=== jhash_stream_flat ===
Figure 1. Wiring by layer (jhash_stream_flat).
Bar = 50 µm. Only two layers are drawn.
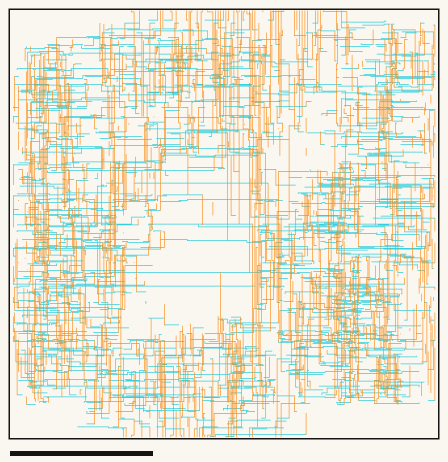

===== config.mk =====
export PLATFORM = sky130hd
export DESIGN_NAME = jhash_stream_flat
export DESIGN_NICKNAME = d
export VERILOG_FILES = /design/src/rtl/jhash_stream_if.sv /design/src/rtl/jhash_stream.sv /design/src/flat_wrapper.sv
export SDC_FILE = /design/constraint.sdc
export NUM_CORES = 1
export LEC_CHECK = 0
export CELL_PAD_IN_SITES_DETAIL_PLACEMENT = 2
export CELL_PAD_IN_SITES_GLOBAL_PLACEMENT = 2
export CORE_UTILIZATION = 29
export CTS_CLUSTER_DIAMETER = 200
export DETAILED_ROUTE_END_ITERATION = 8
export HOLD_SLACK_MARGIN = 0.12
export PLACE_DENSITY = 0.94
export SYNTH_ARGS = -nofsm -noshare
export SYNTH_HDL_FRONTEND = slang
export SYNTH_SLANG_ARGS = --single-unit
export TNS_END_PERCENT = 100

===== constraint.sdc =====
create_clock -name clk -period 13.9 [get_ports clk]
set_input_delay 3.475 -clock clk [delete_from_list [all_inputs] [get_ports clk]]
set_output_delay 3.475 -clock clk [all_outputs]
set_load 0.01 [all_outputs]

===== src/rtl/jhash_stream_if.sv =====
// Stream-producer bus for jhash_stream: message input, core group
// stream, core result and result handshake.
interface jhash_stream_if #(
  parameter int CNT_W = 16
);
  logic [31:0]      in_data;
  logic             in_valid;
  logic             in_last;
  logic             in_empty;
  logic             in_ready;
  logic [31:0]      stream_data0;
  logic [31:0]      stream_data1;
  logic [31:0]      stream_data2;
  logic             stream_valid;
  logic             stream_done;
  logic [1:0]       stream_left;
  logic             stream_ack;
  logic [31:0]      hash_out;
  logic             hash_done;
  logic [31:0]      result;
  logic             result_valid;
  logic             result_ready;
  logic             core_clr;
  logic [CNT_W-1:0] msg_words;

  modport master (
    input  in_data,
    input  in_valid,
    input  in_last,
    input  in_empty,
    output in_ready,
    output stream_data0,
    output stream_data1,
    output stream_data2,
    output stream_valid,
    output stream_done,
    output stream_left,
    input  stream_ack,
    input  hash_out,
    input  hash_done,
    output result,
    output result_valid,
    input  result_ready,
    output core_clr,
    output msg_words
  );

  modport slave (
    output in_data,
    output in_valid,
    output in_last,
    output in_empty,
    input  in_ready,
    input  stream_data0,
    input  stream_data1,
    input  stream_data2,
    input  stream_valid,
    input  stream_done,
    input  stream_left,
    output stream_ack,
    output hash_out,
    output hash_done,
    input  result,
    input  result_valid,
    output result_ready,
    input  core_clr,
    input  msg_words
  );
endinterface


===== src/rtl/jhash_stream.sv =====
// Producer end of the jhash_core stream: packs message words into
// 3-word groups, hands off the final group, returns the hash.
module jhash_stream #(
  parameter int CNT_W = 16
) (
  input  logic           clk,
  input  logic           rst,
  jhash_stream_if.master bus
);

  typedef enum logic [2:0] {
    S_FILL,
    S_SEND,
    S_FINAL,
    S_RESULT,
    S_CLR
  } state_t;

  state_t           state_q;
  state_t           state_d;
  logic [31:0]      a_q;
  logic [31:0]      b_q;
  logic [31:0]      c_q;
  logic [1:0]       idx_q;
  logic [1:0]       left_q;
  logic [31:0]      result_q;
  logic [CNT_W-1:0] cnt_q;

  logic accept;
  logic take_word;
  logic end_msg;
  logic ack_take;
  logic clr_grp;
  logic hash_take;

  assign accept    = (state_q == S_FILL) & bus.in_valid;
  assign take_word = accept & ~bus.in_empty;
  assign end_msg   = accept & bus.in_last;
  assign ack_take  = (state_q == S_SEND) & bus.stream_ack;
  assign hash_take = (state_q == S_FINAL) & bus.hash_done;
  assign clr_grp   = ack_take | (state_q == S_CLR);

  always_ff @(posedge clk or posedge rst) begin
    if (rst) begin
      state_q <= S_FILL;
    end else begin
      state_q <= state_d;
    end
  end

  // A last beat always wins over a full group: length 3n ends in S_FINAL
  always_comb begin
    state_d = state_q;
    unique case (state_q)
      S_FILL: begin
        if (end_msg) begin
          state_d = S_FINAL;
        end else if (take_word && idx_q == 2'd2) begin
          state_d = S_SEND;
        end
      end
      S_SEND: begin
        if (bus.stream_ack) begin
          state_d = S_FILL;
        end
      end
      S_FINAL: begin
        if (bus.hash_done) begin
          state_d = S_RESULT;
        end
      end
      S_RESULT: begin
        if (bus.result_ready) begin
          state_d = S_CLR;
        end
      end
      S_CLR: begin
        state_d = S_FILL;
      end
      default: begin
        state_d = S_FILL;
      end
    endcase
  end

  always_ff @(posedge clk or posedge rst) begin
    if (rst) begin
      a_q   <= '0;
      b_q   <= '0;
      c_q   <= '0;
      idx_q <= '0;
    end else if (clr_grp) begin
      a_q   <= '0;
      b_q   <= '0;
      c_q   <= '0;
      idx_q <= '0;
    end else if (take_word) begin
      case (idx_q)
        2'd0:    a_q <= bus.in_data;
        2'd1:    b_q <= bus.in_data;
        default: c_q <= bus.in_data;
      endcase
      idx_q <= idx_q + 2'd1;
    end
  end

  always_ff @(posedge clk or posedge rst) begin
    if (rst) begin
      left_q <= '0;
    end else if (end_msg) begin
      left_q <= bus.in_empty ? idx_q : idx_q + 2'd1;
    end
  end

  always_ff @(posedge clk or posedge rst) begin
    if (rst) begin
      cnt_q <= '0;
    end else if (state_q == S_CLR) begin
      cnt_q <= '0;
    end else if (take_word && cnt_q != '1) begin
      cnt_q <= cnt_q + CNT_W'(1);
    end
  end

  always_ff @(posedge clk or posedge rst) begin
    if (rst) begin
      result_q <= '0;
    end else if (hash_take) begin
      result_q <= bus.hash_out;
    end
  end

  // Handshake outputs are pure state decodes, no path from stream_ack
  always_comb begin
    bus.in_ready     = 1'b0;
    bus.stream_valid = 1'b0;
    bus.stream_done  = 1'b0;
    bus.stream_left  = 2'd0;
    bus.result_valid = 1'b0;
    bus.core_clr     = 1'b0;
    unique case (state_q)
      S_FILL: begin
        bus.in_ready = 1'b1;
      end
      S_SEND: begin
        bus.stream_valid = 1'b1;
      end
      S_FINAL: begin
        bus.stream_valid = 1'b1;
        bus.stream_done  = 1'b1;
        bus.stream_left  = left_q;
      end
      S_RESULT: begin
        bus.result_valid = 1'b1;
      end
      S_CLR: begin
        bus.core_clr = 1'b1;
      end
      default: begin
        bus.in_ready = 1'b0;
      end
    endcase
  end

  assign bus.stream_data0 = a_q;
  assign bus.stream_data1 = b_q;
  assign bus.stream_data2 = c_q;
  assign bus.result       = result_q;
  assign bus.msg_words    = cnt_q;

endmodule

===== src/flat_wrapper.sv =====
// flat-port wrapper written by rule: the top's interface ports become plain ports
module jhash_stream_flat 
#(
  parameter int CNT_W = 16
)
  (clk, rst, bus_in_data, bus_in_valid, bus_in_last, bus_in_empty, bus_in_ready, bus_stream_data0, bus_stream_data1, bus_stream_data2, bus_stream_valid, bus_stream_done, bus_stream_left, bus_stream_ack, bus_hash_out, bus_hash_done, bus_result, bus_result_valid, bus_result_ready, bus_core_clr, bus_msg_words);
  jhash_stream_if #(.CNT_W(CNT_W)) bus_i ();
  input  logic clk;
  input  logic rst;
  input wire logic [$bits(bus_i.in_data)-1:0] bus_in_data;
  input wire logic [$bits(bus_i.in_valid)-1:0] bus_in_valid;
  input wire logic [$bits(bus_i.in_last)-1:0] bus_in_last;
  input wire logic [$bits(bus_i.in_empty)-1:0] bus_in_empty;
  output wire logic [$bits(bus_i.in_ready)-1:0] bus_in_ready;
  output wire logic [$bits(bus_i.stream_data0)-1:0] bus_stream_data0;
  output wire logic [$bits(bus_i.stream_data1)-1:0] bus_stream_data1;
  output wire logic [$bits(bus_i.stream_data2)-1:0] bus_stream_data2;
  output wire logic [$bits(bus_i.stream_valid)-1:0] bus_stream_valid;
  output wire logic [$bits(bus_i.stream_done)-1:0] bus_stream_done;
  output wire logic [$bits(bus_i.stream_left)-1:0] bus_stream_left;
  input wire logic [$bits(bus_i.stream_ack)-1:0] bus_stream_ack;
  input wire logic [$bits(bus_i.hash_out)-1:0] bus_hash_out;
  input wire logic [$bits(bus_i.hash_done)-1:0] bus_hash_done;
  output wire logic [$bits(bus_i.result)-1:0] bus_result;
  output wire logic [$bits(bus_i.result_valid)-1:0] bus_result_valid;
  input wire logic [$bits(bus_i.result_ready)-1:0] bus_result_ready;
  output wire logic [$bits(bus_i.core_clr)-1:0] bus_core_clr;
  output wire logic [$bits(bus_i.msg_words)-1:0] bus_msg_words;
  assign bus_i.in_data = bus_in_data;
  assign bus_i.in_valid = bus_in_valid;
  assign bus_i.in_last = bus_in_last;
  assign bus_i.in_empty = bus_in_empty;
  assign bus_in_ready = bus_i.in_ready;
  assign bus_stream_data0 = bus_i.stream_data0;
  assign bus_stream_data1 = bus_i.stream_data1;
  assign bus_stream_data2 = bus_i.stream_data2;
  assign bus_stream_valid = bus_i.stream_valid;
  assign bus_stream_done = bus_i.stream_done;
  assign bus_stream_left = bus_i.stream_left;
  assign bus_i.stream_ack = bus_stream_ack;
  assign bus_i.hash_out = bus_hash_out;
  assign bus_i.hash_done = bus_hash_done;
  assign bus_result = bus_i.result;
  assign bus_result_valid = bus_i.result_valid;
  assign bus_i.result_ready = bus_result_ready;
  assign bus_core_clr = bus_i.core_clr;
  assign bus_msg_words = bus_i.msg_words;
  jhash_stream #(.CNT_W(CNT_W)) u_core (.clk(clk), .rst(rst), .bus(bus_i));
endmodule

=== spic_spi_master_flat ===
--- src/rtl/spic_spi_master_if.sv ---
// Instruction handshake and result bundle between the fetch stage and the SPI back end.
interface spic_spi_master_if #(
  parameter int NSLAVES = 4,
  parameter int AWIDTH  = 32,
  parameter int DWIDTH  = 32
);
  localparam int INSTR_SIZE = AWIDTH + DWIDTH + 6;

  logic                  in_valid;
  logic                  in_ready;
  logic [INSTR_SIZE-1:0] in_instr;
  logic [DWIDTH-1:0]     rdata;
  logic                  rvalid;
  logic                  done;
  logic                  err;

  // Instruction source / result sink side.
  modport master (
    output in_valid, in_instr,
    input  in_ready, rdata, rvalid, done, err
  );

  // SPI back end side.
  modport slave (
    input  in_valid, in_instr,
    output in_ready, rdata, rvalid, done, err
  );
endinterface

--- src/rtl/spic_spi_master.sv ---
// SPI mode-0 serial back end: shifts one packed instruction out to the
// selected slave and, for reads, clocks the slave's data word back in.
module spic_spi_master #(
  parameter int NSLAVES  = 4,
  parameter int AWIDTH   = 32,
  parameter int DWIDTH   = 32,
  parameter int CLK_DIV  = 2,
  parameter int TURN_CYC = 2
) (
  input  logic               clk,
  input  logic               rst_n,
  spic_spi_master_if.slave   bus,
  output logic               sclk,
  output logic               mosi,
  input  logic               miso,
  output logic [NSLAVES-1:0] ss_n,
  output logic               busy
);
  localparam int S_ADDR_WIDTH = (NSLAVES > 1) ? $clog2(NSLAVES) : 1;
  localparam int INSTR_SIZE   = AWIDTH + DWIDTH + 6;
  localparam int S_DATA_SIZE  = INSTR_SIZE - S_ADDR_WIDTH;
  localparam int BMAX0        = (S_DATA_SIZE > DWIDTH) ? S_DATA_SIZE : DWIDTH;
  localparam int BIT_MAX      = (BMAX0 > TURN_CYC) ? BMAX0 : TURN_CYC;
  localparam int BW           = $clog2(BIT_MAX + 1);
  localparam int HW           = (CLK_DIV > 1) ? $clog2(CLK_DIV) : 1;

  typedef enum logic [2:0] {IDLE, TX, TURN, RX, HOLD, GAP, ERR} state_t;

  state_t                 state_q, state_d;
  logic [S_DATA_SIZE-2:0] sr_q, sr_d;
  logic [DWIDTH-1:0]      rdata_sr_q, rdata_sr_d;
  logic [DWIDTH-1:0]      rdata_q, rdata_d;
  logic [HW-1:0]          half_q, half_d;
  logic [BW-1:0]          bit_q, bit_d;
  logic [NSLAVES-1:0]     ss_n_q, ss_n_d;
  logic                   t_type_q, t_type_d;
  logic                   sclk_q, sclk_d;
  logic                   mosi_q, mosi_d;
  logic                   in_ready_q, in_ready_d;
  logic                   busy_q, busy_d;
  logic                   rvalid_q, rvalid_d;
  logic                   done_q, done_d;
  logic                   err_q, err_d;

  logic [S_ADDR_WIDTH-1:0] ss_in;
  logic [S_DATA_SIZE-1:0]  payload;
  logic                    half_last;
  logic                    rise_now;
  logic                    slot_end;

  assign ss_in     = bus.in_instr[INSTR_SIZE-1 -: S_ADDR_WIDTH];
  assign payload   = bus.in_instr[S_DATA_SIZE-1:0];
  assign half_last = (half_q == HW'(CLK_DIV - 1));
  assign rise_now  = half_last && !sclk_q;
  assign slot_end  = half_last && sclk_q;

  // Next-state logic: frame sequencing, bit-slot timing and shift registers.
  always_comb begin
    state_d    = state_q;
    sr_d       = sr_q;
    rdata_sr_d = rdata_sr_q;
    rdata_d    = rdata_q;
    half_d     = half_q;
    bit_d      = bit_q;
    ss_n_d     = ss_n_q;
    t_type_d   = t_type_q;
    sclk_d     = sclk_q;
    mosi_d     = mosi_q;
    in_ready_d = in_ready_q;
    busy_d     = busy_q;
    rvalid_d   = 1'b0;
    done_d     = 1'b0;
    err_d      = 1'b0;

    if (state_q == TX || state_q == TURN || state_q == RX) begin
      half_d = half_last ? '0 : half_q + 1'b1;
      if (half_last) sclk_d = ~sclk_q;
    end

    case (state_q)
      IDLE: begin
        if (bus.in_valid && in_ready_q) begin
          in_ready_d = 1'b0;
          busy_d     = 1'b1;
          if (32'(ss_in) >= NSLAVES) begin
            state_d = ERR;
            err_d   = 1'b1;
          end else begin
            state_d  = TX;
            sr_d     = payload[S_DATA_SIZE-2:0];
            t_type_d = payload[S_DATA_SIZE-1];
            mosi_d   = payload[S_DATA_SIZE-1];
            half_d   = '0;
            bit_d    = '0;
            sclk_d   = 1'b0;
            for (int i = 0; i < NSLAVES; i++) ss_n_d[i] = (i != int'(ss_in));
          end
        end
      end
      TX: begin
        if (slot_end) begin
          if (bit_q == BW'(S_DATA_SIZE - 1)) begin
            bit_d   = '0;
            mosi_d  = 1'b0;
            state_d = t_type_q ? HOLD : TURN;
          end else begin
            bit_d  = bit_q + 1'b1;
            mosi_d = sr_q[S_DATA_SIZE-2];
            sr_d   = {sr_q[S_DATA_SIZE-3:0], 1'b0};
          end
        end
      end
      TURN: begin
        if (slot_end) begin
          if (bit_q == BW'(TURN_CYC - 1)) begin
            bit_d   = '0;
            state_d = RX;
          end else begin
            bit_d = bit_q + 1'b1;
          end
        end
      end
      RX: begin
        if (rise_now) rdata_sr_d = {rdata_sr_q[DWIDTH-2:0], miso};
        if (slot_end) begin
          if (bit_q == BW'(DWIDTH - 1)) begin
            bit_d   = '0;
            state_d = HOLD;
          end else begin
            bit_d = bit_q + 1'b1;
          end
        end
      end
      HOLD: begin
        if (half_last) begin
          state_d = GAP;
          half_d  = '0;
          ss_n_d  = '1;
          done_d  = 1'b1;
          if (!t_type_q) begin
            rvalid_d = 1'b1;
            rdata_d  = rdata_sr_q;
          end
        end else begin
          half_d = half_q + 1'b1;
        end
      end
      GAP: begin
        if (half_last) begin
          state_d    = IDLE;
          half_d     = '0;
          in_ready_d = 1'b1;
          busy_d     = 1'b0;
        end else begin
          half_d = half_q + 1'b1;
        end
      end
      ERR: begin
        state_d    = IDLE;
        in_ready_d = 1'b1;
        busy_d     = 1'b0;
      end
      default: state_d = IDLE;
    endcase
  end

  // State and registered outputs; reset aborts any frame immediately.
  always_ff @(posedge clk or negedge rst_n) begin
    if (!rst_n) begin
      state_q    <= IDLE;
      sr_q       <= '0;
      rdata_sr_q <= '0;
      rdata_q    <= '0;
      half_q     <= '0;
      bit_q      <= '0;
      ss_n_q     <= '1;
      t_type_q   <= 1'b0;
      sclk_q     <= 1'b0;
      mosi_q     <= 1'b0;
      in_ready_q <= 1'b1;
      busy_q     <= 1'b0;
      rvalid_q   <= 1'b0;
      done_q     <= 1'b0;
      err_q      <= 1'b0;
    end else begin
      state_q    <= state_d;
      sr_q       <= sr_d;
      rdata_sr_q <= rdata_sr_d;
      rdata_q    <= rdata_d;
      half_q     <= half_d;
      bit_q      <= bit_d;
      ss_n_q     <= ss_n_d;
      t_type_q   <= t_type_d;
      sclk_q     <= sclk_d;
      mosi_q     <= mosi_d;
      in_ready_q <= in_ready_d;
      busy_q     <= busy_d;
      rvalid_q   <= rvalid_d;
      done_q     <= done_d;
      err_q      <= err_d;
    end
  end

  assign sclk         = sclk_q;
  assign mosi         = mosi_q;
  assign ss_n         = ss_n_q;
  assign busy         = busy_q;
  assign bus.in_ready = in_ready_q;
  assign bus.rdata    = rdata_q;
  assign bus.rvalid   = rvalid_q;
  assign bus.done     = done_q;
  assign bus.err      = err_q;
endmodule
--- src/flat_wrapper.sv ---
// flat-port wrapper written by rule: the top's interface ports become plain ports
module spic_spi_master_flat 
#(
  parameter int NSLAVES  = 4,
  parameter int AWIDTH   = 32,
  parameter int DWIDTH   = 32,
  parameter int CLK_DIV  = 2,
  parameter int TURN_CYC = 2
)
  (clk, rst_n, sclk, mosi, miso, ss_n, busy, bus_in_valid, bus_in_instr, bus_in_ready, bus_rdata, bus_rvalid, bus_done, bus_err);
  spic_spi_master_if #(.NSLAVES(NSLAVES), .AWIDTH(AWIDTH), .DWIDTH(DWIDTH)) bus_i ();
  input  logic clk;
  input  logic rst_n;
  output logic sclk;
  output logic mosi;
  input  logic miso;
  output logic [NSLAVES-1:0] ss_n;
  output logic busy;
  input wire logic [$bits(bus_i.in_valid)-1:0] bus_in_valid;
  input wire logic [$bits(bus_i.in_instr)-1:0] bus_in_instr;
  output wire logic [$bits(bus_i.in_ready)-1:0] bus_in_ready;
  output wire logic [$bits(bus_i.rdata)-1:0] bus_rdata;
  output wire logic [$bits(bus_i.rvalid)-1:0] bus_rvalid;
  output wire logic [$bits(bus_i.done)-1:0] bus_done;
  output wire logic [$bits(bus_i.err)-1:0] bus_err;
  assign bus_i.in_valid = bus_in_valid;
  assign bus_i.in_instr = bus_in_instr;
  assign bus_in_ready = bus_i.in_ready;
  assign bus_rdata = bus_i.rdata;
  assign bus_rvalid = bus_i.rvalid;
  assign bus_done = bus_i.done;
  assign bus_err = bus_i.err;
  spic_spi_master #(.NSLAVES(NSLAVES), .AWIDTH(AWIDTH), .DWIDTH(DWIDTH), .CLK_DIV(CLK_DIV), .TURN_CYC(TURN_CYC)) u_core (.clk(clk), .rst_n(rst_n), .bus(bus_i), .sclk(sclk), .mosi(mosi), .miso(miso), .ss_n(ss_n), .busy(busy));
endmodule
--- config.mk ---
export PLATFORM = sky130hd
export DESIGN_NAME = spic_spi_master_flat
export DESIGN_NICKNAME = d
export VERILOG_FILES = /design/src/rtl/spic_spi_master_if.sv /design/src/rtl/spic_spi_master.sv /design/src/flat_wrapper.sv
export SDC_FILE = /design/constraint.sdc
export NUM_CORES = 1
export LEC_CHECK = 0
export CORE_UTILIZATION = 38
export CTS_CLUSTER_DIAMETER = 80
export DETAILED_ROUTE_END_ITERATION = 10
export SYNTH_ARGS = -nofsm -noshare
export SYNTH_HDL_FRONTEND = slang
export SYNTH_SLANG_ARGS = --single-unit
export TNS_END_PERCENT = 5
--- constraint.sdc ---
create_clock -name clk -period 2.5 [get_ports clk]
set_input_delay 0.5 -clock clk [delete_from_list [all_inputs] [get_ports clk]]
set_output_delay 0.5 -clock clk [all_outputs]
set_load 0.005 [all_outputs]
Figure 2. Power grid (spic_spi_master_flat).
Bar = 50 µm. Pins as bars on the die edge.
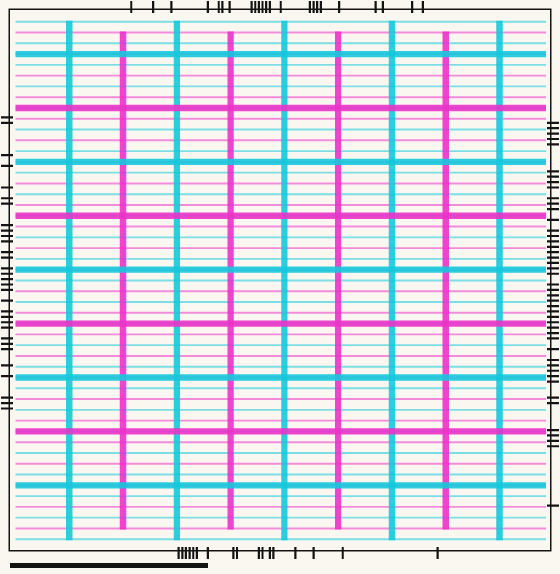
net	color
VDD	magenta
VSS	cyan
rows	48
met5 straps	9
met4 straps	9
met1 rails	49
signal pins	117

==> impl_metrics.toml, spic_spi_master_flat <==
# flow metrics
[run]
warnings = 28

[global_route]
antenna_found_initial = 1
grt_usage_pct = 15.9

[placed_design]
dp_slack_ns = 0.310

[setup_path]
r2r_slack_ns = 0.47
crit_path_max_fanout = 17
regToRegStartpoint = "u_core.state_q[1]"
start_kind = "flop"

[clock_tree]
cts.path.max_buffers = 2
htreeDepth = 4
numCtsBuffers = 17
path_clk_slew_ns = 0.06
cts_num_sinks = 153

[final_timing]
relSlewSlack_pct = 63.0
worst_slew_pin_slew_ns = 0.555
max_freq_ghz = 0.493

[routing]
via_per_inst = 4.96

[layout]
n_fill_cell = 1528
utilization_pct = 50.6
finalNonFillerCells = 914
areaGrowthSynthToFinish_pct = 29.2

[logic_synthesis]
synth_seq_share_pct = 56.0
synth.ff_latch_count = 153
yosys.area_share.simple_pct = 7.73
ff_type = "dfrtp_1"

[pwr]
power_leader = "the clock network"
pg_clk_mw = 2.60

[status]
status = "completed"
-- spic_spi_master_flat: routing by layer --
layer	share of wire [%]	routed length (µm)	global-route usage [%]	vias up
met3	7.4	1020	5.70	19
li1	-	-	-	2216
met1	45	6250	20.2	2180
met2	45	6240	24.3	115
met4	1.9	258	6.73	0
met5	0	0	0	-
-- spic_spi_master_flat: cell type report --
cell class,count,area [µm²],area share [%]
clock inverters,11,148,1.67
inverters,5,18.8,0.212
well taps,225,282,3.18
multi-input cells,373,2780,31.4
flip-flops and latches,153,3830,43.4
repair buffers,127,1330,15.0
clock buffers,19,453,5.12
diodes,1,2.50,0.0283
-- spic_spi_master_flat: worst max path at each step --
| stage | startpoint | endpoint | depth (start not counted) |
|---|---|---|---|
| final | u_core.state_q[1] | u_core.bit_q[0] | 5 |
| after detailed placement | bus_in_valid | u_core.state_q[1] | 5 |
| after global placement | bus_in_valid | u_core.mosi | 6 |
| after CTS | u_core.bus.in_ready | bus_in_ready | 1 |
| after global routing | u_core.state_q[0] | u_core.state_q[1] | 4 |
| after floorplan | u_core.state_q[0] | u_core.bus.rdata[0] | 5 |
Figure 3. Power grid (jhash_stream_flat).
Bar = 50 µm. Pins as bars on the die edge.
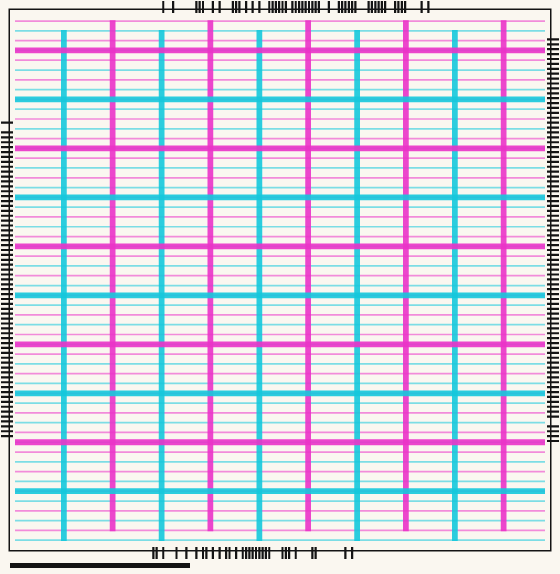
net	color
VSS	cyan
VDD	magenta
rows	53
met4 straps	10
signal pins	223

Notes on Figure 1 above:
layer	color	wire length
metal 2	orange	11,500 µm
metal 1	cyan	9,730 µm

==> impl_metrics.toml, jhash_stream_flat <==
# flow metrics
[final_timing]
hold_slack_ns = 0.498
worst_slew_pin_slew_ns = 1.04

[status]
status = "completed"

[layout]
num-multi-input-gates = 445
n_fill_cell = 2231
num-nonclk-buffers = 230
comb_share_pct = 25.4

[logic_synthesis]
synth_seq_share_pct = 59.5
yosysWarnings = 0
top_cells_by_area = "dfrtp_1 (60%), nand2_1 (12%), a21oi_1 (8.4%), mux2_2 (5.5%), clkbuf_1 (2.2%)"
mux_share_pct = 6.82

[clock_tree]
numCtsBuffers = 17
htreeDepth = 4

[setup_path]
crit_required_ns = 10.43

[placed_design]
gp_congestion = 0.795
jhash_stream_flat: report_power, final:
part	leakage, nW	internal (mW)	switching (mW)
logic	1.60	0.446	0.397
clock network	0.271	0.252	0.195
registers	2.00	0.613	0.128
total	3.87	1.31	0.720
jhash_stream_flat: layer usage:
metal,vias to the layer above,global-route usage (%)
met5,-,0
met2,174,36.6
li1,2592,-
met1,2924,25.6
met4,0,6.31
met3,20,6.65
jhash_stream_flat: worst register-to-register path, stage by stage, from the launching register on:
cell,delay (ns)
dfrtp_1,0.50
nand2b_1,0.24
a21oi_4,0.82
buf_4,0.71
a21oi_1,0.15
jhash_stream_flat: metrics by stage:
| step | util [%] | total power, mW | std cells |
|---|---|---|---|
| 2_1_floorplan | - | 1.09 | 646 |
| 3_3_place_gp | 41.6 | 1.55 | 1109 |
| 3_5_place_dp | 41.6 | 1.60 | 1109 |
| 4_1_cts | 44.2 | 2.06 | 1141 |
| 5_1_grt | 44.2 | 2.16 | 1141 |
| 6_report | 44.2 | 2.03 | 1141 |

=== project_ungapped_ext ===
==> config.mk <==
export PLATFORM = sky130hd
export DESIGN_NAME = project_ungapped_ext
export DESIGN_NICKNAME = d
export VERILOG_FILES = /design/src/rtl/project_ugpe_pkg.sv /design/src/rtl/project_ugpe_score_step.sv /design/src/rtl/project_ungapped_ext.sv
export SDC_FILE = /design/constraint.sdc
export NUM_CORES = 1
export LEC_CHECK = 0
export CORE_ASPECT_RATIO = 1.4
export CORE_MARGIN = 2
export CORE_UTILIZATION = 35
export DETAILED_ROUTE_END_ITERATION = 16
export PLACE_DENSITY_LB_ADDON = 0.1
export SYNTH_ARGS = -nofsm -noshare
export SYNTH_HDL_FRONTEND = slang
export SYNTH_SLANG_ARGS = --single-unit
==> constraint.sdc <==
create_clock -name clk -period 10.6 [get_ports clk]
set_input_delay 1.06 -clock clk [delete_from_list [all_inputs] [get_ports clk]]
set_output_delay 1.06 -clock clk [all_outputs]
set_load 0.03 [all_outputs]
==> src/rtl/project_ugpe_pkg.sv <==
// Shared definitions for the ungapped-extension PE: window message layout,
// FSM states, store indices and the window-length clamp.
package project_ugpe_pkg;

  localparam int unsigned MAX_LEN = 16;
  localparam int unsigned LEN_W   = 5;

  localparam int unsigned LEN_LSB    = 112;
  localparam int unsigned DSTART_LSB = 80;
  localparam int unsigned QSTART_LSB = 64;

  typedef struct packed {
    logic [31:0] scoreaddr;
    logic [31:0] lenaddr;
    logic [31:0] dposaddr;
    logic [31:0] qposaddr;
    logic [15:0] len;
    logic [15:0] hit;
    logic [15:0] dstart;
    logic [15:0] qstart;
    logic [31:0] d;
    logic [31:0] q;
  } ugpe_msg_t;

  typedef enum logic [1:0] {
    IDLE,
    EXTEND,
    ST_REQ,
    ST_RESP
  } ugpe_state_t;

  localparam logic [1:0] K_SCORE = 2'd0;
  localparam logic [1:0] K_LEN   = 2'd1;
  localparam logic [1:0] K_DPOS  = 2'd2;
  localparam logic [1:0] K_QPOS  = 2'd3;

  function automatic logic [LEN_W-1:0] clamp_len(input logic [15:0] len);
    return (len > 16'(MAX_LEN)) ? LEN_W'(MAX_LEN) : len[LEN_W-1:0];
  endfunction

endpackage

==> src/rtl/project_ugpe_score_step.sv <==
// One extension step: compare a base pair, update running/best score and
// best length, and flag an X-drop termination.
module project_ugpe_score_step
  import project_ugpe_pkg::*;
#(
  parameter int MATCH_SCORE    = 1,
  parameter int MISMATCH_SCORE = -1,
  parameter int XDROP          = 4,
  parameter int SCORE_W        = 16
) (
  input  logic [1:0]                d_base,
  input  logic [1:0]                q_base,
  input  logic [LEN_W-1:0]          idx,
  input  logic signed [SCORE_W-1:0] run,
  input  logic signed [SCORE_W-1:0] best,
  input  logic [LEN_W-1:0]          blen,
  output logic signed [SCORE_W-1:0] run_next,
  output logic signed [SCORE_W-1:0] best_next,
  output logic [LEN_W-1:0]          blen_next,
  output logic                      drop
);

  localparam logic signed [SCORE_W-1:0] MATCH_V    = SCORE_W'(MATCH_SCORE);
  localparam logic signed [SCORE_W-1:0] MISMATCH_V = SCORE_W'(MISMATCH_SCORE);
  localparam logic signed [SCORE_W-1:0] XDROP_V    = SCORE_W'(XDROP);

  always_comb begin
    run_next  = run + ((d_base == q_base) ? MATCH_V : MISMATCH_V);
    best_next = best;
    blen_next = blen;
    // strict compare: an equal later score keeps the shorter extension
    if (run_next > best) begin
      best_next = run_next;
      blen_next = idx + LEN_W'(1);
    end
    drop = (best_next - run_next) > XDROP_V;
  end

endmodule

==> src/rtl/project_ungapped_ext.sv <==
// Ungapped-extension PE: accepts a packed hit window, extends with X-drop,
// then writes score/length/dstart/qstart as four sequential stores.
module project_ungapped_ext
  import project_ugpe_pkg::*;
#(
  parameter int MATCH_SCORE    = 1,
  parameter int MISMATCH_SCORE = -1,
  parameter int XDROP          = 4,
  parameter int SCORE_W        = 16
) (
  input  logic         clk,
  input  logic         reset_n,
  input  logic [255:0] istream_msg,
  input  logic         istream_val,
  output logic         istream_rdy,
  output logic [63:0]  memreq_msg,
  output logic         memreq_val,
  input  logic         memreq_rdy,
  input  logic [31:0]  memresp_msg,
  input  logic         memresp_val,
  output logic         memresp_rdy,
  output logic         done
);

  ugpe_state_t state, state_n;
  ugpe_msg_t   in_msg, win;

  logic [LEN_W-1:0]          len_c, i, blen, blen_n;
  logic [1:0]                k;
  logic signed [SCORE_W-1:0] run, best, run_n, best_n;
  logic                      drop, last;
  logic [1:0]                d_base, q_base;
  logic                      unused_bits;

  assign in_msg      = istream_msg;
  assign d_base      = win.d[{i[3:0], 1'b0} +: 2];
  assign q_base      = win.q[{i[3:0], 1'b0} +: 2];
  assign last        = (i + LEN_W'(1)) == len_c;
  assign unused_bits = ^{win.len, win.hit, memresp_msg};

  project_ugpe_score_step #(
    .MATCH_SCORE   (MATCH_SCORE),
    .MISMATCH_SCORE(MISMATCH_SCORE),
    .XDROP         (XDROP),
    .SCORE_W       (SCORE_W)
  ) u_step (
    .d_base   (d_base),
    .q_base   (q_base),
    .idx      (i),
    .run      (run),
    .best     (best),
    .blen     (blen),
    .run_next (run_n),
    .best_next(best_n),
    .blen_next(blen_n),
    .drop     (drop)
  );

  always_ff @(posedge clk or negedge reset_n) begin
    if (!reset_n) state <= IDLE;
    else          state <= state_n;
  end

  always_comb begin
    state_n     = state;
    // gated by reset_n so the ready output is low while reset is held
    istream_rdy = reset_n && (state == IDLE);
    memreq_val  = 1'b0;
    memresp_rdy = 1'b0;
    memreq_msg  = '0;
    case (state)
      IDLE: begin
        if (istream_val) state_n = (clamp_len(in_msg.len) != '0) ? EXTEND : ST_REQ;
      end
      EXTEND: begin
        if (last || drop) state_n = ST_REQ;
      end
      ST_REQ: begin
        memreq_val = 1'b1;
        case (k)
          K_SCORE: memreq_msg = {win.scoreaddr, 32'(best)};
          K_LEN:   memreq_msg = {win.lenaddr,   32'(blen)};
          K_DPOS:  memreq_msg = {win.dposaddr,  32'(win.dstart)};
          default: memreq_msg = {win.qposaddr,  32'(win.qstart)};
        endcase
        if (memreq_rdy) state_n = ST_RESP;
      end
      ST_RESP: begin
        memresp_rdy = 1'b1;
        if (memresp_val) state_n = (k == K_QPOS) ? IDLE : ST_REQ;
      end
      default: state_n = IDLE;
    endcase
  end

  always_ff @(posedge clk or negedge reset_n) begin
    if (!reset_n) begin
      win   <= '0;
      len_c <= '0;
      i     <= '0;
      k     <= '0;
      run   <= '0;
      best  <= '0;
      blen  <= '0;
      done  <= 1'b0;
    end else begin
      done <= (state == ST_RESP) && memresp_val && (k == K_QPOS);
      case (state)
        IDLE: begin
          if (istream_val) begin
            win   <= in_msg;
            len_c <= clamp_len(in_msg.len);
            i     <= '0;
            k     <= '0;
            run   <= '0;
            best  <= '0;
            blen  <= '0;
          end
        end
        EXTEND: begin
          run  <= run_n;
          best <= best_n;
          blen <= blen_n;
          if (!(last || drop)) i <= i + LEN_W'(1);
        end
        ST_RESP: begin
          if (memresp_val && (k != K_QPOS)) k <= k + 2'd1;
        end
        default: ;
      endcase
    end
  end

endmodule

=== pc_fetch_unit_flat ===
`src/rtl/pc_fetch_unit_if.sv`:
```
// rtl/pc_fetch_unit_if.sv - redirect inputs and fetch outputs of the PC sequencer
interface pc_fetch_if #(
    parameter int WL    = 32,
    parameter int CNT_W = 16
);
    logic             stall;
    logic             br_taken;
    logic [15:0]      br_off;
    logic             jmp;
    logic [25:0]      jmp_tgt;
    logic             jr;
    logic [WL-1:0]    jr_tgt;
    logic [WL-1:0]    ima;
    logic [WL-1:0]    pcp1;
    logic             fvld;
    logic             halted;
    logic             err;
    logic [CNT_W-1:0] fcnt;

    modport master (
        output stall, br_taken, br_off, jmp, jmp_tgt, jr, jr_tgt,
        input  ima, pcp1, fvld, halted, err, fcnt
    );

    modport slave (
        input  stall, br_taken, br_off, jmp, jmp_tgt, jr, jr_tgt,
        output ima, pcp1, fvld, halted, err, fcnt
    );
endinterface

```
`src/rtl/pc_fetch_unit.sv`:
```
// rtl/pc_fetch_unit.sv - word-addressed PC register, next-PC select and RUN/HALT fetch sequencer
module pc_fetch_unit #(
    parameter int WL        = 32,
    parameter int LAST_ADDR = 12,
    parameter int CNT_W     = 16
) (
    input  logic        clk,
    input  logic        rst_n,
    pc_fetch_if.slave   fif
);
    typedef enum logic {RUN = 1'b0, HALT = 1'b1} state_t;

    localparam logic [WL-1:0]    LAST    = WL'(LAST_ADDR);
    localparam logic [CNT_W-1:0] CNT_MAX = '1;

    state_t           state_q, state_d;
    logic [WL-1:0]    pc_q, pc_d;
    logic             err_q, err_d;
    logic [CNT_W-1:0] fcnt_q, fcnt_d;

    logic [WL-1:0]    pcp1;
    logic [WL-1:0]    br_tgt;
    logic [WL-1:0]    j_tgt;
    logic [WL-1:0]    target;
    logic             redirect;
    logic             retire;

    assign pcp1   = pc_q + WL'(1);
    assign br_tgt = pcp1 + {{(WL-16){fif.br_off[15]}}, fif.br_off};
    assign j_tgt  = {pcp1[WL-1:26], fif.jmp_tgt};

    // Redirect priority JR > JMP > branch; sequential only when none asserted
    always_comb begin
        target   = br_tgt;
        redirect = 1'b0;
        if (fif.jr) begin
            target   = fif.jr_tgt;
            redirect = 1'b1;
        end else if (fif.jmp) begin
            target   = j_tgt;
            redirect = 1'b1;
        end else if (fif.br_taken) begin
            target   = br_tgt;
            redirect = 1'b1;
        end
    end

    always_comb begin
        state_d = state_q;
        pc_d    = pc_q;
        err_d   = err_q;
        retire  = 1'b0;
        if (state_q == RUN && !fif.stall) begin
            // The fetch in flight always retires, even when it leads to HALT
            retire = 1'b1;
            if (redirect) begin
                if (target <= LAST) begin
                    pc_d = target;
                end else begin
                    err_d   = 1'b1;
                    state_d = HALT;
                end
            end else if (pc_q < LAST) begin
                pc_d = pcp1;
            end else begin
                state_d = HALT;
            end
        end
        fcnt_d = (retire && fcnt_q != CNT_MAX) ? fcnt_q + CNT_W'(1) : fcnt_q;
    end

    always_ff @(posedge clk or negedge rst_n) begin
        if (!rst_n) begin
            state_q <= RUN;
            pc_q    <= '0;
            err_q   <= 1'b0;
            fcnt_q  <= '0;
        end else begin
            state_q <= state_d;
            pc_q    <= pc_d;
            err_q   <= err_d;
            fcnt_q  <= fcnt_d;
        end
    end

    assign fif.ima    = pc_q;
    assign fif.pcp1   = pcp1;
    assign fif.fvld   = (state_q == RUN);
    assign fif.halted = (state_q == HALT);
    assign fif.err    = err_q;
    assign fif.fcnt   = fcnt_q;
endmodule

```
`src/flat_wrapper.sv`:
```
// flat-port wrapper written by rule: the top's interface ports become plain ports
module pc_fetch_unit_flat 
#(
    parameter int WL        = 32,
    parameter int LAST_ADDR = 12,
    parameter int CNT_W     = 16
)
  (clk, rst_n, fif_stall, fif_br_taken, fif_br_off, fif_jmp, fif_jmp_tgt, fif_jr, fif_jr_tgt, fif_ima, fif_pcp1, fif_fvld, fif_halted, fif_err, fif_fcnt);
  pc_fetch_if #(.WL(WL), .CNT_W(CNT_W)) fif_i ();
  input  logic clk;
  input  logic rst_n;
  input wire logic [$bits(fif_i.stall)-1:0] fif_stall;
  input wire logic [$bits(fif_i.br_taken)-1:0] fif_br_taken;
  input wire logic [$bits(fif_i.br_off)-1:0] fif_br_off;
  input wire logic [$bits(fif_i.jmp)-1:0] fif_jmp;
  input wire logic [$bits(fif_i.jmp_tgt)-1:0] fif_jmp_tgt;
  input wire logic [$bits(fif_i.jr)-1:0] fif_jr;
  input wire logic [$bits(fif_i.jr_tgt)-1:0] fif_jr_tgt;
  output wire logic [$bits(fif_i.ima)-1:0] fif_ima;
  output wire logic [$bits(fif_i.pcp1)-1:0] fif_pcp1;
  output wire logic [$bits(fif_i.fvld)-1:0] fif_fvld;
  output wire logic [$bits(fif_i.halted)-1:0] fif_halted;
  output wire logic [$bits(fif_i.err)-1:0] fif_err;
  output wire logic [$bits(fif_i.fcnt)-1:0] fif_fcnt;
  assign fif_i.stall = fif_stall;
  assign fif_i.br_taken = fif_br_taken;
  assign fif_i.br_off = fif_br_off;
  assign fif_i.jmp = fif_jmp;
  assign fif_i.jmp_tgt = fif_jmp_tgt;
  assign fif_i.jr = fif_jr;
  assign fif_i.jr_tgt = fif_jr_tgt;
  assign fif_ima = fif_i.ima;
  assign fif_pcp1 = fif_i.pcp1;
  assign fif_fvld = fif_i.fvld;
  assign fif_halted = fif_i.halted;
  assign fif_err = fif_i.err;
  assign fif_fcnt = fif_i.fcnt;
  pc_fetch_unit #(.WL(WL), .LAST_ADDR(LAST_ADDR), .CNT_W(CNT_W)) u_core (.clk(clk), .rst_n(rst_n), .fif(fif_i));
endmodule
```
`config.mk`:
```
export PLATFORM = sky130hd
export DESIGN_NAME = pc_fetch_unit_flat
export DESIGN_NICKNAME = d
export VERILOG_FILES = /design/src/rtl/pc_fetch_unit_if.sv /design/src/rtl/pc_fetch_unit.sv /design/src/flat_wrapper.sv
export SDC_FILE = /design/constraint.sdc
export NUM_CORES = 1
export LEC_CHECK = 0
export CAP_MARGIN = 0
export CORE_AREA = 2 2 96 168
export DETAILED_ROUTE_END_ITERATION = 10
export DIE_AREA = 0 0 98 170
export RECOVER_POWER = 25
export SYNTH_ARGS = -nofsm -noshare
export SYNTH_HDL_FRONTEND = slang
export SYNTH_SLANG_ARGS = --single-unit
```
`constraint.sdc`:
```
create_clock -name clk -period 5.19 [get_ports clk]
set_input_delay 0.7785 -clock clk [delete_from_list [all_inputs] [get_ports clk]]
set_output_delay 0.7785 -clock clk [all_outputs]
set_load 0.005 [all_outputs]
```
=== sl_preceptron_wram ===
[src/rtl/sl_preceptron_pkg.sv]
// Shared definitions for the sl_preceptron working-RAM block.
// Holds the controller state encoding and the default array geometry.
package sl_preceptron_pkg;

  localparam int unsigned DEF_DATA_WIDTH = 8;
  localparam int unsigned DEF_ADDR_WIDTH = 6;

  typedef enum logic [1:0] {
    ST_IDLE  = 2'd0,
    ST_BURST = 2'd1,
    ST_CLEAR = 2'd2
  } state_e;

endpackage

[src/rtl/sl_preceptron_wram_array.sv]
// Storage array: one synchronous write port and one synchronous read port.
// A read and a write to the same address in the same cycle return the old word.
// Ports:
//   clk, rst        clock and synchronous active-high reset (read register only)
//   we, waddr, wdata write port
//   re, raddr       read request; rdata updates on the following edge
//   rdata           registered read data, held while re is low
module sl_preceptron_wram_array
  import sl_preceptron_pkg::*;
#(
  parameter int unsigned DATA_WIDTH = DEF_DATA_WIDTH,
  parameter int unsigned ADDR_WIDTH = DEF_ADDR_WIDTH
) (
  input  logic                  clk,
  input  logic                  rst,
  input  logic                  we,
  input  logic [ADDR_WIDTH-1:0] waddr,
  input  logic [DATA_WIDTH-1:0] wdata,
  input  logic                  re,
  input  logic [ADDR_WIDTH-1:0] raddr,
  output logic [DATA_WIDTH-1:0] rdata
);

  localparam int unsigned DEPTH = 1 << ADDR_WIDTH;

  logic [DATA_WIDTH-1:0] mem_q [0:DEPTH-1];
  logic [DATA_WIDTH-1:0] rdata_q;

  // Array contents are deliberately not reset.
  always_ff @(posedge clk) begin
    if (we) begin
      mem_q[waddr] <= wdata;
    end
  end

  // Read register; non-blocking update gives read-before-write on a collision.
  always_ff @(posedge clk) begin
    if (rst) begin
      rdata_q <= '0;
    end else if (re) begin
      rdata_q <= mem_q[raddr];
    end
  end

  assign rdata = rdata_q;

endmodule

[src/rtl/sl_preceptron_wram.sv]
// Working RAM with single-word access, incrementing burst read and zero-fill.
// Ports:
//   clk, rst                      clock, synchronous active-high reset
//   mem_wen/mem_ren/mem_addr/mem_wdata  single-word access (IDLE only)
//   burst_start/burst_addr/burst_len    burst read of burst_len+1 words
//   clr_start                     zero-fill the whole array
//   out_ready/out_valid/out_data/out_last  read data stream
//   acc_ready                     a single read is accepted this cycle
//   busy                          BURST or CLEAR in progress
//   done                          completion pulse for burst or clear
module sl_preceptron_wram
  import sl_preceptron_pkg::*;
#(
  parameter int unsigned DATA_WIDTH = DEF_DATA_WIDTH,
  parameter int unsigned ADDR_WIDTH = DEF_ADDR_WIDTH
) (
  input  logic                  clk,
  input  logic                  rst,
  input  logic                  mem_wen,
  input  logic                  mem_ren,
  input  logic [ADDR_WIDTH-1:0] mem_addr,
  input  logic [DATA_WIDTH-1:0] mem_wdata,
  input  logic                  burst_start,
  input  logic [ADDR_WIDTH-1:0] burst_addr,
  input  logic [ADDR_WIDTH-1:0] burst_len,
  input  logic                  clr_start,
  input  logic                  out_ready,
  output logic                  out_valid,
  output logic [DATA_WIDTH-1:0] out_data,
  output logic                  out_last,
  output logic                  acc_ready,
  output logic                  busy,
  output logic                  done
);

  localparam logic [ADDR_WIDTH-1:0] ADDR_ONE = ADDR_WIDTH'(1'b1);
  localparam logic [ADDR_WIDTH-1:0] ADDR_MAX = '1;

  state_e                state_q, state_d;
  logic [ADDR_WIDTH-1:0] addr_q, addr_d;
  logic [ADDR_WIDTH-1:0] rem_q, rem_d;
  logic                  out_valid_q, out_valid_d;
  logic                  out_last_q, out_last_d;
  logic                  out_burst_q, out_burst_d;
  logic                  clr_done_q, clr_done_d;

  logic                  oe_s;
  logic                  we_s;
  logic [ADDR_WIDTH-1:0] waddr_s;
  logic [DATA_WIDTH-1:0] wdata_s;
  logic                  re_s;
  logic [ADDR_WIDTH-1:0] raddr_s;
  logic                  last_s;
  logic [DATA_WIDTH-1:0] rdata_s;

  assign oe_s = !out_valid_q || out_ready;

  // Next-state, array port control and output-register next values.
  always_comb begin
    state_d    = state_q;
    addr_d     = addr_q;
    rem_d      = rem_q;
    clr_done_d = 1'b0;
    we_s       = 1'b0;
    waddr_s    = mem_addr;
    wdata_s    = mem_wdata;
    re_s       = 1'b0;
    raddr_s    = mem_addr;
    last_s     = 1'b0;
    case (state_q)
      ST_IDLE: begin
        if (clr_start) begin
          state_d = ST_CLEAR;
          addr_d  = '0;
        end else if (burst_start) begin
          state_d = ST_BURST;
          addr_d  = burst_addr;
          rem_d   = burst_len;
        end else begin
          // A write does not depend on the output register being free.
          we_s   = mem_wen;
          re_s   = mem_ren && oe_s;
          last_s = 1'b1;
        end
      end
      ST_BURST: begin
        raddr_s = addr_q;
        if (oe_s) begin
          re_s   = 1'b1;
          addr_d = addr_q + ADDR_ONE;
          if (rem_q == '0) begin
            last_s  = 1'b1;
            state_d = ST_IDLE;
          end else begin
            rem_d = rem_q - ADDR_ONE;
          end
        end else begin
          re_s = 1'b0;
        end
      end
      ST_CLEAR: begin
        we_s    = 1'b1;
        waddr_s = addr_q;
        wdata_s = '0;
        addr_d  = addr_q + ADDR_ONE;
        if (addr_q == ADDR_MAX) begin
          state_d    = ST_IDLE;
          clr_done_d = 1'b1;
        end else begin
          clr_done_d = 1'b0;
        end
      end
      default: begin
        state_d = ST_IDLE;
      end
    endcase

    if (oe_s) begin
      out_valid_d = re_s;
      out_last_d  = re_s && last_s;
      out_burst_d = re_s && (state_q == ST_BURST);
    end else begin
      out_valid_d = out_valid_q;
      out_last_d  = out_last_q;
      out_burst_d = out_burst_q;
    end
  end

  // Controller and output-flag registers.
  always_ff @(posedge clk) begin
    if (rst) begin
      state_q     <= ST_IDLE;
      addr_q      <= '0;
      rem_q       <= '0;
      out_valid_q <= 1'b0;
      out_last_q  <= 1'b0;
      out_burst_q <= 1'b0;
      clr_done_q  <= 1'b0;
    end else begin
      state_q     <= state_d;
      addr_q      <= addr_d;
      rem_q       <= rem_d;
      out_valid_q <= out_valid_d;
      out_last_q  <= out_last_d;
      out_burst_q <= out_burst_d;
      clr_done_q  <= clr_done_d;
    end
  end

  // The array read register doubles as the out_data register.
  sl_preceptron_wram_array #(
    .DATA_WIDTH(DATA_WIDTH),
    .ADDR_WIDTH(ADDR_WIDTH)
  ) u_array (
    .clk  (clk),
    .rst  (rst),
    .we   (we_s),
    .waddr(waddr_s),
    .wdata(wdata_s),
    .re   (re_s),
    .raddr(raddr_s),
    .rdata(rdata_s)
  );

  assign out_valid = out_valid_q;
  assign out_last  = out_last_q;
  assign out_data  = rdata_s;
  assign busy      = (state_q != ST_IDLE);
  assign acc_ready = (state_q == ST_IDLE) && oe_s;
  // Burst completion coincides with acceptance of the final burst beat.
  assign done      = clr_done_q || (out_valid_q && out_ready && out_last_q && out_burst_q);

endmodule
[config.mk]
export PLATFORM = sky130hd
export DESIGN_NAME = sl_preceptron_wram
export DESIGN_NICKNAME = d
export VERILOG_FILES = /design/src/rtl/sl_preceptron_pkg.sv /design/src/rtl/sl_preceptron_wram_array.sv /design/src/rtl/sl_preceptron_wram.sv
export SDC_FILE = /design/constraint.sdc
export NUM_CORES = 1
export LEC_CHECK = 0
export CAP_MARGIN = 20
export CORE_ASPECT_RATIO = 1.2
export CORE_MARGIN = 4
export CORE_UTILIZATION = 50
export CTS_CLUSTER_SIZE = 14
export DETAILED_ROUTE_END_ITERATION = 10
export PLACE_DENSITY = 0.69
export SYNTH_ARGS = -nofsm -noshare
export SYNTH_HDL_FRONTEND = slang
export SYNTH_SLANG_ARGS = --single-unit
[constraint.sdc]
create_clock -name clk -period 3.2 [get_ports clk]
set_clock_uncertainty 0.1 [all_clocks]
set_input_delay 0.32 -clock clk [delete_from_list [all_inputs] [get_ports clk]]
set_output_delay 0.32 -clock clk [all_outputs]
set_load 0.1 [all_outputs]
=== cpu_bus_master ===
==> config.mk <==
export PLATFORM = sky130hd
export DESIGN_NAME = cpu_bus_master
export DESIGN_NICKNAME = d
export VERILOG_FILES = /design/src/rtl/cpu_bus_master.sv
export SDC_FILE = /design/constraint.sdc
export NUM_CORES = 1
export LEC_CHECK = 0
export ABC_AREA = 1
export CAP_MARGIN = 5
export CORE_MARGIN = 1.5
export CORE_UTILIZATION = 43
export CTS_CLUSTER_DIAMETER = 40
export DETAILED_ROUTE_END_ITERATION = 10
export PLACE_DENSITY_LB_ADDON = 0.15
export SLEW_MARGIN = 20
export SYNTH_ARGS = -nofsm -noshare
export SYNTH_HDL_FRONTEND = slang
export SYNTH_SLANG_ARGS = --single-unit
==> constraint.sdc <==
create_clock -name clk -period 2.85 [get_ports clk]
set_clock_uncertainty 0.1 [all_clocks]
set_input_delay 0.57 -clock clk [delete_from_list [all_inputs] [get_ports clk]]
set_output_delay 0.57 -clock clk [all_outputs]
set_load 0.01 [all_outputs]
==> src/rtl/cpu_bus_master.sv <==
`default_nettype none
// +----------------------------------------------------------------------------+
// | Module   : cpu_bus_master                                                  |
// | Purpose  : req/ack memory-bus master driven by the CPU I/O control state,  |
// |            with a per-transaction timeout and bus-error flag.              |
// | Revision : 1.0  initial release                                            |
// +----------------------------------------------------------------------------+
module cpu_bus_master #(
  parameter int ADDR_W  = 16,
  parameter int DATA_W  = 16,
  parameter int TIMEOUT = 64
) (
  input  logic              clk,
  input  logic              reset,
  input  logic [2:0]        io_state,
  input  logic [ADDR_W-1:0] addr,
  input  logic [DATA_W-1:0] wdata,
  output logic [DATA_W-1:0] rdata,
  output logic              ready,
  output logic              bus_error,
  output logic [ADDR_W-1:0] mem_addr,
  output logic [DATA_W-1:0] mem_wdata,
  input  logic [DATA_W-1:0] mem_rdata,
  output logic              mem_req,
  output logic              mem_we,
  input  logic              mem_ack
);

  localparam logic [2:0] c_IO_READ_BEGIN  = 3'd1;
  localparam logic [2:0] c_IO_WRITE_BEGIN = 3'd3;

  localparam bit              c_TO_EN     = (TIMEOUT != 0);
  localparam int              c_CNT_W     = (TIMEOUT == 0) ? 1 : $clog2(TIMEOUT + 1);
  localparam int              c_TO_LAST   = (TIMEOUT == 0) ? 0 : TIMEOUT - 1;
  localparam logic [c_CNT_W-1:0] c_CNT_LAST = c_CNT_W'(c_TO_LAST);
  localparam logic [c_CNT_W-1:0] c_CNT_MAX  = {c_CNT_W{1'b1}};

  typedef enum logic [1:0] {
    S_IDLE = 2'd0,
    S_REQ  = 2'd1,
    S_DONE = 2'd2
  } state_t;

  state_t              r_state, w_state_nxt;
  logic [c_CNT_W-1:0]  r_cnt, w_cnt_nxt;
  logic [DATA_W-1:0]   r_rdata, w_rdata_nxt;
  logic                r_ready, w_ready_nxt;
  logic                r_bus_error, w_bus_error_nxt;
  logic [ADDR_W-1:0]   r_mem_addr, w_mem_addr_nxt;
  logic [DATA_W-1:0]   r_mem_wdata, w_mem_wdata_nxt;
  logic                r_mem_req, w_mem_req_nxt;
  logic                r_mem_we, w_mem_we_nxt;

  always_ff @(posedge clk or posedge reset) begin
    if (reset) begin
      r_state     <= S_IDLE;
      r_cnt       <= '0;
      r_rdata     <= '0;
      r_ready     <= 1'b0;
      r_bus_error <= 1'b0;
      r_mem_addr  <= '0;
      r_mem_wdata <= '0;
      r_mem_req   <= 1'b0;
      r_mem_we    <= 1'b0;
    end else begin
      r_state     <= w_state_nxt;
      r_cnt       <= w_cnt_nxt;
      r_rdata     <= w_rdata_nxt;
      r_ready     <= w_ready_nxt;
      r_bus_error <= w_bus_error_nxt;
      r_mem_addr  <= w_mem_addr_nxt;
      r_mem_wdata <= w_mem_wdata_nxt;
      r_mem_req   <= w_mem_req_nxt;
      r_mem_we    <= w_mem_we_nxt;
    end
  end

  always_comb begin
    w_state_nxt     = r_state;
    w_cnt_nxt       = r_cnt;
    w_rdata_nxt     = r_rdata;
    w_ready_nxt     = 1'b0;
    w_bus_error_nxt = 1'b0;
    w_mem_addr_nxt  = r_mem_addr;
    w_mem_wdata_nxt = r_mem_wdata;
    w_mem_req_nxt   = r_mem_req;
    w_mem_we_nxt    = r_mem_we;

    case (r_state)
      S_IDLE: begin
        if (io_state == c_IO_READ_BEGIN || io_state == c_IO_WRITE_BEGIN) begin
          w_mem_addr_nxt = addr;
          w_mem_req_nxt  = 1'b1;
          w_cnt_nxt      = '0;
          w_state_nxt    = S_REQ;
          if (io_state == c_IO_WRITE_BEGIN) begin
            w_mem_wdata_nxt = wdata;
            w_mem_we_nxt    = 1'b1;
          end else begin
            w_mem_we_nxt    = 1'b0;
          end
        end
      end

      S_REQ: begin
        // An ack arriving on the final timeout cycle still completes normally.
        if (mem_ack) begin
          w_mem_req_nxt = 1'b0;
          w_ready_nxt   = 1'b1;
          if (!r_mem_we) w_rdata_nxt = mem_rdata;
          w_state_nxt   = S_DONE;
        end else if (c_TO_EN && (r_cnt == c_CNT_LAST)) begin
          w_mem_req_nxt   = 1'b0;
          w_ready_nxt     = 1'b1;
          w_bus_error_nxt = 1'b1;
          if (!r_mem_we) w_rdata_nxt = {DATA_W{1'b1}};
          w_state_nxt     = S_DONE;
        end else if (r_cnt != c_CNT_MAX) begin
          w_cnt_nxt = r_cnt + 1'b1;
        end
      end

      S_DONE: begin
        w_state_nxt = S_IDLE;
      end

      default: begin
        w_state_nxt   = S_IDLE;
        w_mem_req_nxt = 1'b0;
      end
    endcase
  end

  assign rdata     = r_rdata;
  assign ready     = r_ready;
  assign bus_error = r_bus_error;
  assign mem_addr  = r_mem_addr;
  assign mem_wdata = r_mem_wdata;
  assign mem_req   = r_mem_req;
  assign mem_we    = r_mem_we;

endmodule
`default_nettype wire

Figure 4. Clock wiring as the flow saved it (cpu_bus_master).
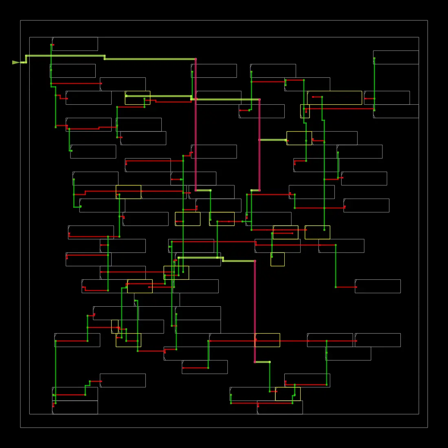
clkbuf count: 13
count of flip-flops and latches: 61
Num Clock Sinks: 61
Insertion Delay late pin: 0.33 ns

==> impl_metrics.toml, cpu_bus_master <==
# flow metrics
[status]
status = "completed"

[routing]
top_layer_used = "met4"
drt-pass1-iter-count = 4
drtIter0Drc = 107
vias = 2424
wl_per_cell_um = 13.1
wl_met1_mm = 2.85
via_per_inst = 4.83
postRouteAntennaNets = 0

[logic_synthesis]
yosys_area_mm2 = 0.00270
synthAdderAreaFrac_pct = 0.463
fp_nets = 370
postSynthCellCount = 315
edf_count = 0

[clock_tree]
numCtsBuffers = 9
path_clk_slew_ns = 0.07
cts.path.max_buffers = 2
cts_resized = 0

[die]
fp_util_pct = 45.1
tap_cells = 75
chipArea_mm2 = 0.00677

[final_timing]
setup_viol = 0
post-route-period-util_pct = 72.7
rsz0062_at_grt = "no"

[layout]
n_fill_cell = 502

[global_route]
use_met1_pct = 25.2
antenna_found_initial = 0
cpu_bus_master: worst paths after layout:
kind,startpoint,end,cells after the start
max in group asynchronous,reset,mem_wdata[3],3
min in group asynchronous,reset,rdata[2],2
worst min-delay path,rdata[3],rdata[3],2
worst min register to register,rdata[3],rdata[3],2
worst max-delay path,io_state[0],mem_wdata[9],8
worst max register to register,r_state[1],mem_wdata[9],6
cpu_bus_master: Yosys cell counts (2+ instances only):
cell type	instances	area, µm²
a21oi_1	2	10.0
inv_1	9	33.8
clkbuf_1	6	22.5
nand2_1	143	537
nor2_1	12	45.0
nand3_4	2	35.0
nand2_2	2	12.5
nand4_1	16	100
dfrtp_1	61	1530
nor2_4	2	22.5
buf_2	5	25.0
or2_2	16	100
nand3_1	24	120
o21ai_0	2	10.0
inv_2	4	15.0
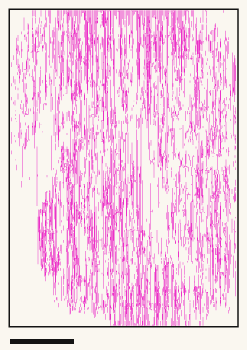
Figure 5: project_ungapped_ext, metal 2.
Bar = 50 µm.
share of all routed wire	51%
wire length on this layer	23.8 mm
main direction	vertical

Figure 6. Power grid (project_ungapped_ext).
Bar = 50 µm. Pins as bars on the die edge.
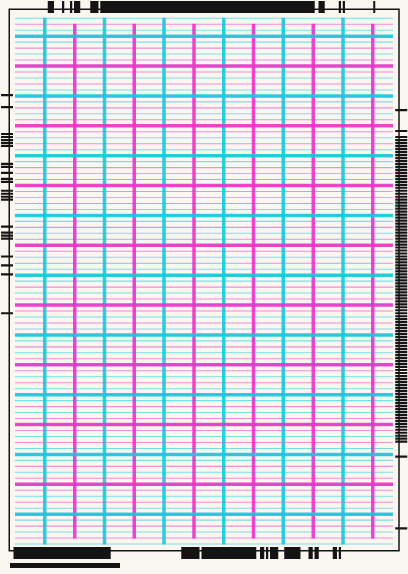
net	color
VSS	cyan
VDD	magenta
met1 rails	89
rows	88
met5 straps	17
signal pins	361

==> impl_metrics.toml, project_ungapped_ext <==
# flow metrics
[die]
fp_util_pct = 35.5
pin_count = 361

[setup_path]
crit_type = "flop to flop"
max_stage_delay_ns = 0.58
reg2reg_to = "i[3]"
slowest_stage = "mux4_1"
crit_path_max_fanout = 15
critPathCaptureType = "flop"

[placed_design]
dp_slack_ns = 0.803
dp.final_hpwl_mm = 31.9
placed_area_mm2 = 0.0181

[final_timing]
drv_slew = 0
fin_worst_skew_ns = 0.0323

[clock_tree]
cts_resized = 0

[logic_synthesis]
synth.ff_latch_count = 276

[status]
status = "completed"

[routing]
via_per_inst = 5.04
==> project_ungapped_ext: kinds of logic after synthesis <==
| kind of cell | share of synthesized area [%] |
|---|---|
| AND-OR/OR-AND | 11.9 |
| XOR/XNOR | 2.02 |
| adder cells (fa/ha/maj) | 4.64 |
| buffers and inverters | 4.97 |
| flip-flops | 47.2 |
| multiplexers | 3.41 |
| AND/OR/NAND/NOR | 25.9 |
==> project_ungapped_ext: sequential cells by signal, indices dropped and copies added, names as in the netlist <==
name	count
i	5
run	16
best	16
win	224
k	2
state	2
done	1
blen	5
len_c	5
==> project_ungapped_ext: area by class of cell <==
class / instances / area [µm²]
Antenna cell: 1 / 2.50
Clock buffer: 40 / 858
Clock inverter: 15 / 272
Fill cell: 4121 / 22000
Inverter: 52 / 195
Multi-Input combinational cell: 1318 / 7030
Sequential cell: 276 / 6910
Tap cell: 540 / 676
Timing Repair Buffer: 333 / 3290
==> project_ungapped_ext: per-layer routing <==
layer  global-route usage [%]  up-vias  share of wire (%)
met5                        0        -                  0
met4                     5.69        0                2.2
met1                     27.0     6282                 42
met3                     2.67       54                4.5
li1                         -     6349                  -
met2                     37.1      284                 51
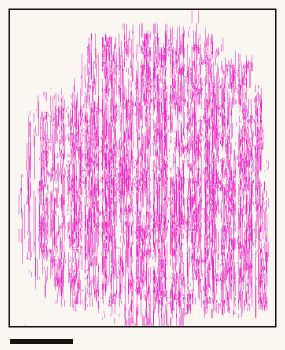
Figure 7: sl_preceptron_wram, metal 2.
Bar = 50 µm.
wire length on this layer	37.0 mm
share of all routed wire	49%
main direction	vertical
nets with wire on the layer	1,975
longest straight run	92.1 µm

==> impl_metrics.toml, sl_preceptron_wram <==
# flow metrics
[global_route]
use_met1_pct = 35.4

[layout]
drive_gt1_share_pct = 12.5
clk_share_pct = 5.82
n_fill_cell = 3878
ff_count = 538

[routing]
drc_errors = 0

[logic_synthesis]
yosys_area_mm2 = 0.0247

[status]
status = "completed"

[die]
tap_cells = 630

[placed_design]
dp_slack_ns = -0.283

[setup_path]
reg2reg_to = "u_array.rdata[6]"
critPathLaunch = "state_q[1]"
-- sl_preceptron_wram: cells in the mapped netlist, drive strengths merged (26+ instances only) --
| master | number | share of area (%) |
|---|---|---|
| a22oi | 204 | 6.5 |
| edfxtp | 512 | 62 |
| nand2 | 498 | 7.6 |
| nor2 | 105 | 1.6 |
| or3 | 26 | 0.66 |
| o22ai | 112 | 2.8 |
| dfxtp | 26 | 2.1 |
| nor3 | 52 | 1.1 |
| buf | 114 | 2.7 |
| o21ai | 85 | 1.7 |
| clkbuf | 40 | 0.61 |
| a21oi | 276 | 5.6 |
-- sl_preceptron_wram: cells by family (layout without fill, tap and decap cells) --
logic type | after synthesis | in the layout | synth area share, %
AND/OR/NAND/NOR | 757 | 757 | 12.9
AND-OR/OR-AND | 733 | 733 | 18.5
flip-flops | 538 | 538 | 64.4
buffers and inverters | 168 | 325 | 3.54
adder cells (fa/ha/maj) | 7 | 7 | 0.355
multiplexers | 5 | 5 | 0.264
other | 0 | 1 | 0
Figure 8. Clock wiring as the flow saved it (pc_fetch_unit_flat).
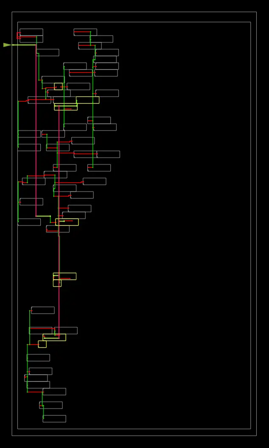
clock skew: 0.00879 ns
count of flip-flops and latches: 50
CTS Buf Count: 5
Insertion Delay late pin: 0.30 ns

==> impl_metrics.toml, pc_fetch_unit_flat <==
# flow metrics
[logic_synthesis]
top_cells_by_area = "dfrtp_1 (24%), ha_1 (9.5%), xnor2_1 (5.8%), nand2_1 (3.9%), nor2_1 (3.6%)"
ff_type = "dfrtp_1"
synth_seq_share_pct = 23.8

[layout]
combGateArea_mm2 = 0.00397
seq_share_pct = 15.9
n_fill_cell = 1513

[final_timing]
drv_slew = 51

[die]
core_region_area_mm2 = 0.0152

[status]
status = "finished with violations"
violations = "max-capacitance violations, max-slew violations"

[run]
max_cap_violations = 1

[routing]
drtIter0Drc = 237

[global_route]
antenna_found_initial = 0

[setup_path]
crit_type = "flop to flop"
worstPathCellList = "ha_1 -> and2_1 -> nand3_1 -> buf_4 -> xnor2_4 -> ha_4 -> a21o_2 -> a211o_1 -> a211o_1 -> nand3b_1 -> or4b_1 -> a22o_1 -> nor4_1 -> nand3_1 -> nor4_4 -> o21ai_2 -> buf_4 -> and2_1"
## pc_fetch_unit_flat: layer usage
metal / share of wire, % / track usage (%)
met5: 0 / 0
met4: 6.8 / 18.4
met3: 4.4 / 3.61
met2: 53 / 48.5
met1: 36 / 27.1
## pc_fetch_unit_flat: per-stage QoR
step / util, % / instance area [µm²] / std cells / setup TNS [ns]
detailed placement: 49.3 / 7520 / 1045 / -1.26
finish: 51.6 / 7860 / 1059 / 0
global route: 51.6 / 7860 / 1059 / -0.264
CTS: 50.4 / 7680 / 1054 / 0
floorplan: - / 5250 / 651 / 0
global placement: 49.3 / 7520 / 1045 / 0
## pc_fetch_unit_flat: flip-flops by register name, summed over array words and instances, names as in the netlist
signal / cells
u_core.fif.halted: 1
u_core.fif.err: 1
u_core.fif.fcnt: 16
u_core.fif.ima: 32
## pc_fetch_unit_flat: cells by family after synthesis
logic type / after synthesis / share of synthesized area (%)
XOR/XNOR: 54 / 9.00
AND-OR/OR-AND: 167 / 21.7
flip-flops: 50 / 23.8
AND/OR/NAND/NOR: 279 / 28.4
multiplexers: 19 / 3.88
buffers and inverters: 41 / 3.31
adder cells (fa/ha/maj): 41 / 9.91

==> gallery <==
Wiring by layer.
shot_01.png
Bar = 50 µm. Only two layers are drawn.
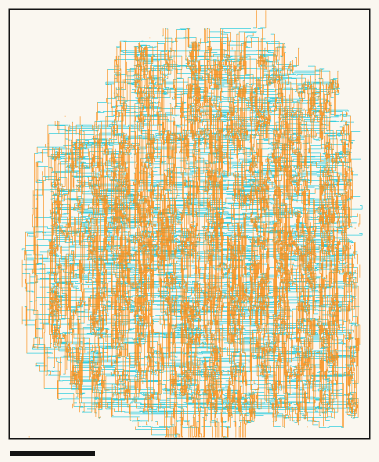
shot_02.png
Bar = 20 µm. Only two layers are drawn.
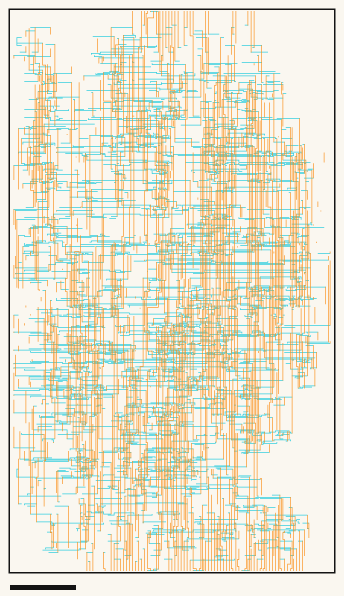
shot_03.png
Bar = 50 µm. Only two layers are drawn.
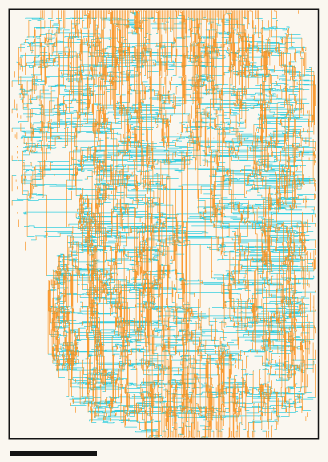
shot_04.png
Bar = 20 µm. Only two layers are drawn.
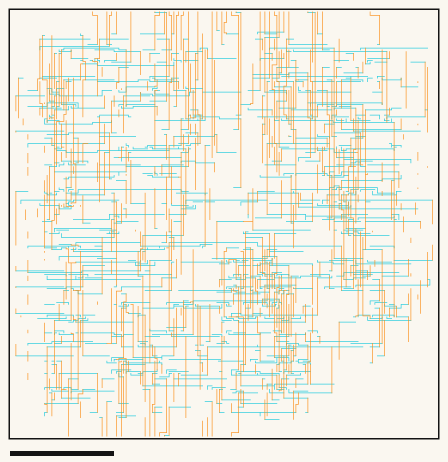
shot_01.png comes from sl_preceptron_wram.
shot_03.png comes from project_ungapped_ext.
shot_02.png comes from pc_fetch_unit_flat.
shot_04.png comes from cpu_bus_master.


=== stream_fifo_rr_arbiter ===
`src/rtl/stream_fifo_rr_arbiter.sv`:
```
// Round-robin burst arbiter that shares one StreamingFIFO write port among NUM_IN
// AXI-Stream requesters, starting a burst only when the FIFO can absorb all of it.
module stream_fifo_rr_arbiter #(
    parameter int NUM_IN     = 4,
    parameter int WIDTH      = 8,
    parameter int BURST      = 16,
    parameter int FIFO_DEPTH = 16384,
    parameter int COUNT_W    = 14
) (
    input  logic                      ap_clk,
    input  logic                      reset,
    input  logic [NUM_IN*WIDTH-1:0]   s_tdata,
    input  logic [NUM_IN-1:0]         s_tvalid,
    input  logic [NUM_IN-1:0]         s_tlast,
    output logic [NUM_IN-1:0]         s_tready,
    output logic [WIDTH-1:0]          m_tdata,
    output logic                      m_tvalid,
    input  logic                      m_tready,
    input  logic [COUNT_W-1:0]        fifo_count,
    output logic [NUM_IN-1:0]         grant,
    output logic                      busy
);

    localparam int IDX_W = (NUM_IN > 1) ? $clog2(NUM_IN) : 1;
    localparam int CNT_W = (BURST > 1) ? $clog2(BURST) : 1;

    localparam logic [COUNT_W:0]   DEPTH_W   = (COUNT_W + 1)'(FIFO_DEPTH);
    localparam logic [COUNT_W:0]   BURST_W   = (COUNT_W + 1)'(BURST);
    localparam logic [CNT_W-1:0]   LAST_BEAT = CNT_W'(BURST - 1);
    localparam logic [IDX_W-1:0]   LAST_IDX  = IDX_W'(NUM_IN - 1);
    localparam logic [IDX_W:0]     NUM_W     = (IDX_W + 1)'(NUM_IN);

    typedef enum logic {
        IDLE = 1'b0,
        XFER = 1'b1
    } state_t;

    state_t              state_reg;
    logic [NUM_IN-1:0]   grant_reg;
    logic [IDX_W-1:0]    last_reg;
    logic [CNT_W-1:0]    beat_cnt_reg;

    logic [WIDTH-1:0]    lane_data [NUM_IN];
    logic                xfer;
    logic                sel_valid;
    logic                sel_last;
    logic                beat;
    logic                burst_done;

    logic [COUNT_W:0]    count_ext;
    logic [COUNT_W:0]    free;
    logic                room;

    logic [IDX_W:0]      cand_sum;
    logic [IDX_W-1:0]    cand_idx;
    logic                pick_found;
    logic [IDX_W-1:0]    pick_idx;
    logic [NUM_IN-1:0]   pick_onehot;

    assign xfer = (state_reg == XFER);

    // Per-lane data unpacking and ready steering: only the granted lane sees m_tready.
    generate
        for (genvar gi = 0; gi < NUM_IN; gi++) begin : g_lane
            assign lane_data[gi] = s_tdata[gi*WIDTH +: WIDTH];
            assign s_tready[gi]  = xfer & grant_reg[gi] & m_tready;
        end
    endgenerate

    assign sel_valid = s_tvalid[last_reg];
    assign sel_last  = s_tlast[last_reg];

    assign m_tvalid  = xfer & sel_valid;
    assign m_tdata   = xfer ? lane_data[last_reg] : '0;

    assign beat       = m_tvalid & m_tready;
    assign burst_done = beat & ((beat_cnt_reg == LAST_BEAT) | sel_last);

    // Free space saturates at zero if the reported occupancy ever exceeds the depth.
    assign count_ext = {1'b0, fifo_count};
    assign free      = (count_ext > DEPTH_W) ? '0 : (DEPTH_W - count_ext);
    assign room      = (free >= BURST_W);

    // Scan from the lane after the last grant, wrapping, and take the first valid one.
    always_comb begin
        pick_found = 1'b0;
        pick_idx   = '0;
        cand_sum   = '0;
        cand_idx   = '0;
        for (int k = 1; k <= NUM_IN; k++) begin
            cand_sum = {1'b0, last_reg} + (IDX_W + 1)'(k);
            if (cand_sum >= NUM_W) begin
                cand_sum = cand_sum - NUM_W;
            end
            cand_idx = cand_sum[IDX_W-1:0];
            if (!pick_found && s_tvalid[cand_idx]) begin
                pick_found = 1'b1;
                pick_idx   = cand_idx;
            end
        end
    end

    assign pick_onehot = NUM_IN'(1) << pick_idx;

    always_ff @(posedge ap_clk) begin
        if (reset) begin
            state_reg    <= IDLE;
            grant_reg    <= '0;
            last_reg     <= LAST_IDX;
            beat_cnt_reg <= '0;
        end else begin
            case (state_reg)
                IDLE: begin
                    if (pick_found && room) begin
                        state_reg    <= XFER;
                        grant_reg    <= pick_onehot;
                        last_reg     <= pick_idx;
                        beat_cnt_reg <= '0;
                    end
                end
                XFER: begin
                    // A missing valid or ready simply holds the burst; no timeout.
                    if (burst_done) begin
                        state_reg    <= IDLE;
                        grant_reg    <= '0;
                        beat_cnt_reg <= '0;
                    end else if (beat) begin
                        beat_cnt_reg <= beat_cnt_reg + 1'b1;
                    end
                end
                default: begin
                    state_reg    <= IDLE;
                    grant_reg    <= '0;
                    beat_cnt_reg <= '0;
                end
            endcase
        end
    end

    assign grant = grant_reg;
    assign busy  = xfer;

endmodule

```
`config.mk`:
```
export PLATFORM = sky130hd
export DESIGN_NAME = stream_fifo_rr_arbiter
export DESIGN_NICKNAME = d
export VERILOG_FILES = /design/src/rtl/stream_fifo_rr_arbiter.sv
export SDC_FILE = /design/constraint.sdc
export NUM_CORES = 1
export LEC_CHECK = 0
export ABC_AREA = 1
export CAP_MARGIN = 20
export CORE_MARGIN = 2
export CORE_UTILIZATION = 39
export DETAILED_ROUTE_END_ITERATION = 8
export GPL_TIMING_DRIVEN = 0
export PLACE_DENSITY = 0.81
export SYNTH_ARGS = -nofsm -noshare
export SYNTH_HDL_FRONTEND = slang
export SYNTH_SLANG_ARGS = --single-unit
```
`constraint.sdc`:
```
create_clock -name ap_clk -period 1.9 [get_ports ap_clk]
set_input_delay 0.38 -clock ap_clk [delete_from_list [all_inputs] [get_ports ap_clk]]
set_output_delay 0.38 -clock ap_clk [all_outputs]
set_load 0.05 [all_outputs]
```
=== uart_rx_fifo ===
$ cat src/rtl/uart_rx_fifo.sv
`default_nettype none
// ============================================================================
// Module   : uart_rx_fifo
// Brief    : Single-clock byte FIFO after the UART receiver. Read data is
//            registered, and a sticky flag records words dropped while full.
// Revision : 1.0
// ============================================================================
module uart_rx_fifo #(
   parameter int DATA_BITS = 8,
   parameter int ADDR_BITS = 4
) (
   input  logic                 clk_50MHz,
   input  logic                 reset,
   input  logic                 wr_en,
   input  logic [DATA_BITS-1:0] wr_data,
   input  logic                 rd_en,
   output logic [DATA_BITS-1:0] rd_data,
   output logic                 rd_valid,
   output logic                 empty,
   output logic                 full,
   output logic [ADDR_BITS:0]   count,
   output logic                 overflow,
   input  logic                 clear_overflow
);

   localparam int DEPTH = 2**ADDR_BITS;
   localparam logic [ADDR_BITS:0] c_DEPTH = (ADDR_BITS+1)'(DEPTH);

   logic [DATA_BITS-1:0] mem_q [DEPTH];
   logic [ADDR_BITS-1:0] wp_q, wp_d;
   logic [ADDR_BITS-1:0] rp_q, rp_d;
   logic [ADDR_BITS:0]   count_q, count_d;
   logic [DATA_BITS-1:0] rd_data_q, rd_data_d;
   logic                 rd_valid_q, rd_valid_d;
   logic                 overflow_q, overflow_d;

   logic w_empty, w_full, w_rd_acc, w_wr_acc, w_drop;

   assign w_empty  = (count_q == '0);
   assign w_full   = (count_q == c_DEPTH);
   assign w_rd_acc = rd_en && !w_empty;
   // At full, a same-cycle read frees the slot the write is about to use.
   assign w_wr_acc = wr_en && (!w_full || w_rd_acc);
   assign w_drop   = wr_en && !w_wr_acc;

   always_comb begin
      wp_d       = wp_q;
      rp_d       = rp_q;
      count_d    = count_q;
      rd_data_d  = rd_data_q;
      rd_valid_d = 1'b0;
      overflow_d = overflow_q;

      if (w_wr_acc) begin
         wp_d = wp_q + 1'b1;
      end
      if (w_rd_acc) begin
         rp_d       = rp_q + 1'b1;
         rd_data_d  = mem_q[rp_q];
         rd_valid_d = 1'b1;
      end

      case ({w_wr_acc, w_rd_acc})
         2'b10:   count_d = count_q + 1'b1;
         2'b01:   count_d = count_q - 1'b1;
         default: count_d = count_q;
      endcase

      if (w_drop) begin
         overflow_d = 1'b1;
      end else if (clear_overflow) begin
         overflow_d = 1'b0;
      end
   end

   always_ff @(posedge clk_50MHz or posedge reset) begin
      if (reset) begin
         wp_q       <= '0;
         rp_q       <= '0;
         count_q    <= '0;
         rd_data_q  <= '0;
         rd_valid_q <= 1'b0;
         overflow_q <= 1'b0;
      end else begin
         wp_q       <= wp_d;
         rp_q       <= rp_d;
         count_q    <= count_d;
         rd_data_q  <= rd_data_d;
         rd_valid_q <= rd_valid_d;
         overflow_q <= overflow_d;
      end
   end

   // Storage is deliberately left out of reset; the pointers alone define content.
   always_ff @(posedge clk_50MHz) begin
      if (w_wr_acc) begin
         mem_q[wp_q] <= wr_data;
      end
   end

   assign rd_data  = rd_data_q;
   assign rd_valid = rd_valid_q;
   assign empty    = w_empty;
   assign full     = w_full;
   assign count    = count_q;
   assign overflow = overflow_q;

endmodule
`default_nettype wire

$ cat config.mk
export PLATFORM = sky130hd
export DESIGN_NAME = uart_rx_fifo
export DESIGN_NICKNAME = d
export VERILOG_FILES = /design/src/rtl/uart_rx_fifo.sv
export SDC_FILE = /design/constraint.sdc
export NUM_CORES = 1
export LEC_CHECK = 0
export ABC_CLOCK_PERIOD_IN_PS = 7000
export CAP_MARGIN = 40
export CELL_PAD_IN_SITES_DETAIL_PLACEMENT = 0
export CELL_PAD_IN_SITES_GLOBAL_PLACEMENT = 1
export CORE_ASPECT_RATIO = 1.2
export CORE_MARGIN = 2
export CORE_UTILIZATION = 25
export DETAILED_ROUTE_END_ITERATION = 7
export GPL_TIMING_DRIVEN = 0
export PLACE_DENSITY_LB_ADDON = 0.1
export SETUP_SLACK_MARGIN = 0.3
export SLEW_MARGIN = 30
export SYNTH_ARGS = -nofsm -noshare
export SYNTH_HDL_FRONTEND = slang
export SYNTH_SLANG_ARGS = --single-unit
$ cat constraint.sdc
create_clock -name clk_50MHz -period 7 [get_ports clk_50MHz]
set_input_delay 0.7 -clock clk_50MHz [delete_from_list [all_inputs] [get_ports clk_50MHz]]
set_output_delay 0.7 -clock clk_50MHz [all_outputs]
set_load 0.02 [all_outputs]
=== div_unit_flat ===
$ cat src/rtl/alu_pkg.sv
// Shared definitions for the execute-stage arithmetic units: default width,
// divider function encodings and the divider control states.
package alu_pkg;
  localparam int WIDTH = 32;

  localparam logic DIV_UNSIGNED = 1'b0;
  localparam logic DIV_SIGNED   = 1'b1;

  typedef enum logic [1:0] {IDLE, RUN, FIX, DONE} div_state_e;
endpackage

$ cat src/rtl/div_unit_if.sv
// Request/response bundle between the execute-stage control path and div_unit.
interface div_unit_if #(parameter int WIDTH = alu_pkg::WIDTH);
  logic             start;
  logic             funct;
  logic [WIDTH-1:0] a;
  logic [WIDTH-1:0] b;
  logic [WIDTH-1:0] quot;
  logic [WIDTH-1:0] rem;
  logic             divz;
  logic             busy;
  logic             done;

  modport master (output start, funct, a, b,
                  input  quot, rem, divz, busy, done);
  modport slave  (input  start, funct, a, b,
                  output quot, rem, divz, busy, done);
endinterface

$ cat src/rtl/div_step.sv
// One restoring shift-subtract iteration: shift the next dividend bit into the
// partial remainder and subtract the divisor if it fits.
module div_step #(
  parameter int WIDTH = alu_pkg::WIDTH
) (
  input  logic [WIDTH-1:0] prem_i,
  input  logic             msb_i,
  input  logic [WIDTH-1:0] divisor_i,
  output logic [WIDTH-1:0] prem_o,
  output logic             qbit_o
);
  logic [WIDTH:0] shifted;
  logic [WIDTH:0] trial;

  // prem < divisor on entry, so shifted < 2*divisor and one extra bit holds the sign
  always_comb begin
    shifted = {prem_i, msb_i};
    trial   = shifted - {1'b0, divisor_i};
    qbit_o  = ~trial[WIDTH];
    prem_o  = qbit_o ? trial[WIDTH-1:0] : shifted[WIDTH-1:0];
  end
endmodule

$ cat src/rtl/div_unit.sv
// Iterative restoring divider: WIDTH shift-subtract cycles on magnitudes, then a
// sign fix-up cycle. busy/done are registered views of the control state.
module div_unit
  import alu_pkg::*;
#(
  parameter int WIDTH = alu_pkg::WIDTH
) (
  input  logic     clk,
  input  logic     rst_n,
  div_unit_if.slave bus
);
  localparam int CNT_W = $clog2(WIDTH);

  function automatic logic [WIDTH-1:0] neg_if(input logic [WIDTH-1:0] v, input logic en);
    return en ? -v : v;
  endfunction

  function automatic logic [WIDTH-1:0] abs_val(input logic [WIDTH-1:0] v);
    return neg_if(v, v[WIDTH-1]);
  endfunction

  div_state_e       state_q, state_d;
  logic [CNT_W-1:0] cnt_q, cnt_d;
  logic [WIDTH-1:0] prem_q, prem_d;
  logic [WIDTH-1:0] dvd_q, dvd_d;
  logic [WIDTH-1:0] dvs_q, dvs_d;
  logic             qneg_q, qneg_d;
  logic             rneg_q, rneg_d;
  logic [WIDTH-1:0] quot_q, quot_d;
  logic [WIDTH-1:0] rem_q, rem_d;
  logic             divz_q, divz_d;
  logic             busy_q, done_q;
  logic             signed_op;
  logic [WIDTH-1:0] step_prem;
  logic             step_qbit;

  div_step #(.WIDTH(WIDTH)) u_step (
    .prem_i    (prem_q),
    .msb_i     (dvd_q[WIDTH-1]),
    .divisor_i (dvs_q),
    .prem_o    (step_prem),
    .qbit_o    (step_qbit)
  );

  always_comb begin
    state_d   = state_q;
    cnt_d     = cnt_q;
    prem_d    = prem_q;
    dvd_d     = dvd_q;
    dvs_d     = dvs_q;
    qneg_d    = qneg_q;
    rneg_d    = rneg_q;
    quot_d    = quot_q;
    rem_d     = rem_q;
    divz_d    = divz_q;
    signed_op = (bus.funct == DIV_SIGNED);
    case (state_q)
      IDLE: begin
        if (bus.start) begin
          dvd_d  = signed_op ? abs_val(bus.a) : bus.a;
          dvs_d  = signed_op ? abs_val(bus.b) : bus.b;
          qneg_d = signed_op & (bus.a[WIDTH-1] ^ bus.b[WIDTH-1]);
          rneg_d = signed_op & bus.a[WIDTH-1];
          prem_d = '0;
          cnt_d  = CNT_W'(WIDTH-1);
          // Divide by zero resolves at capture and skips the iteration loop
          if (bus.b == '0) begin
            quot_d  = '1;
            rem_d   = bus.a;
            divz_d  = 1'b1;
            state_d = DONE;
          end else begin
            state_d = RUN;
          end
        end
      end
      RUN: begin
        prem_d = step_prem;
        dvd_d  = {dvd_q[WIDTH-2:0], step_qbit};
        cnt_d  = cnt_q - 1'b1;
        if (cnt_q == '0) state_d = FIX;
      end
      FIX: begin
        quot_d  = neg_if(dvd_q, qneg_q);
        rem_d   = neg_if(prem_q, rneg_q);
        divz_d  = 1'b0;
        state_d = DONE;
      end
      DONE: state_d = IDLE;
      default: state_d = IDLE;
    endcase
  end

  always_ff @(posedge clk or negedge rst_n) begin
    if (!rst_n) begin
      state_q <= IDLE;
      busy_q  <= 1'b0;
      done_q  <= 1'b0;
      quot_q  <= '0;
      rem_q   <= '0;
      divz_q  <= 1'b0;
    end else begin
      state_q <= state_d;
      busy_q  <= (state_q != IDLE);
      done_q  <= (state_q == DONE);
      quot_q  <= quot_d;
      rem_q   <= rem_d;
      divz_q  <= divz_d;
    end
  end

  // Working registers are qualified by state and need no reset
  always_ff @(posedge clk) begin
    cnt_q  <= cnt_d;
    prem_q <= prem_d;
    dvd_q  <= dvd_d;
    dvs_q  <= dvs_d;
    qneg_q <= qneg_d;
    rneg_q <= rneg_d;
  end

  assign bus.quot = quot_q;
  assign bus.rem  = rem_q;
  assign bus.divz = divz_q;
  assign bus.busy = busy_q;
  assign bus.done = done_q;
endmodule
$ cat src/flat_wrapper.sv
// flat-port wrapper written by rule: the top's interface ports become plain ports
module div_unit_flat import alu_pkg::*;
#(
  parameter int WIDTH = alu_pkg::WIDTH
)
  (clk, rst_n, bus_start, bus_funct, bus_a, bus_b, bus_quot, bus_rem, bus_divz, bus_busy, bus_done);
  div_unit_if #(.WIDTH(WIDTH)) bus_i ();
  input  logic clk;
  input  logic rst_n;
  input wire logic [$bits(bus_i.start)-1:0] bus_start;
  input wire logic [$bits(bus_i.funct)-1:0] bus_funct;
  input wire logic [$bits(bus_i.a)-1:0] bus_a;
  input wire logic [$bits(bus_i.b)-1:0] bus_b;
  output wire logic [$bits(bus_i.quot)-1:0] bus_quot;
  output wire logic [$bits(bus_i.rem)-1:0] bus_rem;
  output wire logic [$bits(bus_i.divz)-1:0] bus_divz;
  output wire logic [$bits(bus_i.busy)-1:0] bus_busy;
  output wire logic [$bits(bus_i.done)-1:0] bus_done;
  assign bus_i.start = bus_start;
  assign bus_i.funct = bus_funct;
  assign bus_i.a = bus_a;
  assign bus_i.b = bus_b;
  assign bus_quot = bus_i.quot;
  assign bus_rem = bus_i.rem;
  assign bus_divz = bus_i.divz;
  assign bus_busy = bus_i.busy;
  assign bus_done = bus_i.done;
  div_unit #(.WIDTH(WIDTH)) u_core (.clk(clk), .rst_n(rst_n), .bus(bus_i));
endmodule
$ cat config.mk
export PLATFORM = sky130hd
export DESIGN_NAME = div_unit_flat
export DESIGN_NICKNAME = d
export VERILOG_FILES = /design/src/rtl/alu_pkg.sv /design/src/rtl/div_unit_if.sv /design/src/rtl/div_step.sv /design/src/rtl/div_unit.sv /design/src/flat_wrapper.sv
export SDC_FILE = /design/constraint.sdc
export NUM_CORES = 1
export LEC_CHECK = 0
export CELL_PAD_IN_SITES_DETAIL_PLACEMENT = 1
export CELL_PAD_IN_SITES_GLOBAL_PLACEMENT = 1
export CORE_MARGIN = 10
export CORE_UTILIZATION = 46
export DETAILED_ROUTE_END_ITERATION = 12
export HOLD_SLACK_MARGIN = 0.02
export PLACE_DENSITY = 0.94
export REMOVE_ABC_BUFFERS = 1
export SLEW_MARGIN = 30
export SYNTH_ARGS = -nofsm -noshare
export SYNTH_HDL_FRONTEND = slang
export SYNTH_SLANG_ARGS = --single-unit
$ cat constraint.sdc
create_clock -name clk -period 10.35 [get_ports clk]
set_clock_uncertainty 0.1 [all_clocks]
set_input_delay 2.07 -clock clk [delete_from_list [all_inputs] [get_ports clk]]
set_output_delay 2.07 -clock clk [all_outputs]
set_load 0.005 [all_outputs]
=== comm_mode_switch_ctrl_flat ===
### config.mk
export PLATFORM = sky130hd
export DESIGN_NAME = comm_mode_switch_ctrl_flat
export DESIGN_NICKNAME = d
export VERILOG_FILES = /design/src/rtl/comm_mode_switch_ctrl_if.sv /design/src/rtl/comm_mode_switch_ctrl.sv /design/src/flat_wrapper.sv
export SDC_FILE = /design/constraint.sdc
export NUM_CORES = 1
export LEC_CHECK = 0
export CORE_UTILIZATION = 59
export CTS_CLUSTER_DIAMETER = 150
export DETAILED_ROUTE_END_ITERATION = 8
export PLACE_DENSITY = 0.78
export SYNTH_ARGS = -nofsm -noshare
export SYNTH_HDL_FRONTEND = slang
export SYNTH_SLANG_ARGS = --single-unit
export TNS_END_PERCENT = 1
### constraint.sdc
create_clock -name clk -period 2.06 [get_ports clk]
set_input_delay 0.412 -clock clk [delete_from_list [all_inputs] [get_ports clk]]
set_output_delay 0.412 -clock clk [all_outputs]
set_load 0.02 [all_outputs]
### src/rtl/comm_mode_switch_ctrl_if.sv
// comm_mode_switch_ctrl_if: mode request, monitored serial lines and route-select status of the mode switch controller
interface comm_mode_switch_ctrl_if;
    logic mode_req;
    logic bus1_rx;
    logic bus2_rx;
    logic bus3_rx;
    logic sw_mode;
    logic busy;
    logic switch_done;
    logic timeout_flag;
    modport master (
        output mode_req, bus1_rx, bus2_rx, bus3_rx,
        input  sw_mode, busy, switch_done, timeout_flag
    );
    modport slave (
        input  mode_req, bus1_rx, bus2_rx, bus3_rx,
        output sw_mode, busy, switch_done, timeout_flag
    );
endinterface

### src/rtl/comm_mode_switch_ctrl.sv
// comm_mode_switch_ctrl: flips the route-through switch select only after every serial line has been idle for a quiet window
//   clk, reset (asynchronous, active low)
//   sif.slave in : mode_req (level, clk domain), bus1_rx/bus2_rx/bus3_rx (async, idle-high)
//   sif.slave out: sw_mode (route select), busy, switch_done (1-cycle pulse), timeout_flag (sticky)
//   COMM_SWITCH_TIMEOUT_EN: forces the flip after TIMEOUT_CYCLES of waiting and sets timeout_flag
module comm_mode_switch_ctrl #(
    parameter logic INIT_MODE      = 1'b0,
    parameter int   QUIET_CYCLES   = 1042,
    parameter int   HOLDOFF_CYCLES = 16,
    parameter int   TIMEOUT_CYCLES = 65535,
    parameter int   CNT_W          = 16
) (
    input logic                    clk,
    input logic                    reset,
    comm_mode_switch_ctrl_if.slave sif
);
    typedef enum logic [1:0] {IDLE, WAIT_QUIET, HOLDOFF} state_t;
    localparam logic [CNT_W-1:0] QUIET_LAST = CNT_W'(QUIET_CYCLES - 1);
    localparam logic [CNT_W-1:0] HOLD_LAST  = CNT_W'(HOLDOFF_CYCLES - 1);
    if (QUIET_CYCLES < 1 || HOLDOFF_CYCLES < 1 || TIMEOUT_CYCLES < 1 ||
        QUIET_CYCLES > 2**CNT_W || HOLDOFF_CYCLES > 2**CNT_W || TIMEOUT_CYCLES > 2**CNT_W) begin : g_bad_cfg
        $error("CNT_W too narrow for the cycle parameters");
    end
    state_t           state_q, state_d;
    logic [2:0]       sync1_q, sync2_q;
    logic [CNT_W-1:0] quiet_q, quiet_d;
    logic [CNT_W-1:0] holdoff_q, holdoff_d;
    logic             sw_mode_q, sw_mode_d;
    logic             busy_q, busy_d;
    logic             done_q, done_d;
    logic             lines_idle, flip;
`ifdef COMM_SWITCH_TIMEOUT_EN
    localparam logic [CNT_W-1:0] WAIT_LAST = CNT_W'(TIMEOUT_CYCLES - 1);
    logic [CNT_W-1:0] wait_q, wait_d;
    logic             tflag_q, tflag_d;
`endif
    // Lines are only trusted after the second synchronizer stage.
    assign lines_idle = &sync2_q;
    always_comb begin
        state_d   = state_q;
        sw_mode_d = sw_mode_q;
        quiet_d   = quiet_q;
        holdoff_d = holdoff_q;
        done_d    = 1'b0;
        flip      = 1'b0;
`ifdef COMM_SWITCH_TIMEOUT_EN
        wait_d    = wait_q;
        tflag_d   = tflag_q;
`endif
        case (state_q)
            IDLE: begin
                if (sif.mode_req != sw_mode_q) begin
                    state_d = WAIT_QUIET;
                    quiet_d = '0;
`ifdef COMM_SWITCH_TIMEOUT_EN
                    wait_d  = '0;
`endif
                end
            end
            WAIT_QUIET: begin
                // Cancel beats any flip; a quiet flip beats a forced one.
                if (sif.mode_req == sw_mode_q) begin
                    state_d = IDLE;
                end else if (lines_idle && quiet_q == QUIET_LAST) begin
                    flip = 1'b1;
`ifdef COMM_SWITCH_TIMEOUT_EN
                    tflag_d = 1'b0;
                end else if (wait_q == WAIT_LAST) begin
                    flip    = 1'b1;
                    tflag_d = 1'b1;
`endif
                end else begin
                    quiet_d = lines_idle ? quiet_q + CNT_W'(1) : '0;
`ifdef COMM_SWITCH_TIMEOUT_EN
                    wait_d  = wait_q + CNT_W'(1);
`endif
                end
            end
            HOLDOFF: begin
                if (holdoff_q == HOLD_LAST) state_d = IDLE;
                else holdoff_d = holdoff_q + CNT_W'(1);
            end
            default: state_d = IDLE;
        endcase
        if (flip) begin
            state_d   = HOLDOFF;
            sw_mode_d = ~sw_mode_q;
            done_d    = 1'b1;
            holdoff_d = '0;
        end
        busy_d = state_d != IDLE;
    end
    always_ff @(posedge clk or negedge reset) begin
        if (!reset) begin
            state_q   <= IDLE;
            sync1_q   <= '1;
            sync2_q   <= '1;
            quiet_q   <= '0;
            holdoff_q <= '0;
            sw_mode_q <= INIT_MODE;
            busy_q    <= 1'b0;
            done_q    <= 1'b0;
`ifdef COMM_SWITCH_TIMEOUT_EN
            wait_q    <= '0;
            tflag_q   <= 1'b0;
`endif
        end else begin
            state_q   <= state_d;
            sync1_q   <= {sif.bus3_rx, sif.bus2_rx, sif.bus1_rx};
            sync2_q   <= sync1_q;
            quiet_q   <= quiet_d;
            holdoff_q <= holdoff_d;
            sw_mode_q <= sw_mode_d;
            busy_q    <= busy_d;
            done_q    <= done_d;
`ifdef COMM_SWITCH_TIMEOUT_EN
            wait_q    <= wait_d;
            tflag_q   <= tflag_d;
`endif
        end
    end
    assign sif.sw_mode     = sw_mode_q;
    assign sif.busy        = busy_q;
    assign sif.switch_done = done_q;
`ifdef COMM_SWITCH_TIMEOUT_EN
    assign sif.timeout_flag = tflag_q;
`else
    assign sif.timeout_flag = 1'b0;
`endif
endmodule
### src/flat_wrapper.sv
// flat-port wrapper written by rule: the top's interface ports become plain ports
module comm_mode_switch_ctrl_flat 
#(
    parameter logic INIT_MODE      = 1'b0,
    parameter int   QUIET_CYCLES   = 1042,
    parameter int   HOLDOFF_CYCLES = 16,
    parameter int   TIMEOUT_CYCLES = 65535,
    parameter int   CNT_W          = 16
)
  (clk, reset, sif_mode_req, sif_bus1_rx, sif_bus2_rx, sif_bus3_rx, sif_sw_mode, sif_busy, sif_switch_done, sif_timeout_flag);
  comm_mode_switch_ctrl_if sif_i ();
  input logic clk;
  input logic reset;
  input wire logic [$bits(sif_i.mode_req)-1:0] sif_mode_req;
  input wire logic [$bits(sif_i.bus1_rx)-1:0] sif_bus1_rx;
  input wire logic [$bits(sif_i.bus2_rx)-1:0] sif_bus2_rx;
  input wire logic [$bits(sif_i.bus3_rx)-1:0] sif_bus3_rx;
  output wire logic [$bits(sif_i.sw_mode)-1:0] sif_sw_mode;
  output wire logic [$bits(sif_i.busy)-1:0] sif_busy;
  output wire logic [$bits(sif_i.switch_done)-1:0] sif_switch_done;
  output wire logic [$bits(sif_i.timeout_flag)-1:0] sif_timeout_flag;
  assign sif_i.mode_req = sif_mode_req;
  assign sif_i.bus1_rx = sif_bus1_rx;
  assign sif_i.bus2_rx = sif_bus2_rx;
  assign sif_i.bus3_rx = sif_bus3_rx;
  assign sif_sw_mode = sif_i.sw_mode;
  assign sif_busy = sif_i.busy;
  assign sif_switch_done = sif_i.switch_done;
  assign sif_timeout_flag = sif_i.timeout_flag;
  comm_mode_switch_ctrl #(.INIT_MODE(INIT_MODE), .QUIET_CYCLES(QUIET_CYCLES), .HOLDOFF_CYCLES(HOLDOFF_CYCLES), .TIMEOUT_CYCLES(TIMEOUT_CYCLES), .CNT_W(CNT_W)) u_core (.clk(clk), .reset(reset), .sif(sif_i));
endmodule
Figure 9. Clock wiring as the flow saved it (uart_rx_fifo).
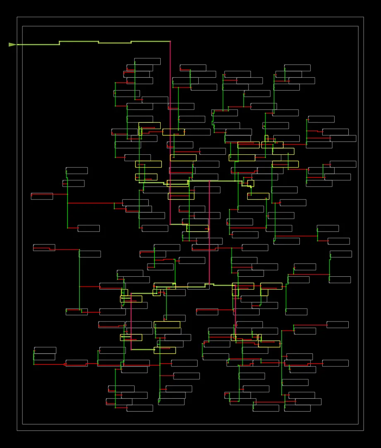
clock skew: 0.0103 ns
clkbuf count: 20
Insertion Delay late pin: 0.42 ns
count of flip-flops and latches: 151
CTS Buf Count: 17

Figure 10. Power grid (uart_rx_fifo).
Bar = 50 µm. Pins as bars on the die edge.
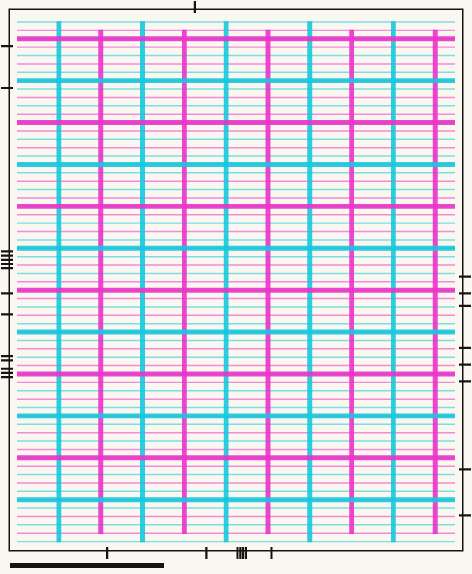
net	color
VDD	magenta
VSS	cyan
signal pins	30
rows	62
met1 rails	63
met5 straps	12
met4 straps	10

==> impl_metrics.toml, uart_rx_fifo <==
# flow metrics
[status]
status = "completed"

[layout]
largest_register_ffs = 128
drive_gt1_share_pct = 22.6
num-multi-input-gates = 139
seq_area_mm2 = 0.00442
dominant_cells = "sequential cells"

[routing]
drc_errors = 0
drtIter0Drc = 225

[global_route]
grt_max_degree = 24
antenna_found_initial = 0

[clock_tree]
cts.path.max_buffers = 2

[pwr]
p_per_area_mw_per_mm2 = 424
vdd_drop_max_mv = 0.161
p_int_mw = 2.23

[die]
dieWidth_um = 147
die_h_um = 175

[logic_synthesis]
synth_top_area_share_pct = 62.9
ff_type = "edfxtp_1"
edf_count = 128
netlist_area_mm2 = 0.00611
top_cells_by_count = "edfxtp_1 (128), mux4_2 (32), dfrtp_1 (23)"
fp_nets = 335

[setup_path]
critPathCaptureType = "output port"
worstPathCellList = "nor4_2 -> nand2_1 -> inv_1 -> clkdlybuf4s50_1"

[run]
max_cap_violations = 0

[final_timing]
setup-tns-final_ns = 0
setup_viol = 0

[placed_design]
io_buffer_count = 29
dp.final_hpwl_mm = 9.26

[min_path]
hp-class = "flop to flop"
-- uart_rx_fifo: logic make-up (layout without fill, tap and decap cells) --
kind of cell	count (synthesis)	after routing	synth area share, %
compound gates	23	23	3.40
simple gates	48	48	4.36
buf+inv	23	86	1.74
xor+xnor	9	9	1.29
mux	50	50	14.9
fa+ha+maj	9	9	1.97
flops	151	151	72.3
-- uart_rx_fifo: cell usage in the layout, fill, tap and decap left out, types with 9 or more instances in the layout --
cell type / count
and3_1: 9
nand2_1: 16
clkbuf_16: 17
mux4_2: 32
xnor2_1: 9
clkdlybuf4s50_1: 29
edfxtp_1: 128
mux2i_1: 16
dfrtp_1: 23
-- uart_rx_fifo: worst register-to-register path, stage by stage (launching register included) --
cell and delay [ns]:
dfrtp_1 0.47, or4_4 0.58, o21ai_4 0.29, nor2_4 0.10
ha_1 0.33, nor2b_1 0.14, o21a_1 0.17, or2_1 0.25
o32a_1 0.30, o211ai_1 0.16
-- uart_rx_fifo: layer usage --
metal,GRT usage [%],vias to the layer above,part of all wire (%)
met1,15.3,1542,44
li1,-,1358,-
met3,2.55,11,3.4
met5,0,-,0
met4,3.76,0,1.2
met2,19.9,55,51
Figure 11. The metal 3 layer (comm_mode_switch_ctrl_flat).
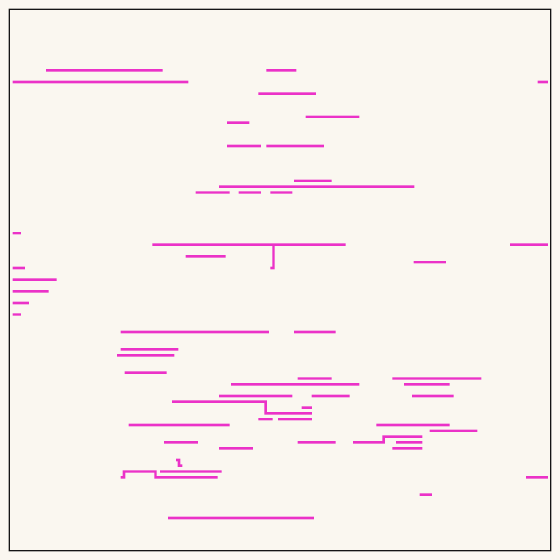
share of all routed wire	7.2%
wire length on this layer	352 µm

==> impl_metrics.toml, comm_mode_switch_ctrl_flat <==
# flow metrics
[global_route]
antenna_found_initial = 0
met2_usage_pct = 41.1
first_global_vias = 1840
grt_max_degree = 30

[logic_synthesis]
yosys_cells = 229
postSynth.asyncResetShare_pct = 100
synth_top_area_share_pct = 42.0
yosys.area_share.simple_pct = 28.7
yosysWarnings = 0

[routing]
wl_per_cell_um = 16.4

[layout]
finalNonFillerCells = 296
final_cell_mix = "dfrtp_1 (37), nor2_1 (17), nand2_1 (16), a21oi_1 (16)"
combGateArea_mm2 = 0.00105
antenna_cells = 0
utilization_pct = 72.3

[setup_path]
max_stage_delay_ns = 0.44
regToRegStartpoint = "u_core.quiet_q[1]"
critPathCaptureType = "flop"

[final_timing]
min_period_ns = 1.96
worst_slew_pin_slew_ns = 0.614
fin_worst_skew_ns = 0.00930

[pwr]
power_leader = "registers"
p_int_mw = 1.41
power.switching_mw = 0.714

[status]
status = "completed"

[clock_tree]
cts_root_buffer = "clkbuf_8"

[min_path]
hp-class = "input pin to asynchronous set/reset pin"
## comm_mode_switch_ctrl_flat: kinds of logic after synthesis
kind of cell | Yosys count
AND-OR/OR-AND | 37
XOR/XNOR | 11
adder cells (fa/ha/maj) | 3
buffers and inverters | 17
flip-flops | 43
multiplexers | 5
other | 1
AND/OR/NAND/NOR | 112
## comm_mode_switch_ctrl_flat: metrics by stage
step | instance area (µm²) | setup slack, ns | power [mW]
after global placement | 2410 | -0.215 | 1.56
after CTS | 2500 | 0.0132 | 2.12
after floorplan | 2210 | 0.0587 | 1.42
after global routing | 2510 | 0.00758 | 2.24
final | 2510 | 0.0965 | 2.12
after detailed placement | 2410 | -0.297 | 1.59
## comm_mode_switch_ctrl_flat: state kept, by name (all words and copies together), names as in the netlist
| name | cells |
|---|---|
| u_core.holdoff_q | 16 |
| u_core.quiet_q | 16 |
| u_core.sync1_q | 3 |
| u_core.sync2_q | 3 |
| u_core.state_q | 2 |
| u_core.sif.busy | 1 |
| u_core.sif.sw_mode | 1 |
| u_core.sif.switch_done | 1 |
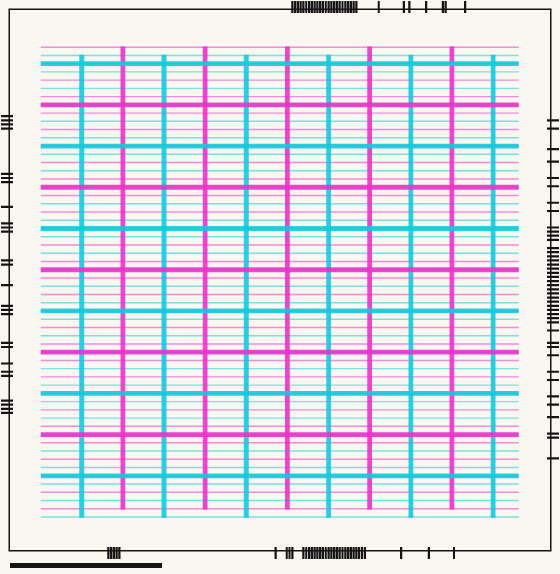
Figure 12: div_unit_flat, power grid.
Bar = 50 µm. Pins as bars on the die edge.
net	color
VSS	cyan
VDD	magenta
met1 rails	58
signal pins	135
met5 straps	11

==> impl_metrics.toml, div_unit_flat <==
# flow metrics
[logic_synthesis]
mux_share_pct = 3.49
synth.ff_latch_count = 172
topCombFamilyByArea = "AND-OR/OR-AND gates"
postSynthCellCount = 1256
netlist_area_mm2 = 0.0115
synth_cell_types = 66

[final_timing]
max_freq_ghz = 0.166
finalHoldViolCount = 0
setup_viol = 0

[layout]
n_fill_cell = 2775

[clock_tree]
insertion_delay_ns = 0.45
cts_tree = "done"
htreeDepth = 4
postCtsHoldBufs = 0
cts_num_sinks = 172

[die]
fp_util_pct = 47.1
core_region_area_mm2 = 0.0245

[global_route]
met3_usage_pct = 3.15
overflow = 0
grt_pass1_wl_mm = 55.6

[status]
status = "completed"

[routing]
postRouteAntennaNets = 0
drc_errors = 0
top_layer_used = "met4"

[placed_design]
dp.final_hpwl_mm = 25.0
gp_congestion = 0.891

[run]
warnings = 31

[setup_path]
worstSetupEndpoint = "u_core.bus.quot[29]"
cp_num_buf_inv = 2

[pwr]
vdd_drop_max_mv = 0.139
-- div_unit_flat: metrics by stage --
step | hold slack [ns] | power, mW | setup WS, ns | instances | instance area, µm²
2_1_floorplan | 0.371 | 2.83 | 4.01 | 1200 | 11200
3_3_place_gp | 0.364 | 3.44 | 4.29 | 1667 | 13100
3_5_place_dp | 0.380 | 3.60 | 3.98 | 1667 | 13100
4_1_cts | 0.396 | 4.35 | 4.38 | 1699 | 13700
5_1_grt | 0.435 | 4.65 | 4.02 | 1702 | 13700
6_report | 0.394 | 4.36 | 4.33 | 1704 | 13700
-- div_unit_flat: layout make-up --
cell class / count / area share [%]
multi-input cells: 967 / 45.4
flip-flops and latches: 172 / 35.2
repair buffers: 144 / 10.4
clock inverters: 14 / 1.31
well taps: 324 / 2.96
inverters: 61 / 1.67
diodes: 4 / 0.0730
clock buffers: 18 / 3.13
-- div_unit_flat: where the power goes --
group | switching (mW) | total, mW | internal, mW
Combinational | 1.32 | 2.28 | 0.959
Clock | 0.299 | 0.684 | 0.385
Sequential | 0.299 | 1.40 | 1.10
-- div_unit_flat: tightest hold or removal path, stage by stage, from the launching register on --
cell	delay (ns)
dfrtp_1	0.35
nand2_1	0.05
o21ai_0	0.06
Figure 13. The metal 3 layer (stream_fifo_rr_arbiter).
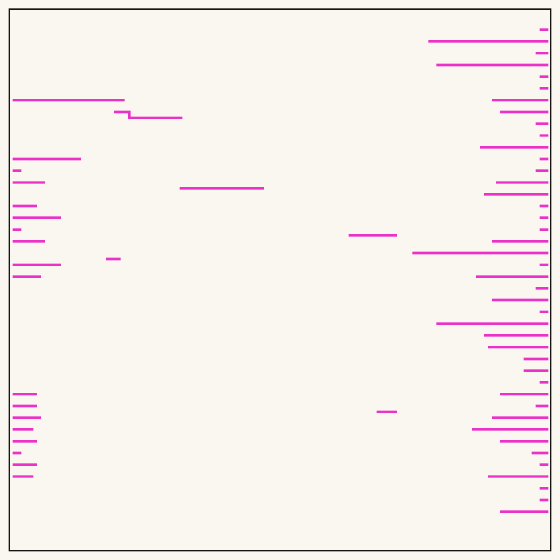
share of all routed wire	6.2%
nets with wire on the layer	63
main direction	horizontal
longest straight run	15.4 µm
wire length on this layer	269 µm

==> impl_metrics.toml, stream_fifo_rr_arbiter <==
# flow metrics
[clock_tree]
cts_resized = 102

[pwr]
vdd_drop_max_mv = 0.819
p_int_mw = 1.40

[final_timing]
fin_ws_ns = -0.0742
setup_viol = 8
relSlewSlack_pct = 65.7

[die]
die_h_um = 62.5
rows = 21
tap_cells = 46

[global_route]
antenna_found_initial = 0
met2_usage_pct = 41.3
overflow = 0

[setup_path]
worstPathArrival_ns = 1.59
max_stage_delay_ns = 0.32

[status]
violations = "negative setup slack"
status = "finished with violations"

[routing]
wl_per_cell_um = 11.9
drc_errors = 0
wl_met1_mm = 1.92

[min_path]
holdCritStartpoint = "beat_cnt_reg[3]"

[logic_synthesis]
postSynth.asyncResetShare_pct = 0
yosys.area_share.simple_pct = 52.0

[layout]
inverters = 37
seq_area_um2 = 226
num-multi-input-gates = 182
dominant_cells = "multi-input combinational cells"

[run]
max_cap_violations = 0

[placed_design]
dp.final_hpwl_mm = 3.33
stream_fifo_rr_arbiter: per-stage QoR:
stage	setup TNS [ns]	setup WS, ns
after floorplan	0	0.0431
after global placement	-8.59	-0.691
after detailed placement	-8.97	-0.694
after CTS	-0.315	-0.0724
after global routing	-0.995	-0.144
final	-0.421	-0.0742
stream_fifo_rr_arbiter: power groups by stage:
stage	combinational [mW]	clock [mW]	sequential, mW
6_report	2.61	0.162	0.405
5_1_grt	2.84	0.182	0.419
4_1_cts	2.57	0.165	0.386
3_5_place_dp	2.38	0	0.388
3_3_place_gp	2.36	0	0.386
2_1_floorplan	1.67	0	0.520
stream_fifo_rr_arbiter: final timing paths:
kind	cells past startpoint	slack [ns]	endpoint
setup / recovery	6	-0.07	m_tdata[0]
hold / removal	2	0.52	beat_cnt_reg[3]
setup reg to reg	15	0.14	last_reg[1]
hold reg to reg	2	0.52	beat_cnt_reg[3]

==> screenshots <==
Metal 2.
(a)
Bar = 20 µm.
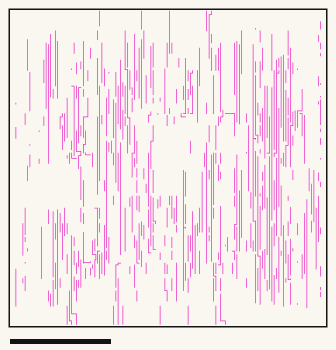
(b)
Bar = 50 µm.
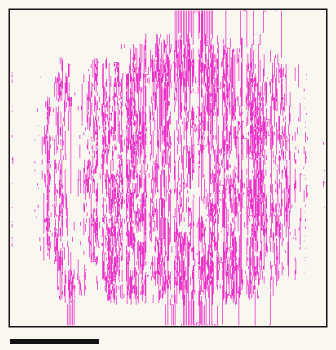
(c)
Bar = 20 µm.
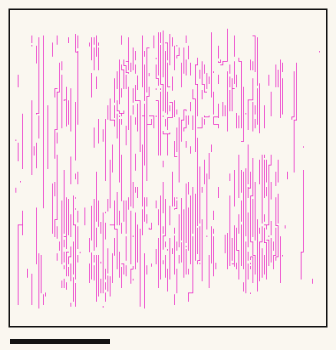
(d)
Bar = 50 µm.
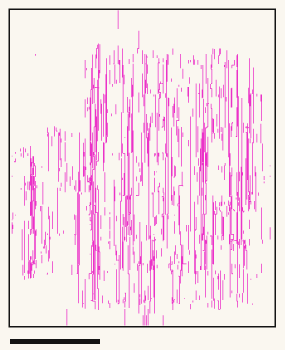
(c): comm_mode_switch_ctrl_flat
(a): stream_fifo_rr_arbiter
(b): div_unit_flat
(d): uart_rx_fifo
The one with the largest die is (b).

Key to (a):
share of all routed wire	49%
wire length on this layer	2,150 µm
longest straight run	34.9 µm



==> layout pictures side by side <==
The metal 3 layer.
image #1
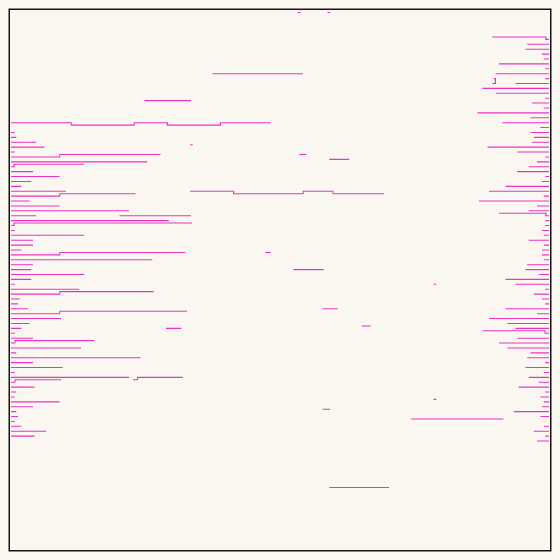
image #2
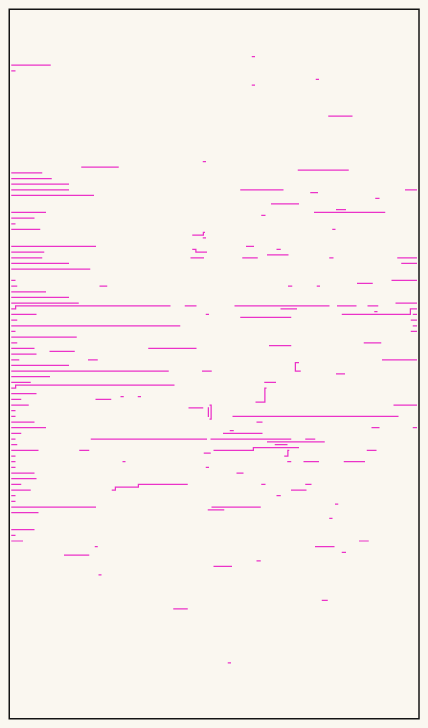
image #3
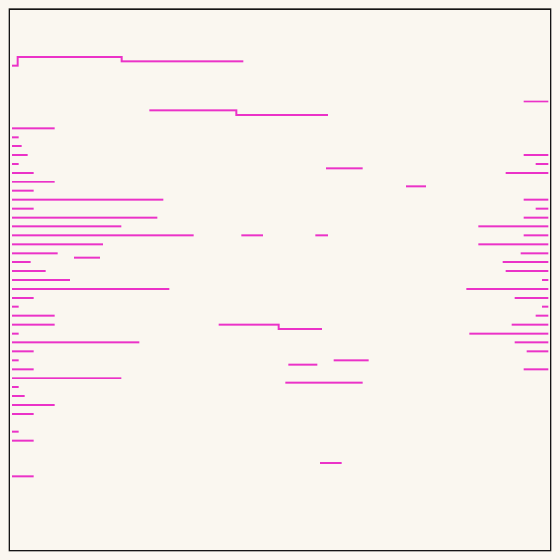
image #4
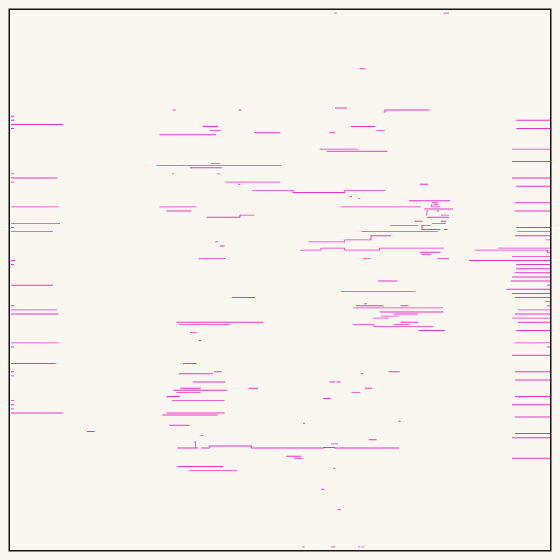
image #5
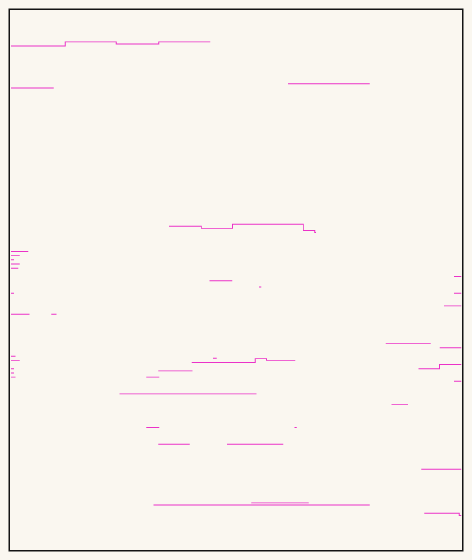
image #6
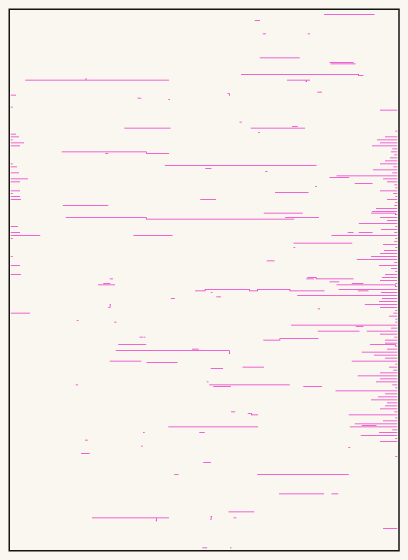
Image #1 comes from jhash_stream_flat.
Image #2 comes from pc_fetch_unit_flat.
Image #3 comes from cpu_bus_master.
Image #6 comes from project_ungapped_ext.
Image #5 comes from uart_rx_fifo.
Image #4 comes from div_unit_flat.


==> notes/layouts.md <==
Pictures saved along the way, in no particular order.

Metal 2.
panel A
Bar = 20 µm.
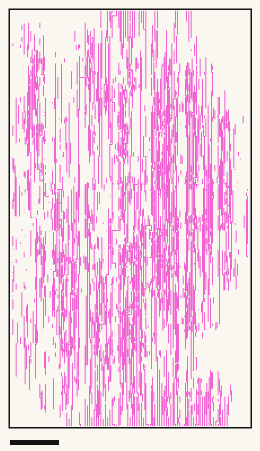
panel B
Bar = 20 µm.
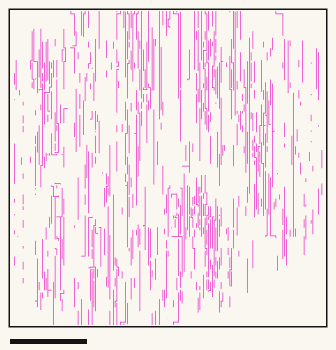
panel C
Bar = 50 µm.
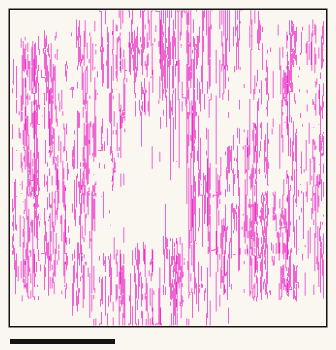
panel D
Bar = 50 µm.
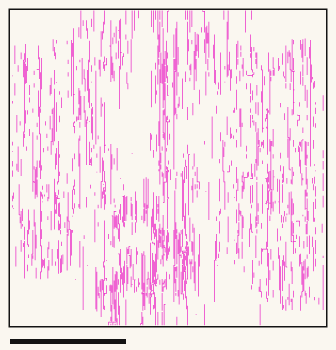
| from | picture |
|---|---|
| spic_spi_master_flat | panel D |
| jhash_stream_flat | panel C |
| cpu_bus_master | panel B |
| pc_fetch_unit_flat | panel A |
The one with the largest die is panel C.
The one with the smallest die is panel B.

Key to panel A:
main direction	vertical
share of all routed wire	53%
wire length on this layer	11,800 µm

Power figures rest on the tool's default switching activity, not on a simulated workload.
